# ---- block 1 ----
Fig. 1: block 1, placed standard cells
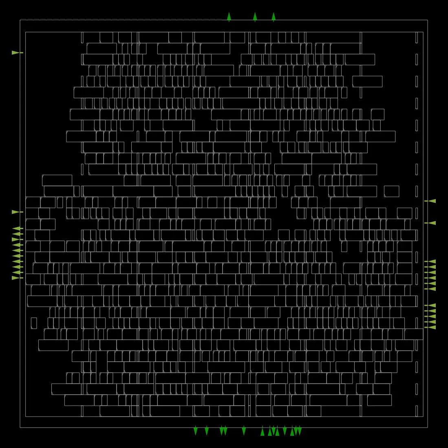

<file path="src/rtl/agc_pkg.sv">
// Shared definitions for the AGC gain loop: Q8.8 width, FSM encoding and default thresholds.
package agc_pkg;

    localparam int Q_W   = 16;
    localparam int ACC_W = 18;

    localparam logic signed [Q_W-1:0] LOCK_THRESH_DEF   = 16'sd32;
    localparam logic signed [Q_W-1:0] UNLOCK_THRESH_DEF = 16'sd128;

    typedef enum logic [1:0] {
        ST_IDLE    = 2'd0,
        ST_ACQUIRE = 2'd1,
        ST_TRACK   = 2'd2,
        ST_HOLD    = 2'd3
    } agc_state_e;

    // Magnitude of a Q8.8 value; the most negative code saturates instead of wrapping.
    function automatic logic [Q_W-1:0] abs_sat(input logic signed [Q_W-1:0] v);
        logic [Q_W-1:0] r;
        if (v == 16'sh8000) begin
            r = 16'h7FFF;
        end else if (v[Q_W-1]) begin
            r = 16'(-v);
        end else begin
            r = v;
        end
        return r;
    endfunction

endpackage

</file>
<file path="src/rtl/agc_gain_acc.sv">
// Combinational gain step: gain + (error >>> mu) in 18-bit signed, clamped to [GAIN_MIN, GAIN_MAX].
module agc_gain_acc
    import agc_pkg::*;
#(
    parameter logic signed [Q_W-1:0] GAIN_MIN = 16'sh0010,
    parameter logic signed [Q_W-1:0] GAIN_MAX = 16'sh7F00
) (
    input  logic signed [Q_W-1:0] gain_i,
    input  logic signed [Q_W-1:0] error_i,
    input  logic        [3:0]     mu_i,
    output logic signed [Q_W-1:0] gain_o
);

    localparam logic signed [ACC_W-1:0] MIN_X = ACC_W'(GAIN_MIN);
    localparam logic signed [ACC_W-1:0] MAX_X = ACC_W'(GAIN_MAX);

    logic signed [Q_W-1:0]   shifted_s;
    logic signed [ACC_W-1:0] step_s;
    logic signed [ACC_W-1:0] sum_s;

    // Widen both operands before the add so the sum can never wrap ahead of the clamp.
    always_comb begin
        shifted_s = error_i >>> mu_i;
        step_s    = {{(ACC_W-Q_W){shifted_s[Q_W-1]}}, shifted_s};
        sum_s     = {{(ACC_W-Q_W){gain_i[Q_W-1]}}, gain_i} + step_s;
        if (sum_s > MAX_X) begin
            gain_o = GAIN_MAX;
        end else if (sum_s < MIN_X) begin
            gain_o = GAIN_MIN;
        end else begin
            gain_o = sum_s[Q_W-1:0];
        end
    end

endmodule

</file>
<file path="src/rtl/agc_gain_loop.sv">
// AGC loop controller: IDLE/ACQUIRE/TRACK/HOLD FSM, lock/miss counters and the registered gain.
module agc_gain_loop
    import agc_pkg::*;
#(
    parameter int                    MU_SHIFT_ACQ  = 4,
    parameter int                    MU_SHIFT_TRK  = 7,
    parameter logic signed [Q_W-1:0] GAIN_INIT     = 16'sh0100,
    parameter logic signed [Q_W-1:0] GAIN_MIN      = 16'sh0010,
    parameter logic signed [Q_W-1:0] GAIN_MAX      = 16'sh7F00,
    parameter logic signed [Q_W-1:0] LOCK_THRESH   = LOCK_THRESH_DEF,
    parameter logic signed [Q_W-1:0] UNLOCK_THRESH = UNLOCK_THRESH_DEF,
    parameter int                    LOCK_COUNT    = 16,
    parameter int                    UNLOCK_COUNT  = 4
) (
    input  logic                  clk,
    input  logic                  rst,
    input  logic                  enable,
    input  logic                  hold,
    input  logic                  error_valid,
    input  logic signed [Q_W-1:0] error,
    output logic signed [Q_W-1:0] gain,
    output logic                  gain_valid,
    output logic                  locked,
    output logic [1:0]            state
);

    agc_state_e            state_q, state_d;
    agc_state_e            prev_q, prev_d;
    logic [15:0]           lock_cnt_q, lock_cnt_d;
    logic [15:0]           miss_cnt_q, miss_cnt_d;
    logic signed [Q_W-1:0] gain_q, gain_d;
    logic                  gain_valid_q, gain_valid_d;
    logic                  locked_q, locked_d;

    logic [3:0]            mu_s;
    logic signed [Q_W-1:0] acc_gain_s;
    logic [Q_W-1:0]        mag_s;
    logic [16:0]           lock_inc_s;
    logic [16:0]           miss_inc_s;

    agc_gain_acc #(
        .GAIN_MIN (GAIN_MIN),
        .GAIN_MAX (GAIN_MAX)
    ) u_acc (
        .gain_i  (gain_q),
        .error_i (error),
        .mu_i    (mu_s),
        .gain_o  (acc_gain_s)
    );

    // Step size and counter increments derived from the current state and sample.
    always_comb begin
        if (state_q == ST_TRACK) begin
            mu_s = 4'(MU_SHIFT_TRK);
        end else begin
            mu_s = 4'(MU_SHIFT_ACQ);
        end
        mag_s      = abs_sat(error);
        lock_inc_s = {1'b0, lock_cnt_q} + 17'd1;
        miss_inc_s = {1'b0, miss_cnt_q} + 17'd1;
    end

    // Next-state logic: enable beats hold, hold beats the update.
    always_comb begin
        state_d      = state_q;
        prev_d       = prev_q;
        lock_cnt_d   = lock_cnt_q;
        miss_cnt_d   = miss_cnt_q;
        gain_d       = gain_q;
        gain_valid_d = 1'b0;
        if (!enable) begin
            state_d    = ST_IDLE;
            lock_cnt_d = 16'd0;
            miss_cnt_d = 16'd0;
        end else begin
            case (state_q)
                ST_IDLE: begin
                    state_d = ST_ACQUIRE;
                end
                ST_ACQUIRE: begin
                    if (hold) begin
                        state_d = ST_HOLD;
                        prev_d  = ST_ACQUIRE;
                    end else if (error_valid) begin
                        gain_d       = acc_gain_s;
                        gain_valid_d = 1'b1;
                        if (mag_s <= $unsigned(LOCK_THRESH)) begin
                            if (lock_inc_s >= 17'(LOCK_COUNT)) begin
                                state_d    = ST_TRACK;
                                lock_cnt_d = 16'd0;
                            end else begin
                                lock_cnt_d = lock_inc_s[15:0];
                            end
                        end else begin
                            lock_cnt_d = 16'd0;
                        end
                    end else begin
                        state_d = ST_ACQUIRE;
                    end
                end
                ST_TRACK: begin
                    if (hold) begin
                        state_d = ST_HOLD;
                        prev_d  = ST_TRACK;
                    end else if (error_valid) begin
                        gain_d       = acc_gain_s;
                        gain_valid_d = 1'b1;
                        if (mag_s > $unsigned(UNLOCK_THRESH)) begin
                            if (miss_inc_s >= 17'(UNLOCK_COUNT)) begin
                                state_d    = ST_ACQUIRE;
                                miss_cnt_d = 16'd0;
                            end else begin
                                miss_cnt_d = miss_inc_s[15:0];
                            end
                        end else begin
                            miss_cnt_d = 16'd0;
                        end
                    end else begin
                        state_d = ST_TRACK;
                    end
                end
                ST_HOLD: begin
                    if (!hold) begin
                        state_d = prev_q;
                    end else begin
                        state_d = ST_HOLD;
                    end
                end
                default: begin
                    state_d = ST_IDLE;
                end
            endcase
        end
        locked_d = (state_d == ST_TRACK) || ((state_d == ST_HOLD) && (prev_d == ST_TRACK));
    end

    // State, counter and output registers with synchronous reset.
    always_ff @(posedge clk) begin
        if (rst) begin
            state_q      <= ST_IDLE;
            prev_q       <= ST_IDLE;
            lock_cnt_q   <= 16'd0;
            miss_cnt_q   <= 16'd0;
            gain_q       <= GAIN_INIT;
            gain_valid_q <= 1'b0;
            locked_q     <= 1'b0;
        end else begin
            state_q      <= state_d;
            prev_q       <= prev_d;
            lock_cnt_q   <= lock_cnt_d;
            miss_cnt_q   <= miss_cnt_d;
            gain_q       <= gain_d;
            gain_valid_q <= gain_valid_d;
            locked_q     <= locked_d;
        end
    end

    assign gain       = gain_q;
    assign gain_valid = gain_valid_q;
    assign locked     = locked_q;
    assign state      = state_q;

endmodule

</file>
<file path="config.mk">
export PLATFORM = sky130hd
export DESIGN_NAME = agc_gain_loop
export DESIGN_NICKNAME = d
export VERILOG_FILES = /design/src/rtl/agc_pkg.sv /design/src/rtl/agc_gain_acc.sv /design/src/rtl/agc_gain_loop.sv
export SDC_FILE = /design/constraint.sdc
export NUM_CORES = 1
export LEC_CHECK = 0
export ABC_AREA = 1
export CAP_MARGIN = 20
export CORE_UTILIZATION = 46
export DETAILED_ROUTE_END_ITERATION = 10
export PLACE_DENSITY = 0.73
export SETUP_SLACK_MARGIN = 0.1
export SYNTH_ARGS = -nofsm -noshare
export SYNTH_HDL_FRONTEND = slang
export SYNTH_SLANG_ARGS = --single-unit
</file>
<file path="constraint.sdc">
create_clock -name clk -period 3.4 [get_ports clk]
set_clock_uncertainty 0.15 [all_clocks]
set_input_delay 0.51 -clock clk [delete_from_list [all_inputs] [get_ports clk]]
set_output_delay 0.51 -clock clk [all_outputs]
set_load 0.01 [all_outputs]
</file>
# ---- block 2 ----
<file path="src/rtl/word_packer.sv">
// word_packer
//
// Packs a stream of IN_WIDTH-bit chunks into OUT_WIDTH-bit words, least
// significant chunk first, and emits each finished word with a one-cycle
// strobe. A flush emits a zero-padded partial word; a clear discards the
// partial word and realigns so the next chunk lands in slot 0.
//
// Handshake: there is no back-pressure. inclk is a one-cycle valid strobe
// qualifying in; every qualified chunk is accepted. outclk is a one-cycle
// valid strobe qualifying out/out_len, which then hold until the next emit.
//
// Ports
//   clk     : system clock
//   rst     : synchronous active-high reset
//   inclk   : chunk valid strobe
//   in      : chunk data
//   flush   : emit the current partial word, if any
//   clear   : drop the partial word and realign to chunk 0
//   outclk  : one-cycle emit strobe
//   out     : packed word, chunk k at [k*IN_WIDTH +: IN_WIDTH]
//   out_len : number of valid chunks in out (1..RATIO)
//   busy    : a partial word is held (also the observable EMPTY/PARTIAL state)
module word_packer #(
  parameter int IN_WIDTH  = 2,
  parameter int OUT_WIDTH = 8,
  parameter int RATIO     = OUT_WIDTH / IN_WIDTH,
  parameter int CW        = $clog2(RATIO),
  parameter int LW        = $clog2(RATIO + 1)
) (
  input  logic                 clk,
  input  logic                 rst,
  input  logic                 inclk,
  input  logic [IN_WIDTH-1:0]  in,
  input  logic                 flush,
  input  logic                 clear,
  output logic                 outclk,
  output logic [OUT_WIDTH-1:0] out,
  output logic [LW-1:0]        out_len,
  output logic                 busy
);

  logic [OUT_WIDTH-1:0] acc;
  logic [CW-1:0]        cnt;
  logic [OUT_WIDTH-1:0] acc_ins;   // acc with the incoming chunk placed at slot cnt
  logic                 last_slot;

  always_comb begin
    acc_ins = acc;
    for (int k = 0; k < RATIO; k++) begin
      if (cnt == CW'(k)) acc_ins[k*IN_WIDTH +: IN_WIDTH] = in;
    end
  end

  assign last_slot = (cnt == CW'(RATIO - 1));

  // cnt is the state: zero is EMPTY, non-zero is PARTIAL.
  assign busy = (cnt != '0);

  always_ff @(posedge clk) begin
    if (rst) begin
      acc     <= '0;
      cnt     <= '0;
      outclk  <= 1'b0;
      out     <= '0;
      out_len <= '0;
    end else begin
      outclk <= 1'b0;
      if (clear) begin
        // flush is ignored here; a chunk arriving with clear starts a new word.
        if (inclk) begin
          acc <= {{(OUT_WIDTH-IN_WIDTH){1'b0}}, in};
          cnt <= CW'(1);
        end else begin
          acc <= '0;
          cnt <= '0;
        end
      end else if (inclk) begin
        if (last_slot || flush) begin
          // Chunk is accepted first, then exactly one emit covers it.
          outclk  <= 1'b1;
          out     <= acc_ins;
          out_len <= LW'(cnt) + LW'(1);
          acc     <= '0;
          cnt     <= '0;
        end else begin
          acc <= acc_ins;
          cnt <= cnt + CW'(1);
        end
      end else if (flush && busy) begin
        // Unfilled upper slots are already zero since acc is cleared per word.
        outclk  <= 1'b1;
        out     <= acc;
        out_len <= LW'(cnt);
        acc     <= '0;
        cnt     <= '0;
      end
    end
  end

endmodule

</file>
<file path="config.mk">
export PLATFORM = sky130hd
export DESIGN_NAME = word_packer
export DESIGN_NICKNAME = d
export VERILOG_FILES = /design/src/rtl/word_packer.sv
export SDC_FILE = /design/constraint.sdc
export NUM_CORES = 1
export LEC_CHECK = 0
export CAP_MARGIN = 20
export CORE_UTILIZATION = 52
export CTS_BUF_LIST = sky130_fd_sc_hd__clkbuf_8 sky130_fd_sc_hd__clkbuf_16
export DETAILED_ROUTE_END_ITERATION = 7
export HOLD_SLACK_MARGIN = 0.02
export PLACE_DENSITY = 0.84
export REMOVE_ABC_BUFFERS = 1
export SYNTH_ARGS = -nofsm -noshare
export SYNTH_HDL_FRONTEND = slang
export SYNTH_SLANG_ARGS = --single-unit
</file>
<file path="constraint.sdc">
create_clock -name clk -period 2.1 [get_ports clk]
set_clock_uncertainty 0.15 [all_clocks]
set_input_delay 0.315 -clock clk [delete_from_list [all_inputs] [get_ports clk]]
set_output_delay 0.315 -clock clk [all_outputs]
set_load 0.01 [all_outputs]
</file>
# ---- block 3 ----
`config.mk`:
```
export PLATFORM = sky130hd
export DESIGN_NAME = pump_sched
export DESIGN_NICKNAME = d
export VERILOG_FILES = /design/src/rtl/pump_pkg.sv /design/src/rtl/pump_timer.sv /design/src/rtl/pump_sched.sv
export SDC_FILE = /design/constraint.sdc
export NUM_CORES = 1
export LEC_CHECK = 0
export CELL_PAD_IN_SITES_DETAIL_PLACEMENT = 1
export CELL_PAD_IN_SITES_GLOBAL_PLACEMENT = 1
export CORE_MARGIN = 2
export CORE_UTILIZATION = 25
export DETAILED_ROUTE_END_ITERATION = 16
export PLACE_DENSITY_LB_ADDON = 0.1
export SYNTH_ARGS = -nofsm -noshare
export SYNTH_HDL_FRONTEND = slang
export SYNTH_SLANG_ARGS = --single-unit
```
`constraint.sdc`:
```
create_clock -name clk -period 2.2 [get_ports clk]
set_input_delay 0.22 -clock clk [delete_from_list [all_inputs] [get_ports clk]]
set_output_delay 0.22 -clock clk [all_outputs]
set_load 0.1 [all_outputs]
```
`src/rtl/pump_pkg.sv`:
```
// Shared types and constants for the duplex pump scheduler.
package pump_pkg;

    typedef enum logic [1:0] {
        S_IDLE  = 2'd0,
        S_RUN   = 2'd1,
        S_DWELL = 2'd2,
        S_FAULT = 2'd3
    } state_t;

    localparam logic PUMP_B1 = 1'b0;
    localparam logic PUMP_B2 = 1'b1;
    localparam int   CNT_W   = 8;

    function automatic logic [CNT_W-1:0] sat_inc(input logic [CNT_W-1:0] v);
        return (v == {CNT_W{1'b1}}) ? v : v + 1'b1;
    endfunction

endpackage

```
`src/rtl/pump_timer.sv`:
```
// Tick-qualified saturating up-counter; clear has priority over tick.
module pump_timer
    import pump_pkg::*;
(
    input  logic             clk,
    input  logic             reset,
    input  logic             clear,
    input  logic             tick,
    output logic [CNT_W-1:0] count
);

    logic [CNT_W-1:0] r_count;

    always_ff @(posedge clk or negedge reset) begin
        if (!reset) begin
            r_count <= '0;
        end else if (clear) begin
            r_count <= '0;
        end else if (tick) begin
            r_count <= sat_inc(r_count);
        end
    end

    assign count = r_count;

endmodule

```
`src/rtl/pump_sched.sv`:
```
// Duplex sump pump scheduler with alternation, failover and cool-down dwell.
// PUMP_SCHED_BOOST_EN: lvl_hh brings in the idle healthy pump alongside the lead pump.
//   state | meaning
//   IDLE  | waiting for lvl_high demand
//   RUN   | lead pump running, counter holds ticks since run start
//   DWELL | all pumps off, counter holds cool-down ticks
//   FAULT | no healthy pump, alarm raised
module pump_sched
    import pump_pkg::*;
#(
    parameter int MIN_RUN = 8,
    parameter int COOL    = 4
) (
    input  logic       clk,
    input  logic       reset,
    input  logic       tick,
    input  logic       lvl_low,
    input  logic       lvl_high,
    input  logic       lvl_hh,
    input  logic       flt_b1,
    input  logic       flt_b2,
    output logic       run_b1,
    output logic       run_b2,
    output logic       last_b2,
    output logic       alarm,
    output logic [1:0] state
);

    localparam logic [CNT_W-1:0] C_MIN_RUN = CNT_W'(MIN_RUN);
    localparam logic [CNT_W-1:0] C_COOL_M1 = CNT_W'(COOL - 1);

    state_t           r_state;
    logic             r_active;
    logic             r_run_b1;
    logic             r_run_b2;
    logic             r_last_b2;
    logic             r_alarm;

    logic [CNT_W-1:0] w_count;
    logic             w_clr;
    logic             w_run_done;
    logic             w_cool_done;
    logic             w_act_flt;
    logic             w_oth_flt;
    logic             w_pick;
    logic             w_boost;

    assign w_act_flt   = (r_active == PUMP_B2) ? flt_b2 : flt_b1;
    assign w_oth_flt   = (r_active == PUMP_B2) ? flt_b1 : flt_b2;
    assign w_run_done  = !lvl_low && (w_count >= C_MIN_RUN);
    assign w_cool_done = tick && (w_count >= C_COOL_M1);

    // Alternate when both are healthy, otherwise take whichever one is left.
    assign w_pick = flt_b1 ? PUMP_B2 :
                    flt_b2 ? PUMP_B1 :
                    (r_last_b2 ? PUMP_B1 : PUMP_B2);

    // Held clear outside RUN/DWELL so it reads zero on entry to either.
    assign w_clr = (r_state == S_IDLE) || (r_state == S_FAULT) ||
                   ((r_state == S_RUN) && w_run_done);

`ifdef PUMP_SCHED_BOOST_EN
    assign w_boost = lvl_hh && !w_oth_flt;
`else
    logic w_unused_hh;
    assign w_unused_hh = lvl_hh;
    assign w_boost     = 1'b0;
`endif

    pump_timer u_timer (
        .clk   (clk),
        .reset (reset),
        .clear (w_clr),
        .tick  (tick),
        .count (w_count)
    );

    always_ff @(posedge clk or negedge reset) begin
        if (!reset) begin
            r_state   <= S_IDLE;
            r_active  <= PUMP_B1;
            r_run_b1  <= 1'b0;
            r_run_b2  <= 1'b0;
            r_last_b2 <= 1'b1;
            r_alarm   <= 1'b0;
        end else begin
            case (r_state)
                S_IDLE: begin
                    if (lvl_high) begin
                        if (flt_b1 && flt_b2) begin
                            r_state <= S_FAULT;
                            r_alarm <= 1'b1;
                        end else begin
                            r_state  <= S_RUN;
                            r_active <= w_pick;
                            r_run_b1 <= (w_pick == PUMP_B1);
                            r_run_b2 <= (w_pick == PUMP_B2);
                        end
                    end
                end
                S_RUN: begin
                    if (w_run_done) begin
                        r_state   <= S_DWELL;
                        r_last_b2 <= r_active;
                        r_run_b1  <= 1'b0;
                        r_run_b2  <= 1'b0;
                    end else if (w_act_flt) begin
                        if (!w_oth_flt) begin
                            r_active <= ~r_active;
                            r_run_b1 <= (r_active == PUMP_B2);
                            r_run_b2 <= (r_active == PUMP_B1);
                        end else begin
                            r_state  <= S_FAULT;
                            r_alarm  <= 1'b1;
                            r_run_b1 <= 1'b0;
                            r_run_b2 <= 1'b0;
                        end
                    end else begin
                        r_run_b1 <= (r_active == PUMP_B1) || w_boost;
                        r_run_b2 <= (r_active == PUMP_B2) || w_boost;
                    end
                end
                S_DWELL: begin
                    if (w_cool_done) begin
                        r_state <= S_IDLE;
                    end
                end
                S_FAULT: begin
                    if (!flt_b1 || !flt_b2) begin
                        r_state <= S_IDLE;
                        r_alarm <= 1'b0;
                    end
                end
                default: begin
                    r_state  <= S_IDLE;
                    r_run_b1 <= 1'b0;
                    r_run_b2 <= 1'b0;
                    r_alarm  <= 1'b0;
                end
            endcase
        end
    end

    assign run_b1  = r_run_b1;
    assign run_b2  = r_run_b2;
    assign last_b2 = r_last_b2;
    assign alarm   = r_alarm;
    assign state   = r_state;

endmodule

```

==> gallery <==
Power grid.
Bar = 20 um. Pins as bars on the die edge. Tap cells in grey.
Plate I
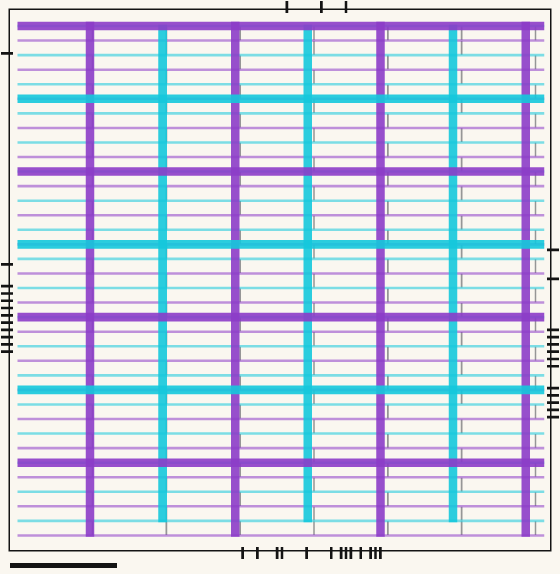
Plate II
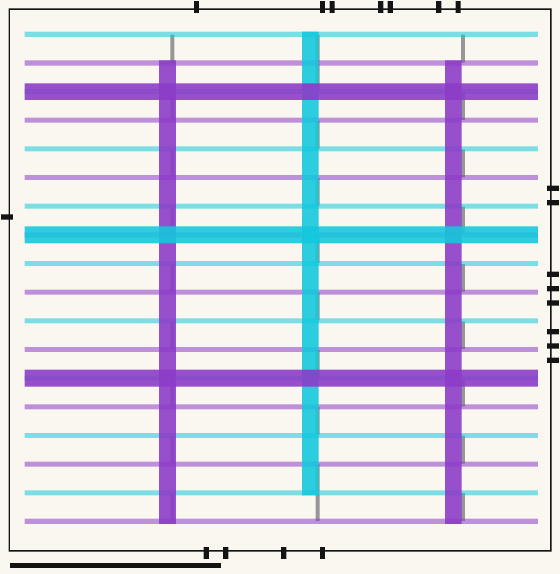
Plate III
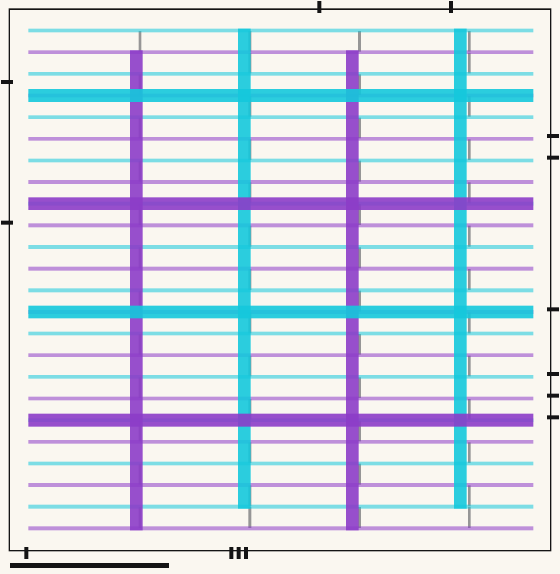
- most pins: Plate I
- fewest pins: Plate III
Plate I: block 1
Plate III: block 3
Plate II: block 2

Key to Plate I:
| colour | net |
|---|---|
| purple | VSS |
| cyan | VDD |
rows: 35
tap cells: 129

Fig. 2: block 3, where the registers sit
Bar = 20 um. Other sequential cells in the stronger grey, the rest of the logic in the fainter grey.
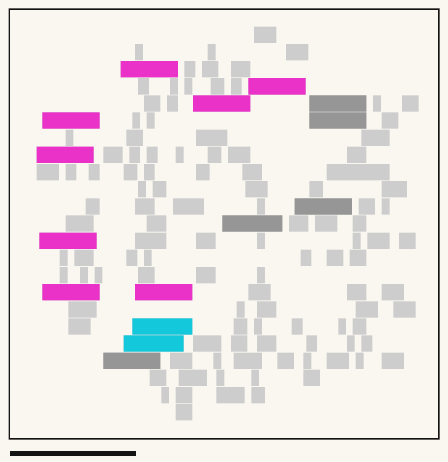
| colour | name in the netlist | flops |
|---|---|---|
| cyan | state | 2 |
| magenta | u_timer.count | 8 |
not coloured: 5
Post-Route Utilization: 0.313
Reg area: 379 um^2
fraction of area in registers: 0.305
sequential power: 421 uW

==> impl_metrics.json, block 3 <==
{
  "hold_class": "input port to async pin",
  "fp-utilization": 0.257,
  "syn_avg_cell_area_um2": 9.27,
  "p_sw_frac": 0.502,
  "syn_nets": 124,
  "cp-start-kind": "flop",
  "first_pass_iters": 4,
  "required_ps": 2320,
  "grt_max_degree": 10,
  "postSynth.asyncResetShare": 1.00,
  "intPower_uw": 813,
  "power_density_mw_per_mm2": 1310,
  "synth_seq_share": 0.369,
  "hold_viol": 0,
  "status": "finished clean",
  "fp-row-count": 23,
  "reg2reg_to": "r_active$_DFFE_PN0P_",
  "warning_count": 32,
  "cp-startpoint": "state[1]$_DFFE_PN0P_",
  "comb_area_um2": 592,
  "antenna_found_initial": 0,
  "layout_setup_ws_ps": 323,
  "ctsResizeCount": 0,
  "worstMarginPinSlew_ps": 396,
  "total_power_mw": 1.63,
  "wl_met1_um": 1170,
  "nMultiInputCombCells": 82,
  "final_layout_size_suffix_gt1_frac": 0.198,
  "non_clock_buffer_count": 15,
  "finalSetupTns_ps": 0,
  "grt_pass1_wl_um": 4310,
  "cts-hold-fix-buffers": 0,
  "flops": 15,
  "place_ws_ps": 303
}
## block 3: flip-flops by register name, indices dropped and copies added, names as in the netlist
signal         count
run_b1             1
u_timer.count      8
r_active           1
run_b2             1
last_b2            1
alarm              1
state              2
## block 3: cells in the mapped netlist, types with 2 or more instances
cell type	n	area share
xnor2_1	3	0.026
mux2i_1	4	0.039
dfrtp_1	14	0.34
a22oi_1	2	0.015
nor2_1	13	0.048
nand4_1	2	0.012
nor3_1	3	0.015
o21ai_0	2	0.0098
inv_1	10	0.037
nand3_1	3	0.015
a211oi_1	2	0.015
nand2_1	7	0.026
nor2b_1	2	0.012
ha_1	6	0.074
a21oi_1	5	0.025
## block 3: worst max-delay path: stages, from the launching register on
cell	delay, ps
dfrtp_2	380
inv_1	80
ha_1	250
buf_4	180
nor3b_1	160
a2111oi_4	370
mux2i_1	220
o311ai_1	110
## block 3: stage by stage
stage          utilization  cells  instance area (um^2)  hold slack, ps
2_1_floorplan            -    110                  1020           -75.6
6_report             0.313    176                  1240             254
5_1_grt              0.313    176                  1240             258
4_1_cts              0.313    176                  1240             262
3_5_place_dp         0.302    172                  1200             479
3_3_place_gp         0.302    172                  1200             463
Fig. 3: block 2, port wiring
Bar = 20 um.
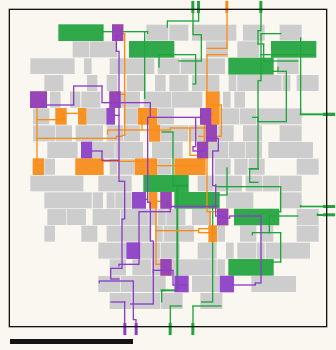
| colour | port | bits | direction | edge | end cells | buffers | wire |
|---|---|---|---|---|---|---|---|
| orange | inclk | 1 | input | north | 21 | 3 | 189 um |
| purple | in | 2 | input | south | 15 | 3 | 225 um |
| green | out | 8 | output | 3 north, 3 east, 2 south | 8 | 8 | 251 um |

==> impl_metrics.json, block 2 <==
{
  "cts.root.buffer_cell": "clkbuf_8",
  "cp.depth": 4,
  "fp-utilization": 0.560,
  "drt-total-wl_um": 3190,
  "intPower_uw": 646,
  "area_delta_synth_final_pct": 20.6,
  "grt_overflow": 0,
  "crit_chain": "ha_1 > or2_2 > a221o_1 > a21oi_1",
  "synth_top_cell_by_count": "dfxtp_1",
  "top_cell_area_share": 0.349,
  "antenna_found_initial": 0,
  "leakage_nw": 0.529,
  "clk_latency_ps": 260,
  "path_class": "flop to flop",
  "hold_class": "flop to flop",
  "drv_slew": 0,
  "final_cell_mix": "20 x dfxtp_1, 18 x clkdlybuf4s50_1, 11 x buf_4, 10 x nand2_1, 9 x inv_1",
  "first_pass_iters": 5,
  "total_power_uw": 884,
  "core_area_mm2": 0.00225,
  "crit_buf_inv": 0,
  "power_density_mw_per_mm2": 580,
  "place_hpwl_um": 2300,
  "ys_cells": 133,
  "worstMarginPinSlew_ps": 428,
  "fp-row-count": 17,
  "reg2reg_depth": 4,
  "vias": 1160,
  "required_ps": 2150,
  "p_sw_frac": 0.269,
  "irDropWorstVdd_v": 0.000345,
  "dieHeight_um": 51.3,
  "clkSlewWorstSetupHoldPaths_ps": 80,
  "ys_ff": 22,
  "edf_count": 0,
  "finalSetupTns_ps": 0,
  "status": "finished clean",
  "yosys-top-cells-count": "22 x dfxtp_1, 10 x nand2_1, 9 x inv_1",
  "final_nets": 167,
  "die-area_mm2": 0.00263,
  "instances_no_fill": 182,
  "grt_max_degree": 13,
  "hold_viol": 0,
  "synth_cells": 133,
  "critPathSlowestCell": "or2_2"
}
-- block 2: per-layer routing --
layer  vias to the layer above  global-route usage  wire (um)
li1                        547                   -          -
met1                       553               0.319       1400
met2                        51               0.447       1590
met3                         9              0.0298        122
met4                         0              0.0991         74
met5                         -                   0          0
-- block 2: logic make-up (layout without fill, tap and decap cells) --
kind of cell	Yosys count	count (layout)	share of synthesized area
xor+xnor	1	1	0.00694
mux	1	1	0.00793
compound gates	39	39	0.252
simple gates	45	45	0.240
flops	22	22	0.349
buf+inv	21	42	0.105
fa+ha+maj	4	4	0.0396
-- block 2: per-stage QoR --
| stage | worst slack, ps | util |
|---|---|---|
| finish | 221 | 0.675 |
| global route | 177 | 0.675 |
| CTS | 14.5 | 0.673 |
| detailed placement | 91.5 | 0.653 |
| global placement | 168 | 0.653 |
| floorplan | 226 | - |
-- block 2: worst register-to-register path, stage by stage (launching register included) --
cell     delay, ps
dfxtp_4        370
ha_1           320
or2_2          470
a221o_1        360
a21oi_1        140
-- block 2: final cells by class --
type,instances,share of cell area
Multi-Input combinational cell,90,0.454
Sequential cell,22,0.293
Timing Repair Buffer,30,0.181
Clock buffer,3,0.0271
Tap cell,28,0.0230
Inverter,9,0.0222
Fig. 4: block 1, cell area per tile
Bar = 20 um. The die is cut into 10 by 10 equal tiles; white is low, dark blue is high, 0 to 100% covered.
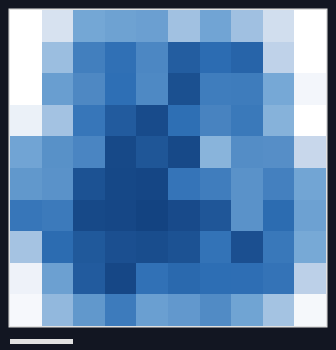
tiles over 75% full: 28%
mean over tiles: 59%
fullest tile: 92%

## Picture notes: Fig. 1
Final Non-Filler Cells: 990
Post-Route Utilization: 0.654

==> impl_metrics.json, block 1 <==
{
  "status": "finished clean",
  "topCellsByArea": "dfxtp_1 24%, nand2_1 16%, nor2_1 8.8%",
  "synth_warnings": 0,
  "power_density_mw_per_mm2": 230,
  "vias": 5199,
  "final_nets": 907,
  "edf_count": 0,
  "grt_max_degree": 31,
  "total_power_mw": 1.41,
  "period_minus_slack_ps": 3240,
  "cp-start-kind": "input port",
  "comb_area_mm2": 0.00339,
  "layout_setup_ws_ps": 165,
  "place_ws_ps": -209,
  "synth_top_cell_by_count": "nand2_1",
  "drt_iter0_markers": 365,
  "topCombFamilyByArea": "simple AND/OR/NAND/NOR gates",
  "h-tree-depth": 2,
  "portBuffers": 40,
  "grt_overflow": 0,
  "crit_arrival_ps": 3310,
  "top_area_cell": "dfxtp_1",
  "cts_setup_buffers": 1,
  "cts.root.buffer_cell": "clkbuf_8",
  "grt_util_all_layers": 0.251,
  "top_cell_area_share": 0.240,
  "xor_share": 0.0626,
  "cp-startpoint": "error[10]",
  "lay_top_count": "nand2_1",
  "place_area_mm2": 0.00548,
  "die-area_mm2": 0.0102,
  "min_period_over_period": 0.952,
  "reg2reg_depth": 21,
  "mux_area_frac": 0,
  "dp.cells": 968,
  "ys_types": 37,
  "synth_seq_share": 0.240,
  "ant_nets": 0,
  "postSynth.asyncResetShare": 0,
  "rsz0062_at_grt": "true",
  "hold_depth": 2
}
[block 1: power by group]
group | switching [mW] | internal, mW | leakage, nW
Combinational | 0.211 | 0.166 | 2.29
Clock | 0.239 | 0.153 | 0.0502
Sequential | 0.00396 | 0.636 | 0.436
[block 1: state kept, by name (all words and copies together), names as in the netlist]
name	cells
state	2
locked	1
prev_q	2
lock_cnt_q	16
miss_cnt_q	16
gain	16
gain_valid	1
[block 1: critical path, cell delays in order]
cell	delay, ps
clkdlybuf4s50_1	520
inv_1	70
o21ai_1	140
ha_1	310
a21oi_2	200
buf_4	130
o21ai_0	90
a21oi_1	260
nand3_1	150
nand2_2	120
inv_1	40
nand2_1	80
nor2_2	50
nand3b_1	90
nand2_2	110
nand3_4	130
nand2_4	90
o21ai_2	140
inv_1	50
[block 1: metal layers]
layer  vias up  GRT usage  wire length [um]
met5         -          0                 0
met4         0     0.0647               176
met3        19     0.0277               693
met2       164      0.419              6530
met1      2387      0.345              6060
li1       2629          -                 -
[block 1: cell type report]
type,instances,area share
Clock buffer,5,0.0112
Clock inverter,3,0.00470
Inverter,101,0.0623
Multi-Input combinational cell,581,0.553
Sequential cell,54,0.177
Tap cell,129,0.0263
Timing Repair Buffer,117,0.166

# ---- block 4 ----
Fig. 5: block 4, port wiring
Bar = 20 um.
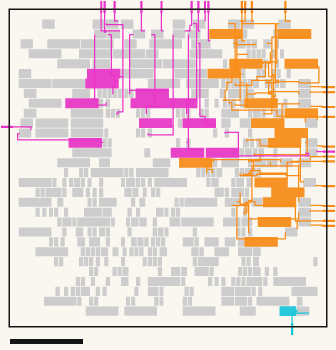

$ cat src/rtl/response_capture_pkg.sv
// -----------------------------------------------------------------------------
// response_capture_pkg
// Shared definitions for the response capture block that feeds the 11-bit
// Response PIO: the capture FSM state encoding and the default widths.
// Ports: none (package).
// Configuration macro used by the block: RESP_STABLE_CHECK_EN.
// -----------------------------------------------------------------------------
package response_capture_pkg;

    localparam int RESP_W  = 11;   // default response word width (PIO in_port)
    localparam int COUNT_W = 16;   // capture counter and internal counter width

    typedef enum logic [1:0] {
        ST_IDLE   = 2'd0,
        ST_SETTLE = 2'd1,
        ST_SAMPLE = 2'd2,
        ST_DONE   = 2'd3
    } state_e;

endpackage

$ cat src/rtl/response_capture_resp_sync.sv
// -----------------------------------------------------------------------------
// resp_sync
// WIDTH-bit two-flop synchronizer bringing the asynchronous DUT response pins
// into the clk domain. Each bit is synchronized independently, so a multi-bit
// word is only coherent once the pins have been stable for two clk cycles.
// Ports:
//   clk_i    in   1      capture clock
//   rst_ni   in   1      asynchronous active-low reset (both stages clear to 0)
//   d_i      in   WIDTH  raw asynchronous pins
//   q_o      out  WIDTH  synchronized pins
// -----------------------------------------------------------------------------
module resp_sync
    import response_capture_pkg::*;
#(
    parameter int WIDTH = RESP_W
) (
    input  logic             clk_i,
    input  logic             rst_ni,
    input  logic [WIDTH-1:0] d_i,
    output logic [WIDTH-1:0] q_o
);

    logic [WIDTH-1:0] meta_q;
    logic [WIDTH-1:0] sync_q;

    always_ff @(posedge clk_i or negedge rst_ni) begin
        if (!rst_ni) begin
            meta_q <= '0;
            sync_q <= '0;
        end else begin
            meta_q <= d_i;
            sync_q <= meta_q;
        end
    end

    assign q_o = sync_q;

endmodule

$ cat src/rtl/response_capture.sv
// -----------------------------------------------------------------------------
// response_capture
// Samples the asynchronous DUT response pins after a programmable settle time
// and holds the captured word stable on out_port for CPU readback through the
// Response PIO. A start pulse arms a capture; done stays high with the word
// valid until clear returns the block to idle.
// Ports:
//   clk            in   1        single clock, posedge
//   reset_n        in   1        asynchronous active-low reset
//   start          in   1        one-cycle capture request, honoured only in IDLE
//   clear          in   1        synchronous return to IDLE, highest priority
//   dut_resp       in   WIDTH    raw DUT response pins (asynchronous)
//   out_port       out  WIDTH    captured word (drives PIO in_port)
//   busy           out  1        high while settling or sampling
//   done           out  1        high while the captured word is valid
//   unstable       out  1        stability window expired (0 without the macro)
//   capture_count  out  COUNT_W  completed captures, wraps 0xFFFF -> 0
// Configuration:
//   RESP_STABLE_CHECK_EN  when defined, SAMPLE waits for STABLE_CYCLES
//                         consecutive identical samples, bounded by MAX_SAMPLE
//                         cycles; otherwise SAMPLE lasts a single cycle.
// -----------------------------------------------------------------------------
module response_capture
    import response_capture_pkg::*;
#(
    parameter int WIDTH         = RESP_W,
    parameter int SETTLE_CYCLES = 4
`ifdef RESP_STABLE_CHECK_EN
    ,
    parameter int STABLE_CYCLES = 3,
    parameter int MAX_SAMPLE    = 64
`endif
) (
    input  logic               clk,
    input  logic               reset_n,
    input  logic               start,
    input  logic               clear,
    input  logic [WIDTH-1:0]   dut_resp,
    output logic [WIDTH-1:0]   out_port,
    output logic               busy,
    output logic               done,
    output logic               unstable,
    output logic [COUNT_W-1:0] capture_count
);

    // Last settle count before moving to SAMPLE; unused when SETTLE_CYCLES is 0
    // because IDLE then jumps straight to SAMPLE.
    localparam logic [COUNT_W-1:0] SETTLE_LAST =
        (SETTLE_CYCLES > 0) ? COUNT_W'(SETTLE_CYCLES - 1) : '0;

    logic [WIDTH-1:0]   sync_w;

    state_e             state_q,   state_d;
    logic [COUNT_W-1:0] settle_q,  settle_d;
    logic [WIDTH-1:0]   word_q,    word_d;
    logic [COUNT_W-1:0] cap_cnt_q, cap_cnt_d;

    resp_sync #(
        .WIDTH (WIDTH)
    ) u_sync (
        .clk_i  (clk),
        .rst_ni (reset_n),
        .d_i    (dut_resp),
        .q_o    (sync_w)
    );

`ifdef RESP_STABLE_CHECK_EN
    // Match counter value that, with one more equal sample, completes the
    // required run of STABLE_CYCLES equal samples.
    localparam logic [COUNT_W-1:0] STABLE_LAST = COUNT_W'(STABLE_CYCLES - 1);
    localparam logic [COUNT_W-1:0] WIN_LAST    = COUNT_W'(MAX_SAMPLE - 1);

    logic [WIDTH-1:0]   prev_q,     prev_d;
    logic [COUNT_W-1:0] match_q,    match_d;
    logic [COUNT_W-1:0] win_q,      win_d;
    logic               unstable_q, unstable_d;
    logic               same_w;

    // The first SAMPLE cycle has no previous sample to compare against.
    assign same_w = (win_q != '0) && (sync_w == prev_q);
`endif

    always_comb begin
        state_d   = state_q;
        settle_d  = settle_q;
        word_d    = word_q;
        cap_cnt_d = cap_cnt_q;
`ifdef RESP_STABLE_CHECK_EN
        prev_d     = prev_q;
        match_d    = match_q;
        win_d      = win_q;
        unstable_d = unstable_q;
`endif

        case (state_q)
            ST_IDLE: begin
                if (start) begin
                    settle_d = '0;
                    state_d  = (SETTLE_CYCLES == 0) ? ST_SAMPLE : ST_SETTLE;
`ifdef RESP_STABLE_CHECK_EN
                    match_d = '0;
                    win_d   = '0;
`endif
                end
            end

            ST_SETTLE: begin
                if (settle_q == SETTLE_LAST) begin
                    state_d = ST_SAMPLE;
                end else begin
                    settle_d = settle_q + COUNT_W'(1);
                end
            end

            ST_SAMPLE: begin
`ifdef RESP_STABLE_CHECK_EN
                prev_d = sync_w;
                win_d  = win_q + COUNT_W'(1);
                if (same_w && (match_q == STABLE_LAST)) begin
                    word_d     = sync_w;
                    cap_cnt_d  = cap_cnt_q + COUNT_W'(1);
                    unstable_d = 1'b0;
                    state_d    = ST_DONE;
                end else if (win_q == WIN_LAST) begin
                    // Window exhausted: keep the most recent sample, flag it.
                    word_d     = sync_w;
                    cap_cnt_d  = cap_cnt_q + COUNT_W'(1);
                    unstable_d = 1'b1;
                    state_d    = ST_DONE;
                end else begin
                    match_d = same_w ? (match_q + COUNT_W'(1)) : '0;
                end
`else
                word_d    = sync_w;
                cap_cnt_d = cap_cnt_q + COUNT_W'(1);
                state_d   = ST_DONE;
`endif
            end

            ST_DONE: begin
                // Held until clear; start is deliberately ignored here.
            end

            default: begin
                state_d = ST_IDLE;
            end
        endcase

        // clear overrides everything, including a same-cycle start and an
        // in-flight SAMPLE exit: the word and the count must not move.
        if (clear) begin
            state_d   = ST_IDLE;
            word_d    = word_q;
            cap_cnt_d = cap_cnt_q;
`ifdef RESP_STABLE_CHECK_EN
            unstable_d = 1'b0;
`endif
        end
    end

    always_ff @(posedge clk or negedge reset_n) begin
        if (!reset_n) begin
            state_q   <= ST_IDLE;
            settle_q  <= '0;
            word_q    <= '0;
            cap_cnt_q <= '0;
        end else begin
            state_q   <= state_d;
            settle_q  <= settle_d;
            word_q    <= word_d;
            cap_cnt_q <= cap_cnt_d;
        end
    end

`ifdef RESP_STABLE_CHECK_EN
    always_ff @(posedge clk or negedge reset_n) begin
        if (!reset_n) begin
            prev_q     <= '0;
            match_q    <= '0;
            win_q      <= '0;
            unstable_q <= 1'b0;
        end else begin
            prev_q     <= prev_d;
            match_q    <= match_d;
            win_q      <= win_d;
            unstable_q <= unstable_d;
        end
    end

    assign unstable = unstable_q;
`else
    assign unstable = 1'b0;
`endif

    assign out_port      = word_q;
    assign busy          = (state_q == ST_SETTLE) || (state_q == ST_SAMPLE);
    assign done          = (state_q == ST_DONE);
    assign capture_count = cap_cnt_q;

endmodule

$ cat config.mk
export PLATFORM = sky130hd
export DESIGN_NAME = response_capture
export DESIGN_NICKNAME = d
export VERILOG_FILES = /design/src/rtl/response_capture_pkg.sv /design/src/rtl/response_capture_resp_sync.sv /design/src/rtl/response_capture.sv
export SDC_FILE = /design/constraint.sdc
export NUM_CORES = 1
export LEC_CHECK = 0
export ABC_AREA = 1
export CORE_MARGIN = 2
export CORE_UTILIZATION = 45
export DETAILED_ROUTE_END_ITERATION = 10
export HOLD_SLACK_MARGIN = 0.05
export PLACE_DENSITY_LB_ADDON = 0.05
export SKIP_LAST_GASP = 1
export SYNTH_ARGS = -nofsm -noshare
export SYNTH_HDL_FRONTEND = slang
export SYNTH_SLANG_ARGS = --single-unit
$ cat constraint.sdc
create_clock -name clk -period 2.9 [get_ports clk]
set_input_delay 0.58 -clock clk [delete_from_list [all_inputs] [get_ports clk]]
set_output_delay 0.58 -clock clk [all_outputs]
set_load 0.03 [all_outputs]
# ---- block 5 ----
[src/rtl/fir_stream_driver_pkg.sv]
// Shared definitions for the FIR stream driver: defaults, FSM encoding and
// the index-width helper used by the driver, its interface and the FIFO.
package fir_stream_driver_pkg;

  localparam int unsigned DEF_LENGTH     = 20;
  localparam int unsigned DEF_DATA_WIDTH = 8;
  localparam int unsigned DEF_FIFO_DEPTH = 16;

  typedef enum logic [2:0] {
    S_IDLE       = 3'd0,
    S_ARM        = 3'd1,
    S_SEND_COEFF = 3'd2,
    S_STREAM     = 3'd3,
    S_DRAIN      = 3'd4,
    S_STOP       = 3'd5
  } state_e;

  function automatic int unsigned addr_width(input int unsigned n);
    return (n > 1) ? $clog2(n) : 1;
  endfunction

endpackage

[src/rtl/fir_stream_driver_if.sv]
// Control, coefficient and sample bus between an upstream controller and the
// FIR stream driver; master is the controller side, slave the driver side.
interface fir_stream_driver_if
  import fir_stream_driver_pkg::*;
#(
  parameter int unsigned LENGTH     = DEF_LENGTH,
  parameter int unsigned DATA_WIDTH = DEF_DATA_WIDTH
);
  localparam int unsigned AW = addr_width(LENGTH);

  logic                         coeffWrEn;
  logic [AW-1:0]                coeffWrAddr;
  logic signed [DATA_WIDTH-1:0] coeffWrData;
  logic                         startFlag;
  logic                         stopFlag;
  logic                         sampleValid;
  logic signed [DATA_WIDTH-1:0] sampleIn;
  logic                         sampleReady;
  logic                         loadCoeff;
  logic signed [DATA_WIDTH-1:0] coeffOut;
  logic                         loadDataFlag;
  logic signed [DATA_WIDTH-1:0] dataOut;
  logic                         stopDataLoadFlag;
  logic                         busy;

  modport master (
    output coeffWrEn, coeffWrAddr, coeffWrData, startFlag, stopFlag,
           sampleValid, sampleIn,
    input  sampleReady, loadCoeff, coeffOut, loadDataFlag, dataOut,
           stopDataLoadFlag, busy
  );

  modport slave (
    input  coeffWrEn, coeffWrAddr, coeffWrData, startFlag, stopFlag,
           sampleValid, sampleIn,
    output sampleReady, loadCoeff, coeffOut, loadDataFlag, dataOut,
           stopDataLoadFlag, busy
  );

endinterface

[src/rtl/fir_sample_fifo.sv]
// Synchronous sample FIFO with wrap-bit pointers and a synchronous flush.
// No write-to-read bypass: a pushed entry is visible from the next cycle.
module fir_sample_fifo
  import fir_stream_driver_pkg::*;
#(
  parameter int unsigned DATA_WIDTH = DEF_DATA_WIDTH,
  parameter int unsigned DEPTH      = DEF_FIFO_DEPTH
) (
  input  logic                  clk,
  input  logic                  rst_n,
  input  logic                  flush,
  input  logic                  wr_en,
  input  logic [DATA_WIDTH-1:0] wr_data,
  input  logic                  rd_en,
  output logic [DATA_WIDTH-1:0] rd_data,
  output logic                  full,
  output logic                  empty
);
  localparam int unsigned AW = addr_width(DEPTH);
  localparam int unsigned PW = AW + 1;

  logic [PW-1:0]         wr_ptr_q, wr_ptr_d;
  logic [PW-1:0]         rd_ptr_q, rd_ptr_d;
  logic [DATA_WIDTH-1:0] mem_q [DEPTH];
  logic                  do_wr, do_rd;

  // Same slot index with differing wrap bits means the writer lapped the reader.
  assign full    = (wr_ptr_q[PW-1] != rd_ptr_q[PW-1]) &&
                   (wr_ptr_q[AW-1:0] == rd_ptr_q[AW-1:0]);
  assign empty   = (wr_ptr_q == rd_ptr_q);
  assign do_wr   = wr_en && !full && !flush;
  assign do_rd   = rd_en && !empty && !flush;
  assign rd_data = mem_q[rd_ptr_q[AW-1:0]];

  always_comb begin
    wr_ptr_d = wr_ptr_q;
    rd_ptr_d = rd_ptr_q;
    if (flush) begin
      wr_ptr_d = '0;
      rd_ptr_d = '0;
    end else begin
      if (do_wr) wr_ptr_d = wr_ptr_q + 1'b1;
      if (do_rd) rd_ptr_d = rd_ptr_q + 1'b1;
    end
  end

  always_ff @(posedge clk or negedge rst_n) begin
    if (!rst_n) begin
      wr_ptr_q <= '0;
      rd_ptr_q <= '0;
    end else begin
      wr_ptr_q <= wr_ptr_d;
      rd_ptr_q <= rd_ptr_d;
    end
  end

  always_ff @(posedge clk) begin
    if (do_wr) mem_q[wr_ptr_q[AW-1:0]] <= wr_data;
  end

endmodule

[src/rtl/fir_stream_driver.sv]
// Session controller feeding an FIR: streams the stored coefficients once per
// session, then forwards buffered samples until a requested stop drains them.
module fir_stream_driver
  import fir_stream_driver_pkg::*;
#(
  parameter int unsigned LENGTH     = DEF_LENGTH,
  parameter int unsigned DATA_WIDTH = DEF_DATA_WIDTH,
  parameter int unsigned FIFO_DEPTH = DEF_FIFO_DEPTH
) (
  input  logic                clock,
  input  logic                resetN,
  fir_stream_driver_if.slave  bus
);
  localparam int unsigned   AW       = addr_width(LENGTH);
  localparam logic [AW-1:0] LAST_IDX = AW'(LENGTH - 1);

  state_e                       state_q, state_d;
  logic [AW-1:0]                cnt_q, cnt_d;
  logic                         stop_pend_q, stop_pend_d;
  logic                         ready_en_q, ready_en_d;
  logic signed [DATA_WIDTH-1:0] store_q [LENGTH];
  logic signed [DATA_WIDTH-1:0] store_d [LENGTH];
  logic signed [DATA_WIDTH-1:0] data_q, data_d;

  logic                         fifo_full, fifo_empty, fifo_flush;
  logic                         fifo_push, fifo_pop, sample_ready;
  logic [DATA_WIDTH-1:0]        fifo_rd_data;

  // Holds sampleReady low through reset and for the first edge after release.
  assign ready_en_d   = 1'b1;
  assign sample_ready = ready_en_q && !fifo_full && (state_q != S_STOP);
  assign fifo_push    = bus.sampleValid && sample_ready;

  assign bus.sampleReady  = sample_ready;
  assign bus.loadDataFlag = fifo_pop;
  assign bus.dataOut      = data_d;

  always_comb begin
    data_d = data_q;
    if (fifo_pop) data_d = $signed(fifo_rd_data);
  end

  always_comb begin
    store_d = store_q;
    if (state_q == S_IDLE && bus.coeffWrEn && bus.coeffWrAddr <= LAST_IDX)
      store_d[bus.coeffWrAddr] = bus.coeffWrData;
  end

  always_comb begin
    state_d              = state_q;
    cnt_d                = '0;
    stop_pend_d          = stop_pend_q;
    fifo_pop             = 1'b0;
    fifo_flush           = 1'b0;
    bus.loadCoeff        = 1'b0;
    bus.coeffOut         = '0;
    bus.stopDataLoadFlag = 1'b0;
    bus.busy             = 1'b1;
    case (state_q)
      S_IDLE: begin
        bus.busy = 1'b0;
        if (bus.startFlag) state_d = S_ARM;
      end
      S_ARM: begin
        bus.loadCoeff = 1'b1;
        if (bus.stopFlag) stop_pend_d = 1'b1;
        state_d = S_SEND_COEFF;
      end
      S_SEND_COEFF: begin
        bus.coeffOut = store_q[cnt_q];
        if (bus.stopFlag) stop_pend_d = 1'b1;
        if (cnt_q == LAST_IDX) state_d = S_STREAM;
        else                   cnt_d   = cnt_q + 1'b1;
      end
      S_STREAM: begin
        fifo_pop = !fifo_empty;
        if (bus.stopFlag) stop_pend_d = 1'b1;
        if (stop_pend_q || bus.stopFlag) state_d = S_DRAIN;
      end
      S_DRAIN: begin
        fifo_pop = !fifo_empty;
        if (fifo_empty) state_d = S_STOP;
      end
      S_STOP: begin
        bus.stopDataLoadFlag = 1'b1;
        fifo_flush           = 1'b1;
        stop_pend_d          = 1'b0;
        state_d              = S_IDLE;
      end
      default: state_d = S_IDLE;
    endcase
  end

  always_ff @(posedge clock or negedge resetN) begin
    if (!resetN) begin
      state_q     <= S_IDLE;
      cnt_q       <= '0;
      stop_pend_q <= 1'b0;
      ready_en_q  <= 1'b0;
      store_q     <= '{default: '0};
      data_q      <= '0;
    end else begin
      state_q     <= state_d;
      cnt_q       <= cnt_d;
      stop_pend_q <= stop_pend_d;
      ready_en_q  <= ready_en_d;
      store_q     <= store_d;
      data_q      <= data_d;
    end
  end

  fir_sample_fifo #(
    .DATA_WIDTH (DATA_WIDTH),
    .DEPTH      (FIFO_DEPTH)
  ) u_fifo (
    .clk     (clock),
    .rst_n   (resetN),
    .flush   (fifo_flush),
    .wr_en   (fifo_push),
    .wr_data (bus.sampleIn),
    .rd_en   (fifo_pop),
    .rd_data (fifo_rd_data),
    .full    (fifo_full),
    .empty   (fifo_empty)
  );

endmodule

[src/flat_wrapper.sv]
// flat-port wrapper written by rule: the top's interface ports become plain ports
module fir_stream_driver_flat import fir_stream_driver_pkg::*;
#(
  parameter int unsigned LENGTH     = DEF_LENGTH,
  parameter int unsigned DATA_WIDTH = DEF_DATA_WIDTH,
  parameter int unsigned FIFO_DEPTH = DEF_FIFO_DEPTH
)
  (clock, resetN, bus_coeffWrEn, bus_coeffWrAddr, bus_coeffWrData, bus_startFlag, bus_stopFlag, bus_sampleValid, bus_sampleIn, bus_sampleReady, bus_loadCoeff, bus_coeffOut, bus_loadDataFlag, bus_dataOut, bus_stopDataLoadFlag, bus_busy);
  fir_stream_driver_if #(.LENGTH(LENGTH), .DATA_WIDTH(DATA_WIDTH)) bus_i ();
  input  logic clock;
  input  logic resetN;
  input wire logic [$bits(bus_i.coeffWrEn)-1:0] bus_coeffWrEn;
  input wire logic [$bits(bus_i.coeffWrAddr)-1:0] bus_coeffWrAddr;
  input wire logic [$bits(bus_i.coeffWrData)-1:0] bus_coeffWrData;
  input wire logic [$bits(bus_i.startFlag)-1:0] bus_startFlag;
  input wire logic [$bits(bus_i.stopFlag)-1:0] bus_stopFlag;
  input wire logic [$bits(bus_i.sampleValid)-1:0] bus_sampleValid;
  input wire logic [$bits(bus_i.sampleIn)-1:0] bus_sampleIn;
  output wire logic [$bits(bus_i.sampleReady)-1:0] bus_sampleReady;
  output wire logic [$bits(bus_i.loadCoeff)-1:0] bus_loadCoeff;
  output wire logic [$bits(bus_i.coeffOut)-1:0] bus_coeffOut;
  output wire logic [$bits(bus_i.loadDataFlag)-1:0] bus_loadDataFlag;
  output wire logic [$bits(bus_i.dataOut)-1:0] bus_dataOut;
  output wire logic [$bits(bus_i.stopDataLoadFlag)-1:0] bus_stopDataLoadFlag;
  output wire logic [$bits(bus_i.busy)-1:0] bus_busy;
  assign bus_i.coeffWrEn = bus_coeffWrEn;
  assign bus_i.coeffWrAddr = bus_coeffWrAddr;
  assign bus_i.coeffWrData = bus_coeffWrData;
  assign bus_i.startFlag = bus_startFlag;
  assign bus_i.stopFlag = bus_stopFlag;
  assign bus_i.sampleValid = bus_sampleValid;
  assign bus_i.sampleIn = bus_sampleIn;
  assign bus_sampleReady = bus_i.sampleReady;
  assign bus_loadCoeff = bus_i.loadCoeff;
  assign bus_coeffOut = bus_i.coeffOut;
  assign bus_loadDataFlag = bus_i.loadDataFlag;
  assign bus_dataOut = bus_i.dataOut;
  assign bus_stopDataLoadFlag = bus_i.stopDataLoadFlag;
  assign bus_busy = bus_i.busy;
  fir_stream_driver #(.LENGTH(LENGTH), .DATA_WIDTH(DATA_WIDTH), .FIFO_DEPTH(FIFO_DEPTH)) u_core (.clock(clock), .resetN(resetN), .bus(bus_i));
endmodule
[config.mk]
export PLATFORM = sky130hd
export DESIGN_NAME = fir_stream_driver_flat
export DESIGN_NICKNAME = d
export VERILOG_FILES = /design/src/rtl/fir_stream_driver_pkg.sv /design/src/rtl/fir_stream_driver_if.sv /design/src/rtl/fir_sample_fifo.sv /design/src/rtl/fir_stream_driver.sv /design/src/flat_wrapper.sv
export SDC_FILE = /design/constraint.sdc
export NUM_CORES = 1
export LEC_CHECK = 0
export CELL_PAD_IN_SITES_DETAIL_PLACEMENT = 1
export CELL_PAD_IN_SITES_GLOBAL_PLACEMENT = 1
export CORE_ASPECT_RATIO = 0.5
export CORE_MARGIN = 4
export CORE_UTILIZATION = 48
export CTS_CLUSTER_SIZE = 8
export DETAILED_ROUTE_END_ITERATION = 12
export PLACE_DENSITY_LB_ADDON = 0.1
export REMOVE_ABC_BUFFERS = 1
export SYNTH_ARGS = -nofsm -noshare
export SYNTH_HDL_FRONTEND = slang
export SYNTH_SLANG_ARGS = --single-unit
[constraint.sdc]
create_clock -name clock -period 2.63 [get_ports clock]
set_input_delay 0.789 -clock clock [delete_from_list [all_inputs] [get_ports clock]]
set_output_delay 0.789 -clock clock [all_outputs]
set_load 0.02 [all_outputs]
# ---- block 6 ----
==> config.mk <==
export PLATFORM = sky130hd
export DESIGN_NAME = exposure_sequencer
export DESIGN_NICKNAME = d
export VERILOG_FILES = /design/src/rtl/exposure_sequencer.sv
export SDC_FILE = /design/constraint.sdc
export NUM_CORES = 1
export LEC_CHECK = 0
export CAP_MARGIN = 20
export CORE_UTILIZATION = 56
export CTS_CLUSTER_DIAMETER = 30
export DETAILED_ROUTE_END_ITERATION = 8
export MAX_ROUTING_LAYER = met4
export PLACE_DENSITY = 0.77
export SLEW_MARGIN = 20
export SYNTH_ARGS = -nofsm -noshare
export SYNTH_HDL_FRONTEND = slang
export SYNTH_SLANG_ARGS = --single-unit
export TNS_END_PERCENT = 5
==> constraint.sdc <==
create_clock -name Clk -period 2.7 [get_ports Clk]
set_input_delay 0.54 -clock Clk [delete_from_list [all_inputs] [get_ports Clk]]
set_output_delay 0.54 -clock Clk [all_outputs]
set_load 0.02 [all_outputs]
==> src/rtl/exposure_sequencer.sv <==
// Exposure/readout sequencer for the camera sensor: erase, timed expose, then
// a row-by-row readout with an ADC strobe per row. Supports single-shot and video modes.
module exposure_sequencer #(
    parameter int N_ROWS      = 2,
    parameter int EXP_W       = 5,
    parameter int EXP_MIN     = 2,
    parameter int EXP_MAX     = 30,
    parameter int EXP_DEFAULT = 2,
    parameter int ERASE_CYC   = 4,
    parameter int TICK_DIV    = 1
) (
    input  logic              Clk,
    input  logic              Reset,
    input  logic              Init,
    input  logic              Exp_increase,
    input  logic              Exp_decrease,
    input  logic              Mode,
    output logic              Erase,
    output logic              Expose,
    output logic [N_ROWS-1:0] NRE,
    output logic              ADC,
    output logic [EXP_W-1:0]  Exp_time,
    output logic              Busy,
    output logic              Frame_done
);

    localparam int CNT_W = EXP_W + $clog2(TICK_DIV);
    localparam int ER_W  = $clog2(ERASE_CYC) + 1;
    localparam int RW    = (N_ROWS > 1) ? $clog2(N_ROWS) : 1;
    localparam logic [N_ROWS-1:0] NRE_ROW0 = ~N_ROWS'(1);

    typedef enum logic [1:0] {IDLE, ERASE, EXPOSE, READ} state_t;

    state_t            state_reg;
    logic              init_prev_reg;
    logic              inc_prev_reg;
    logic              dec_prev_reg;
    logic [ER_W-1:0]   erase_cnt_reg;
    logic [CNT_W-1:0]  exp_cnt_reg;
    logic [RW-1:0]     row_reg;
    logic [1:0]        phase_reg;

    logic              init_rise;
    logic              inc_rise;
    logic              dec_rise;
    logic [CNT_W-1:0]  exp_load;
    logic              row_last;
    logic [RW-1:0]     row_next;
    logic [N_ROWS-1:0] nre_next;

    assign init_rise = Init & ~init_prev_reg;
    assign inc_rise  = Exp_increase & ~inc_prev_reg;
    assign dec_rise  = Exp_decrease & ~dec_prev_reg;

    // Expose length in clocks minus one; the counter runs down to zero.
    assign exp_load  = CNT_W'(Exp_time) * CNT_W'(TICK_DIV) - CNT_W'(1);
    assign row_last  = (row_reg == RW'(N_ROWS - 1));
    assign row_next  = row_reg + RW'(1);

    generate
        for (genvar gi = 0; gi < N_ROWS; gi++) begin : g_row_dec
            assign nre_next[gi] = (row_next != RW'(gi));
        end
    endgenerate

    always_ff @(posedge Clk or posedge Reset) begin
        if (Reset) begin
            state_reg     <= IDLE;
            init_prev_reg <= 1'b0;
            inc_prev_reg  <= 1'b0;
            dec_prev_reg  <= 1'b0;
            erase_cnt_reg <= '0;
            exp_cnt_reg   <= '0;
            row_reg       <= '0;
            phase_reg     <= 2'd0;
            Erase         <= 1'b0;
            Expose        <= 1'b0;
            NRE           <= '1;
            ADC           <= 1'b0;
            Exp_time      <= EXP_W'(EXP_DEFAULT);
            Busy          <= 1'b0;
            Frame_done    <= 1'b0;
        end else begin
            init_prev_reg <= Init;
            inc_prev_reg  <= Exp_increase;
            dec_prev_reg  <= Exp_decrease;

            case (state_reg)
                IDLE: begin
                    if (init_rise) begin
                        state_reg     <= ERASE;
                        Erase         <= 1'b1;
                        Busy          <= 1'b1;
                        erase_cnt_reg <= ER_W'(ERASE_CYC - 1);
                    end else if (inc_rise && !dec_rise && Exp_time < EXP_W'(EXP_MAX)) begin
                        Exp_time <= Exp_time + EXP_W'(1);
                    end else if (dec_rise && !inc_rise && Exp_time > EXP_W'(EXP_MIN)) begin
                        Exp_time <= Exp_time - EXP_W'(1);
                    end
                end

                ERASE: begin
                    if (erase_cnt_reg == '0) begin
                        state_reg   <= EXPOSE;
                        Erase       <= 1'b0;
                        Expose      <= 1'b1;
                        exp_cnt_reg <= exp_load;
                    end else begin
                        erase_cnt_reg <= erase_cnt_reg - ER_W'(1);
                    end
                end

                EXPOSE: begin
                    if (exp_cnt_reg == '0) begin
                        state_reg <= READ;
                        Expose    <= 1'b0;
                        NRE       <= NRE_ROW0;
                        row_reg   <= '0;
                        phase_reg <= 2'd0;
                    end else begin
                        exp_cnt_reg <= exp_cnt_reg - CNT_W'(1);
                    end
                end

                READ: begin
                    // Each row takes three cycles: setup, ADC strobe, hold.
                    case (phase_reg)
                        2'd0: begin
                            ADC       <= 1'b1;
                            phase_reg <= 2'd1;
                        end
                        2'd1: begin
                            ADC        <= 1'b0;
                            phase_reg  <= 2'd2;
                            Frame_done <= row_last;
                        end
                        default: begin
                            phase_reg <= 2'd0;
                            if (row_last) begin
                                Frame_done <= 1'b0;
                                NRE        <= '1;
                                if (Mode) begin
                                    state_reg     <= ERASE;
                                    Erase         <= 1'b1;
                                    erase_cnt_reg <= ER_W'(ERASE_CYC - 1);
                                end else begin
                                    state_reg <= IDLE;
                                    Busy      <= 1'b0;
                                end
                            end else begin
                                row_reg <= row_next;
                                NRE     <= nre_next;
                            end
                        end
                    endcase
                end

                default: state_reg <= IDLE;
            endcase
        end
    end

endmodule

# ---- block 7 ----
File: src/rtl/packet_receiver.sv
// packet_receiver: four-phase channel receiver that frames packets by header bit,
// buffers accepted flits in a small FIFO and keeps saturating packet/error counters.
`default_nettype none

module packet_receiver #(
   parameter int ID       = 0,
   parameter int SIZE     = 8,
   parameter int FLITS    = 8,
   parameter int DEPTH    = 4,
   parameter int CNT_BITS = 16
) (
   input  logic                clk,
   input  logic                reset,
   input  logic                ch_req,
   input  logic [SIZE-1:0]     ch_data,
   output logic                ch_ack,
   output logic                out_valid,
   output logic [SIZE-1:0]     out_data,
   output logic                out_last,
   input  logic                out_ready,
   output logic [CNT_BITS-1:0] pkt_count,
   output logic [CNT_BITS-1:0] err_count,
   output logic                busy
);

   localparam int AW = (DEPTH > 1) ? $clog2(DEPTH) : 1;
   localparam int CW = AW + 1;
   localparam int IW = (FLITS > 1) ? $clog2(FLITS) : 1;
   localparam logic [CW-1:0] C_FULL = CW'(DEPTH);
   localparam logic [IW-1:0] C_TAIL = IW'(FLITS - 1);

   if (DEPTH < 2 || (DEPTH & (DEPTH - 1)) != 0 || FLITS < 2) begin : g_bad_params
      $error("packet_receiver %0d: DEPTH must be a power of two >= 2 and FLITS >= 2", ID);
   end

   typedef enum logic {S_IDLE = 1'b0, S_ACK = 1'b1} state_t;

   state_t              r_state;
   logic                r_ack;
   logic [IW-1:0]       r_idx;
   logic [CNT_BITS-1:0] r_pkt;
   logic [CNT_BITS-1:0] r_err;
   logic [SIZE:0]       r_mem [DEPTH];
   logic [AW-1:0]       r_wptr;
   logic [AW-1:0]       r_rptr;
   logic [CW-1:0]       r_count;

   logic          w_pop;
   logic          w_space;
   logic          w_take;
   logic          w_hdr;
   logic          w_first;
   logic          w_tail;
   logic          w_push;
   logic          w_last;
   logic          w_err_inc;
   logic          w_pkt_inc;
   logic [SIZE:0] w_head;

   assign w_pop   = (r_count != '0) && out_ready;
   // A full FIFO still accepts when the head leaves in the same cycle.
   assign w_space = (r_count != C_FULL) || w_pop;
   assign w_take  = (r_state == S_IDLE) && ch_req && w_space;
   assign w_hdr   = ch_data[SIZE-1];
   assign w_first = (r_idx == '0);
   assign w_tail  = (r_idx == C_TAIL);

   assign w_push    = w_take && (w_hdr || !w_first);
   assign w_last    = !w_hdr && w_tail;
   assign w_err_inc = w_take && (w_hdr ? !w_first : w_first);
   assign w_pkt_inc = w_take && !w_hdr && w_tail;

   always_ff @(posedge clk or negedge reset) begin
      if (!reset) begin
         r_state <= S_IDLE;
         r_ack   <= 1'b0;
         r_idx   <= '0;
         r_pkt   <= '0;
         r_err   <= '0;
      end else begin
         unique case (r_state)
            S_IDLE: begin
               if (w_take) begin
                  r_state <= S_ACK;
                  r_ack   <= 1'b1;
               end
            end
            S_ACK: begin
               if (!ch_req) begin
                  r_state <= S_IDLE;
                  r_ack   <= 1'b0;
               end
            end
            default: begin
               r_state <= S_IDLE;
               r_ack   <= 1'b0;
            end
         endcase

         // A header always restarts framing; a stray body at index 0 is dropped.
         if (w_take) begin
            if (w_hdr)
               r_idx <= IW'(1);
            else if (!w_first)
               r_idx <= w_tail ? '0 : r_idx + IW'(1);
         end

         if (w_pkt_inc && r_pkt != '1)
            r_pkt <= r_pkt + CNT_BITS'(1);
         if (w_err_inc && r_err != '1)
            r_err <= r_err + CNT_BITS'(1);
      end
   end

   always_ff @(posedge clk) begin
      if (w_push)
         r_mem[r_wptr] <= {w_last, ch_data};
   end

   always_ff @(posedge clk or negedge reset) begin
      if (!reset) begin
         r_wptr  <= '0;
         r_rptr  <= '0;
         r_count <= '0;
      end else begin
         if (w_push)
            r_wptr <= r_wptr + AW'(1);
         if (w_pop)
            r_rptr <= r_rptr + AW'(1);
         unique case ({w_push, w_pop})
            2'b10:   r_count <= r_count + CW'(1);
            2'b01:   r_count <= r_count - CW'(1);
            default: r_count <= r_count;
         endcase
      end
   end

   assign w_head    = r_mem[r_rptr];
   assign out_valid = (r_count != '0);
   assign out_data  = out_valid ? w_head[SIZE-1:0] : '0;
   assign out_last  = out_valid & w_head[SIZE];
   assign ch_ack    = r_ack;
   assign pkt_count = r_pkt;
   assign err_count = r_err;
   assign busy      = (r_idx != '0);

endmodule

`default_nettype wire

File: config.mk
export PLATFORM = sky130hd
export DESIGN_NAME = packet_receiver
export DESIGN_NICKNAME = d
export VERILOG_FILES = /design/src/rtl/packet_receiver.sv
export SDC_FILE = /design/constraint.sdc
export NUM_CORES = 1
export LEC_CHECK = 0
export CORE_ASPECT_RATIO = 1.1
export CORE_MARGIN = 1
export CORE_UTILIZATION = 49
export DETAILED_ROUTE_END_ITERATION = 10
export PLACE_DENSITY = 0.76
export SYNTH_ARGS = -nofsm -noshare
export SYNTH_HDL_FRONTEND = slang
export SYNTH_SLANG_ARGS = --single-unit
File: constraint.sdc
create_clock -name clk -period 2.3 [get_ports clk]
set_clock_uncertainty 0.2 [all_clocks]
set_input_delay 0.575 -clock clk [delete_from_list [all_inputs] [get_ports clk]]
set_output_delay 0.575 -clock clk [all_outputs]
set_load 0.03 [all_outputs]
Fig. 6: block 6, where the registers sit
Bar = 20 um. Other sequential cells in the stronger grey, the rest of the logic in the fainter grey.
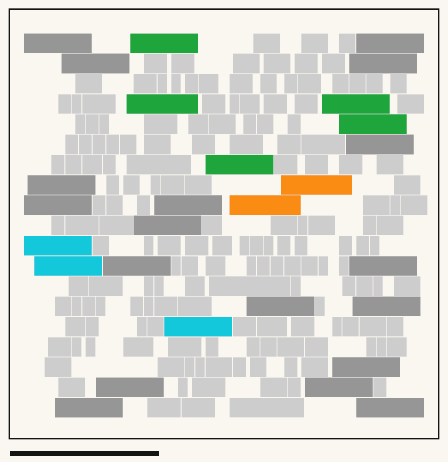
| colour | name in the netlist | flops |
|---|---|---|
| orange | NRE | 2 |
| green | Exp_time | 5 |
| cyan | erase_cnt_reg | 3 |

==> impl_metrics.json, block 6 <==
{
  "holdWs_ps": 394,
  "clock_path_buffers": 2,
  "grt_max_degree": 23,
  "cts-hold-fix-buffers": 0,
  "grt_overflow": 0,
  "drc": 1,
  "drt-total-wl_um": 3410,
  "top_area_cell": "dfrtp_1",
  "violations": "DRC",
  "hold_viol": 0,
  "final-setup-viol-count": 0,
  "wl_met2_um": 1720,
  "place_ws_ps": 395,
  "drt_iter0_markers": 55,
  "area_delta_synth_final_pct": 14.2,
  "total_power_mw": 2.20,
  "ff2ff_setup_slack_ps": 550,
  "status": "finished, violations left",
  "comb_area_um2": 945,
  "path_class": "flop to flop",
  "final_core_util": 0.697,
  "final_area_mm2": 0.00197
}
## block 6: power by group
group	leakage (nW)	switching [mW]	internal, mW
Sequential	0.323	0.203	0.576
Combinational	0.489	0.633	0.511
Clock	0.0279	0.130	0.150
Total	0.839	0.966	1.24
## block 6: area by class of cell
type | instances | area share
clock inverters | 1 | 0.0152
multi-input cells | 131 | 0.479
inverters | 12 | 0.0229
flip-flops and latches | 28 | 0.357
repair buffers | 19 | 0.0940
well taps | 31 | 0.0197
clock buffers | 3 | 0.0114
## block 6: worst max-delay path by stage
stage,cells after the start,slack (ps),end,start
after detailed placement,5,400,erase_cnt_reg[2]$_DFFE_PP0P_,Init
after global routing,5,400,erase_cnt_reg[2]$_DFFE_PP0P_,state_reg[1]$_DFFE_PP0P_
after floorplan,6,860,state_reg[1]$_DFFE_PP0P_,state_reg[0]$_DFFE_PP0P_
after CTS,5,530,erase_cnt_reg[2]$_DFFE_PP0P_,state_reg[1]$_DFFE_PP0P_
after global placement,5,470,erase_cnt_reg[2]$_DFFE_PP0P_,Init
final,5,550,erase_cnt_reg[2]$_DFFE_PP0P_,state_reg[1]$_DFFE_PP0P_
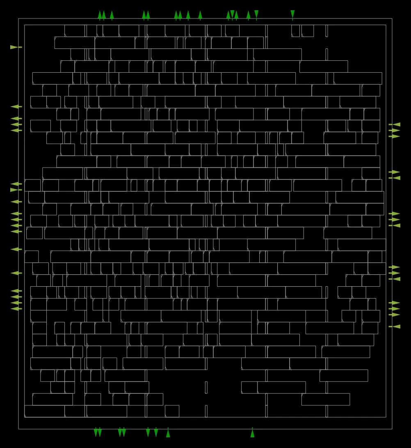
Fig. 7. Placed standard cells (block 7).
# fillers: 514
core area: 0.00743 mm^2
fraction of area in registers: 0.421
Final Non-Filler Cells: 466

==> impl_metrics.json, block 7 <==
{
  "portBuffers": 55,
  "layout_setup_ws_ps": -152,
  "wl_met1_um": 3310,
  "place_ws_ps": -541,
  "intPower_mw": 3.41,
  "cts.root.buffer_cell": "clkbuf_8",
  "ys_cells": 275,
  "topCellsByArea": "dfrtp_1 29%, edfxtp_1 29%, mux4_2 5.4%",
  "maxCapViolations": 0,
  "clk_latency_ps": 340,
  "final-setup-viol-count": 13,
  "yosys-top-cells-count": "44 x dfrtp_1, 36 x edfxtp_1, 20 x xor2_1",
  "irDropWorstVdd_v": 0.000533,
  "reg2reg_to": "r_count[2]$_DFFE_PN0P_",
  "cts_tree": "built",
  "power_density_mw_per_mm2": 996,
  "final_nets": 398,
  "synth_seq_share": 0.579,
  "dp.cells": 439,
  "final_area_mm2": 0.00519,
  "clkSlewWorstSetupHoldPaths_ps": 80,
  "required_ps": 1520,
  "top_cell_area_share": 0.292,
  "gp_congestion": 0.766,
  "status": "finished, violations left",
  "first_global_vias": 2534,
  "grt_util_all_layers": 0.199,
  "ant_nets": 0,
  "ys_ff": 80,
  "synth_warnings": 0,
  "gr-usage-met2": 0.330,
  "topRoutingLayerUsed": "met4",
  "reg2reg_depth": 10,
  "die-area_mm2": 0.00804,
  "area_delta_synth_final_pct": 37.7,
  "violations": "setup timing",
  "vias": 2539,
  "cp-start-kind": "flop",
  "pg_clk_uw": 983
}
-- block 7: state kept, by name, summed over array words and instances, names as in the netlist --
name,cells
r_mem,36
r_state,1
r_rptr,2
ch_ack,1
err_count,16
r_wptr,2
pkt_count,16
r_idx,3
r_count,3
-- block 7: critical path, cell delays in order, from the launching register on --
cell,delay [ps]
dfrtp_1,410
buf_12,140
mux4_2,500
and2_4,160
buf_6,130
-- block 7: cells by family after synthesis --
group | share of synthesized area
fa+ha+maj | 0.0419
compound gates | 0.0173
simple gates | 0.191
mux | 0.0674
xor+xnor | 0.0814
buf+inv | 0.0216
flops | 0.579
-- block 7: final cells by class --
cell class	instances	area, um^2
clock buffer	11	131
clock inverter	5	57.6
fill	514	2240
inverter	15	56.3
multi-input combinational	174	1710
sequential	80	2180
tap	87	109
timing repair buffer	94	941
-- block 7: through the flow --
step / power (mW) / utilization
after detailed placement: 3.86 / 0.630
after global routing: 5.45 / 0.698
after floorplan: 3.05 / -
after global placement: 3.81 / 0.630
after CTS: 5.09 / 0.673
final: 5.17 / 0.698
-- block 7: timing repair --
action | 4_1_cts | 5_1_grt
pin swaps | 15 | 9
resized | 93 | 35
buffers inserted | 5 | 6
setup endpoints to repair | 26 | 34
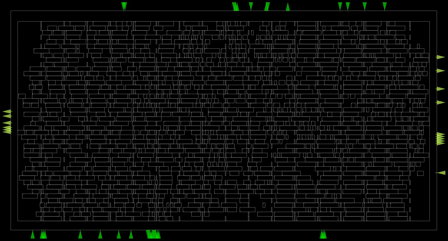
Fig. 8. Placed standard cells (block 5).
Final Non-Filler Cells: 1494
Rows: 44
# fillers: 2592
fraction of area in registers: 0.458
Post-Route Utilization: 0.634

==> impl_metrics.json, block 5 <==
{
  "first_pass_iters": 4,
  "path_max_fanout": 5,
  "rsz0062_at_grt": "true",
  "core_area_mm2": 0.0295,
  "slew-limit-headroom": 0.497,
  "slowest_delay_ps": 490,
  "hold_viol": 0,
  "num-nonclk-inverters": 16,
  "yosys_most_used_dff": "dfrtp_1",
  "max_freq_mhz": 301,
  "clock_area_frac": 0.0695,
  "gp_congestion": 0.746,
  "maxCapViolations": 0,
  "status": "finished, violations left",
  "crit_arrival_ps": 2540,
  "power.group.top": "combinational cells",
  "crit_buf_inv": 3,
  "final-setup-viol-count": 18,
  "drv_slew": 0,
  "clk_latency_ps": 550,
  "lay_top_count": "dfrtp_1",
  "pg_seq_mw": 6.52,
  "drc": 0,
  "violations": "setup timing",
  "clock-sinks": 316,
  "grt_use_met3": 0.0397,
  "reg2reg_from": "u_core.state_q[1]$_DFFE_PN0P_",
  "flops": 316,
  "dieHeight_um": 132,
  "layout_setup_ws_ps": -695,
  "ys_sh_aoi": 0.0361,
  "well_tap_count": 391,
  "final-seq-area_mm2": 0.00856,
  "wl_met2_um": 19100,
  "cp_top_family": "multiplexers",
  "final_area_mm2": 0.0187,
  "syn_avg_cell_area_um2": 16.3,
  "comb-cell-share": 0.338,
  "cts_buffers": 45
}
## block 5: repair_timing
action | CTS | global route
cloned | 6 | 1
pin swaps | 32 | 30
endpoints found under the setup margin | 21 | 76
gates resized | 197 | 60
buffers inserted | 18 | 14
## block 5: Yosys cell counts (5+ instances only)
cell       number  area [um^2]
mux4_2         48         1080
or3_1          11         68.8
mux2i_1        43          430
nor2_8         20          400
mux2_1         52          586
a2111oi_0       8         70.1
buf_1           6         22.5
nor2b_1        17          106
nand2_1        20         75.1
inv_1          15         56.3
xor2_1          5         43.8
nor2_1         35          131
o21ai_0         8         40.0
mux2_2         12          135
a21oi_1        28          140
o21ai_1        10         50.1
edfxtp_1      128         3840
a211oi_1        8         60.1
nor3_1          6         30.0
ha_1            6         75.1
buf_2          15         75.1
dfrtp_1       188         4700
o22ai_1         9         56.3
o221ai_1        8         70.1
clkbuf_1       33          124
mux2_4        120         1800
## block 5: registers in the layout (all words and copies together) (netlist names)
register,flops
u_core.state_q,3
u_core.stop_pend_q,1
u_core.cnt_q,5
u_core.store_q,160
u_core.u_fifo.mem_q,128
u_core.ready_en_q,1
u_core.u_fifo.wr_ptr_q,5
u_core.data_q,8
u_core.u_fifo.rd_ptr_q,5
Fig. 9: block 4, where the registers sit
Bar = 20 um. Other sequential cells in the stronger grey, the rest of the logic in the fainter grey.
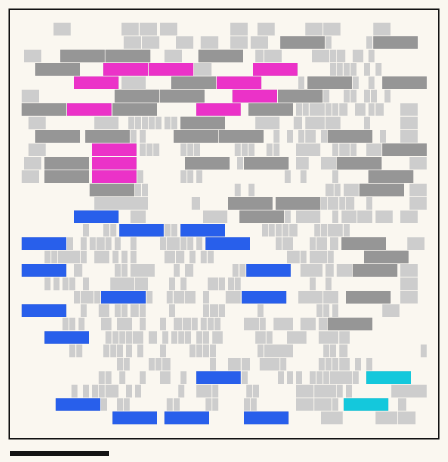
| colour | name in the netlist | flops |
|---|---|---|
| magenta | u_sync.q_o | 11 |
| blue | settle_q | 16 |
| cyan | state_q | 2 |
fraction of area in registers: 0.441
Reg area: 0.00168 mm^2
Post-Route Utilization: 0.566

## Picture notes: Fig. 5
| colour | port | bits | direction | edge | end cells | buffers | wire |
|---|---|---|---|---|---|---|---|
| orange | capture_count | 16 | output | 12 east, 4 north | 16 | 16 | 596 um |
| cyan | done | 1 | output | south | 1 | 1 | 8.60 um |
| magenta | out_port | 11 | output | 9 north, 1 east, 1 west | 11 | 11 | 378 um |

==> impl_metrics.json, block 4 <==
{
  "status": "finished clean",
  "syn_area_mm2": 0.00309,
  "total_power_mw": 2.93,
  "cts_setup_buffers": 0,
  "fp-row-count": 30,
  "clock_area_frac": 0.0526,
  "final_area_mm2": 0.00380,
  "cts_tree": "built",
  "place_hpwl_um": 4130,
  "irDropWorstVdd_v": 0.000409,
  "comb_power_uw": 973,
  "well_tap_count": 80,
  "grt_util_all_layers": 0.176,
  "cp-start-kind": "flop",
  "dominant_cells": "flip-flops and latches",
  "mux_area_frac": 0,
  "yosys_area_mm2": 0.00309,
  "leakage_nw": 1.85
}
==> block 4: cell usage after synthesis, drive strengths merged <==
master / n / area [um^2]
a21o: 1 / 7.51
a21oi: 1 / 16.3
buf: 2 / 18.8
clkbuf: 3 / 11.3
clkinv: 1 / 5.00
conb: 1 / 3.75
dfrtp: 67 / 1680
ha: 6 / 75.1
inv: 30 / 113
nand2: 150 / 601
nand3: 16 / 85.1
nand4: 11 / 68.8
nor2: 52 / 213
nor3: 5 / 25.0
nor3b: 1 / 7.51
o21ai: 2 / 10.0
o21bai: 3 / 22.5
or2: 1 / 6.26
xnor2: 4 / 35.0
xor2: 10 / 87.6
==> block 4: layer usage <==
layer | wire length (um) | global-route usage | share of wire | vias up
met5 | 0 | 0 | 0 | -
met4 | 46 | 0.0497 | 0.0077 | 0
met3 | 232 | 0.0552 | 0.039 | 4
met2 | 2790 | 0.272 | 0.47 | 47
met1 | 2870 | 0.240 | 0.48 | 1107
li1 | - | - | - | 1232
==> block 4: worst max-delay path: cells and delay by family (launching register included) <==
kind	cells	cell delay, ps
buf+inv	2	750
fa+ha+maj	1	290
flops	1	410


==> layout pictures side by side <==
Where the registers sit.
shot_01.png
Bar = 20 um. Other sequential cells in the stronger grey, the rest of the logic in the fainter grey.
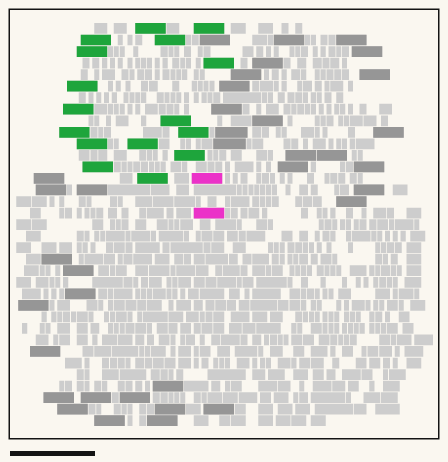
shot_02.png
Bar = 20 um. Other sequential cells in the stronger grey, the rest of the logic in the fainter grey.
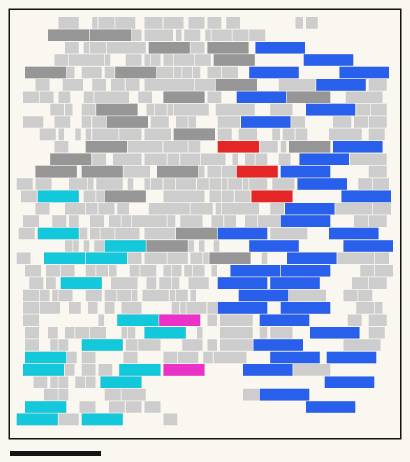
shot_03.png
Bar = 20 um. Other sequential cells in the stronger grey, the rest of the logic in the fainter grey.
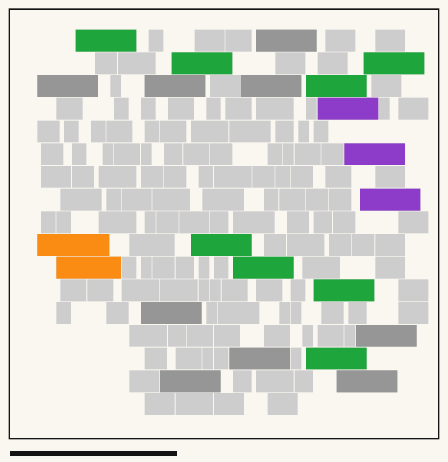
shot_04.png
Bar = 100 um. Other sequential cells in the stronger grey, the rest of the logic in the fainter grey.
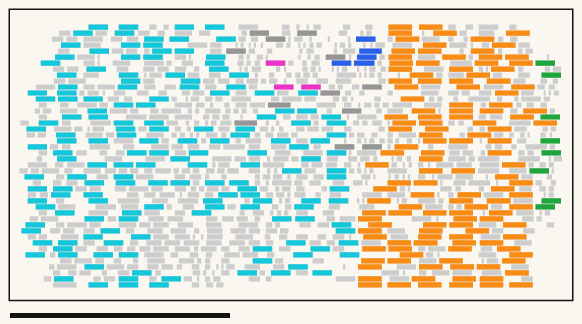
- largest die: shot_04.png
- most cells: shot_04.png
For block 7, see shot_02.png.
For block 5, see shot_04.png.
For block 2, see shot_03.png.
For block 1, see shot_01.png.


==> gallery <==
Power grid.
picture 1
Bar = 100 um. Pins as bars on the die edge. Tap cells in grey.
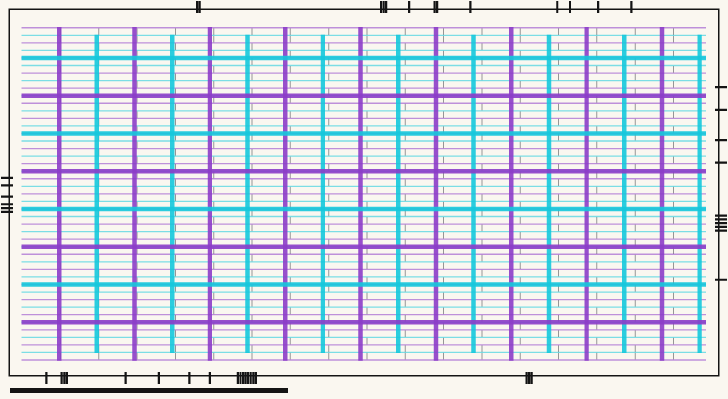
picture 2
Bar = 20 um. Pins as bars on the die edge. Tap cells in grey.
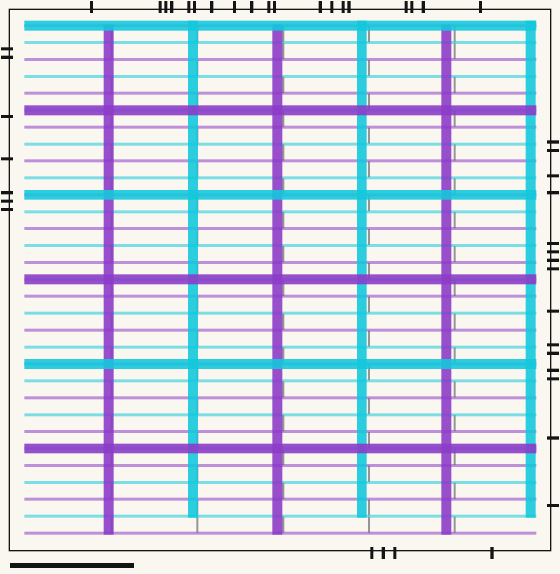
picture 3
Bar = 20 um. Pins as bars on the die edge. Tap cells in grey.
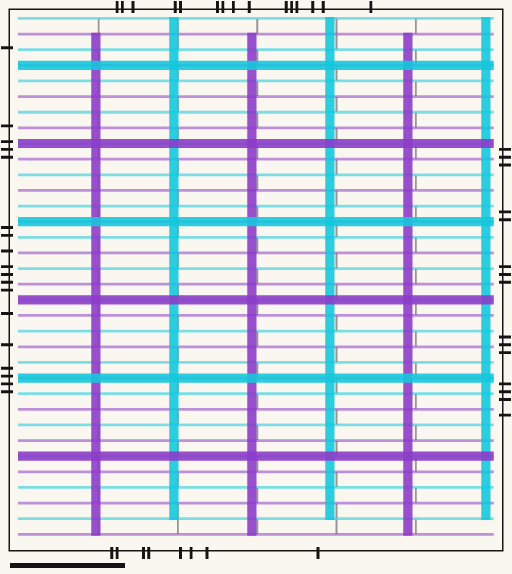
picture 4
Bar = 20 um. Pins as bars on the die edge. Tap cells in grey.
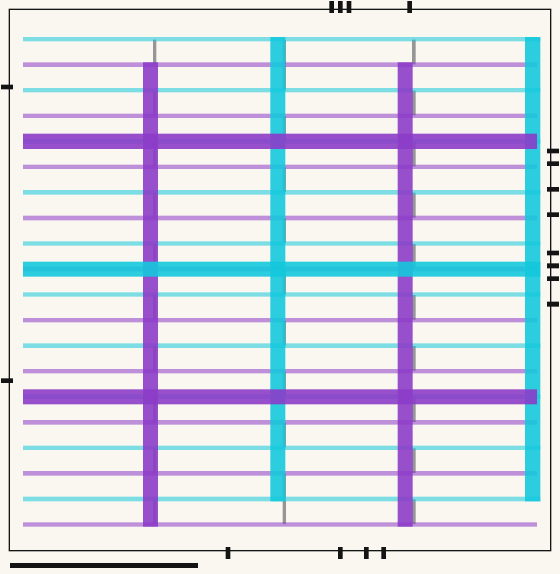
- fewest pins: picture 4
Picture 3 comes from block 7.
Picture 2 comes from block 4.
Picture 4 comes from block 6.
Picture 1 comes from block 5.

Key to picture 2:
| colour | net |
|---|---|
| cyan | VDD |
| purple | VSS |
rows: 30
tap cells: 80

Power figures rest on the tool's default switching activity, not on a simulated workload.
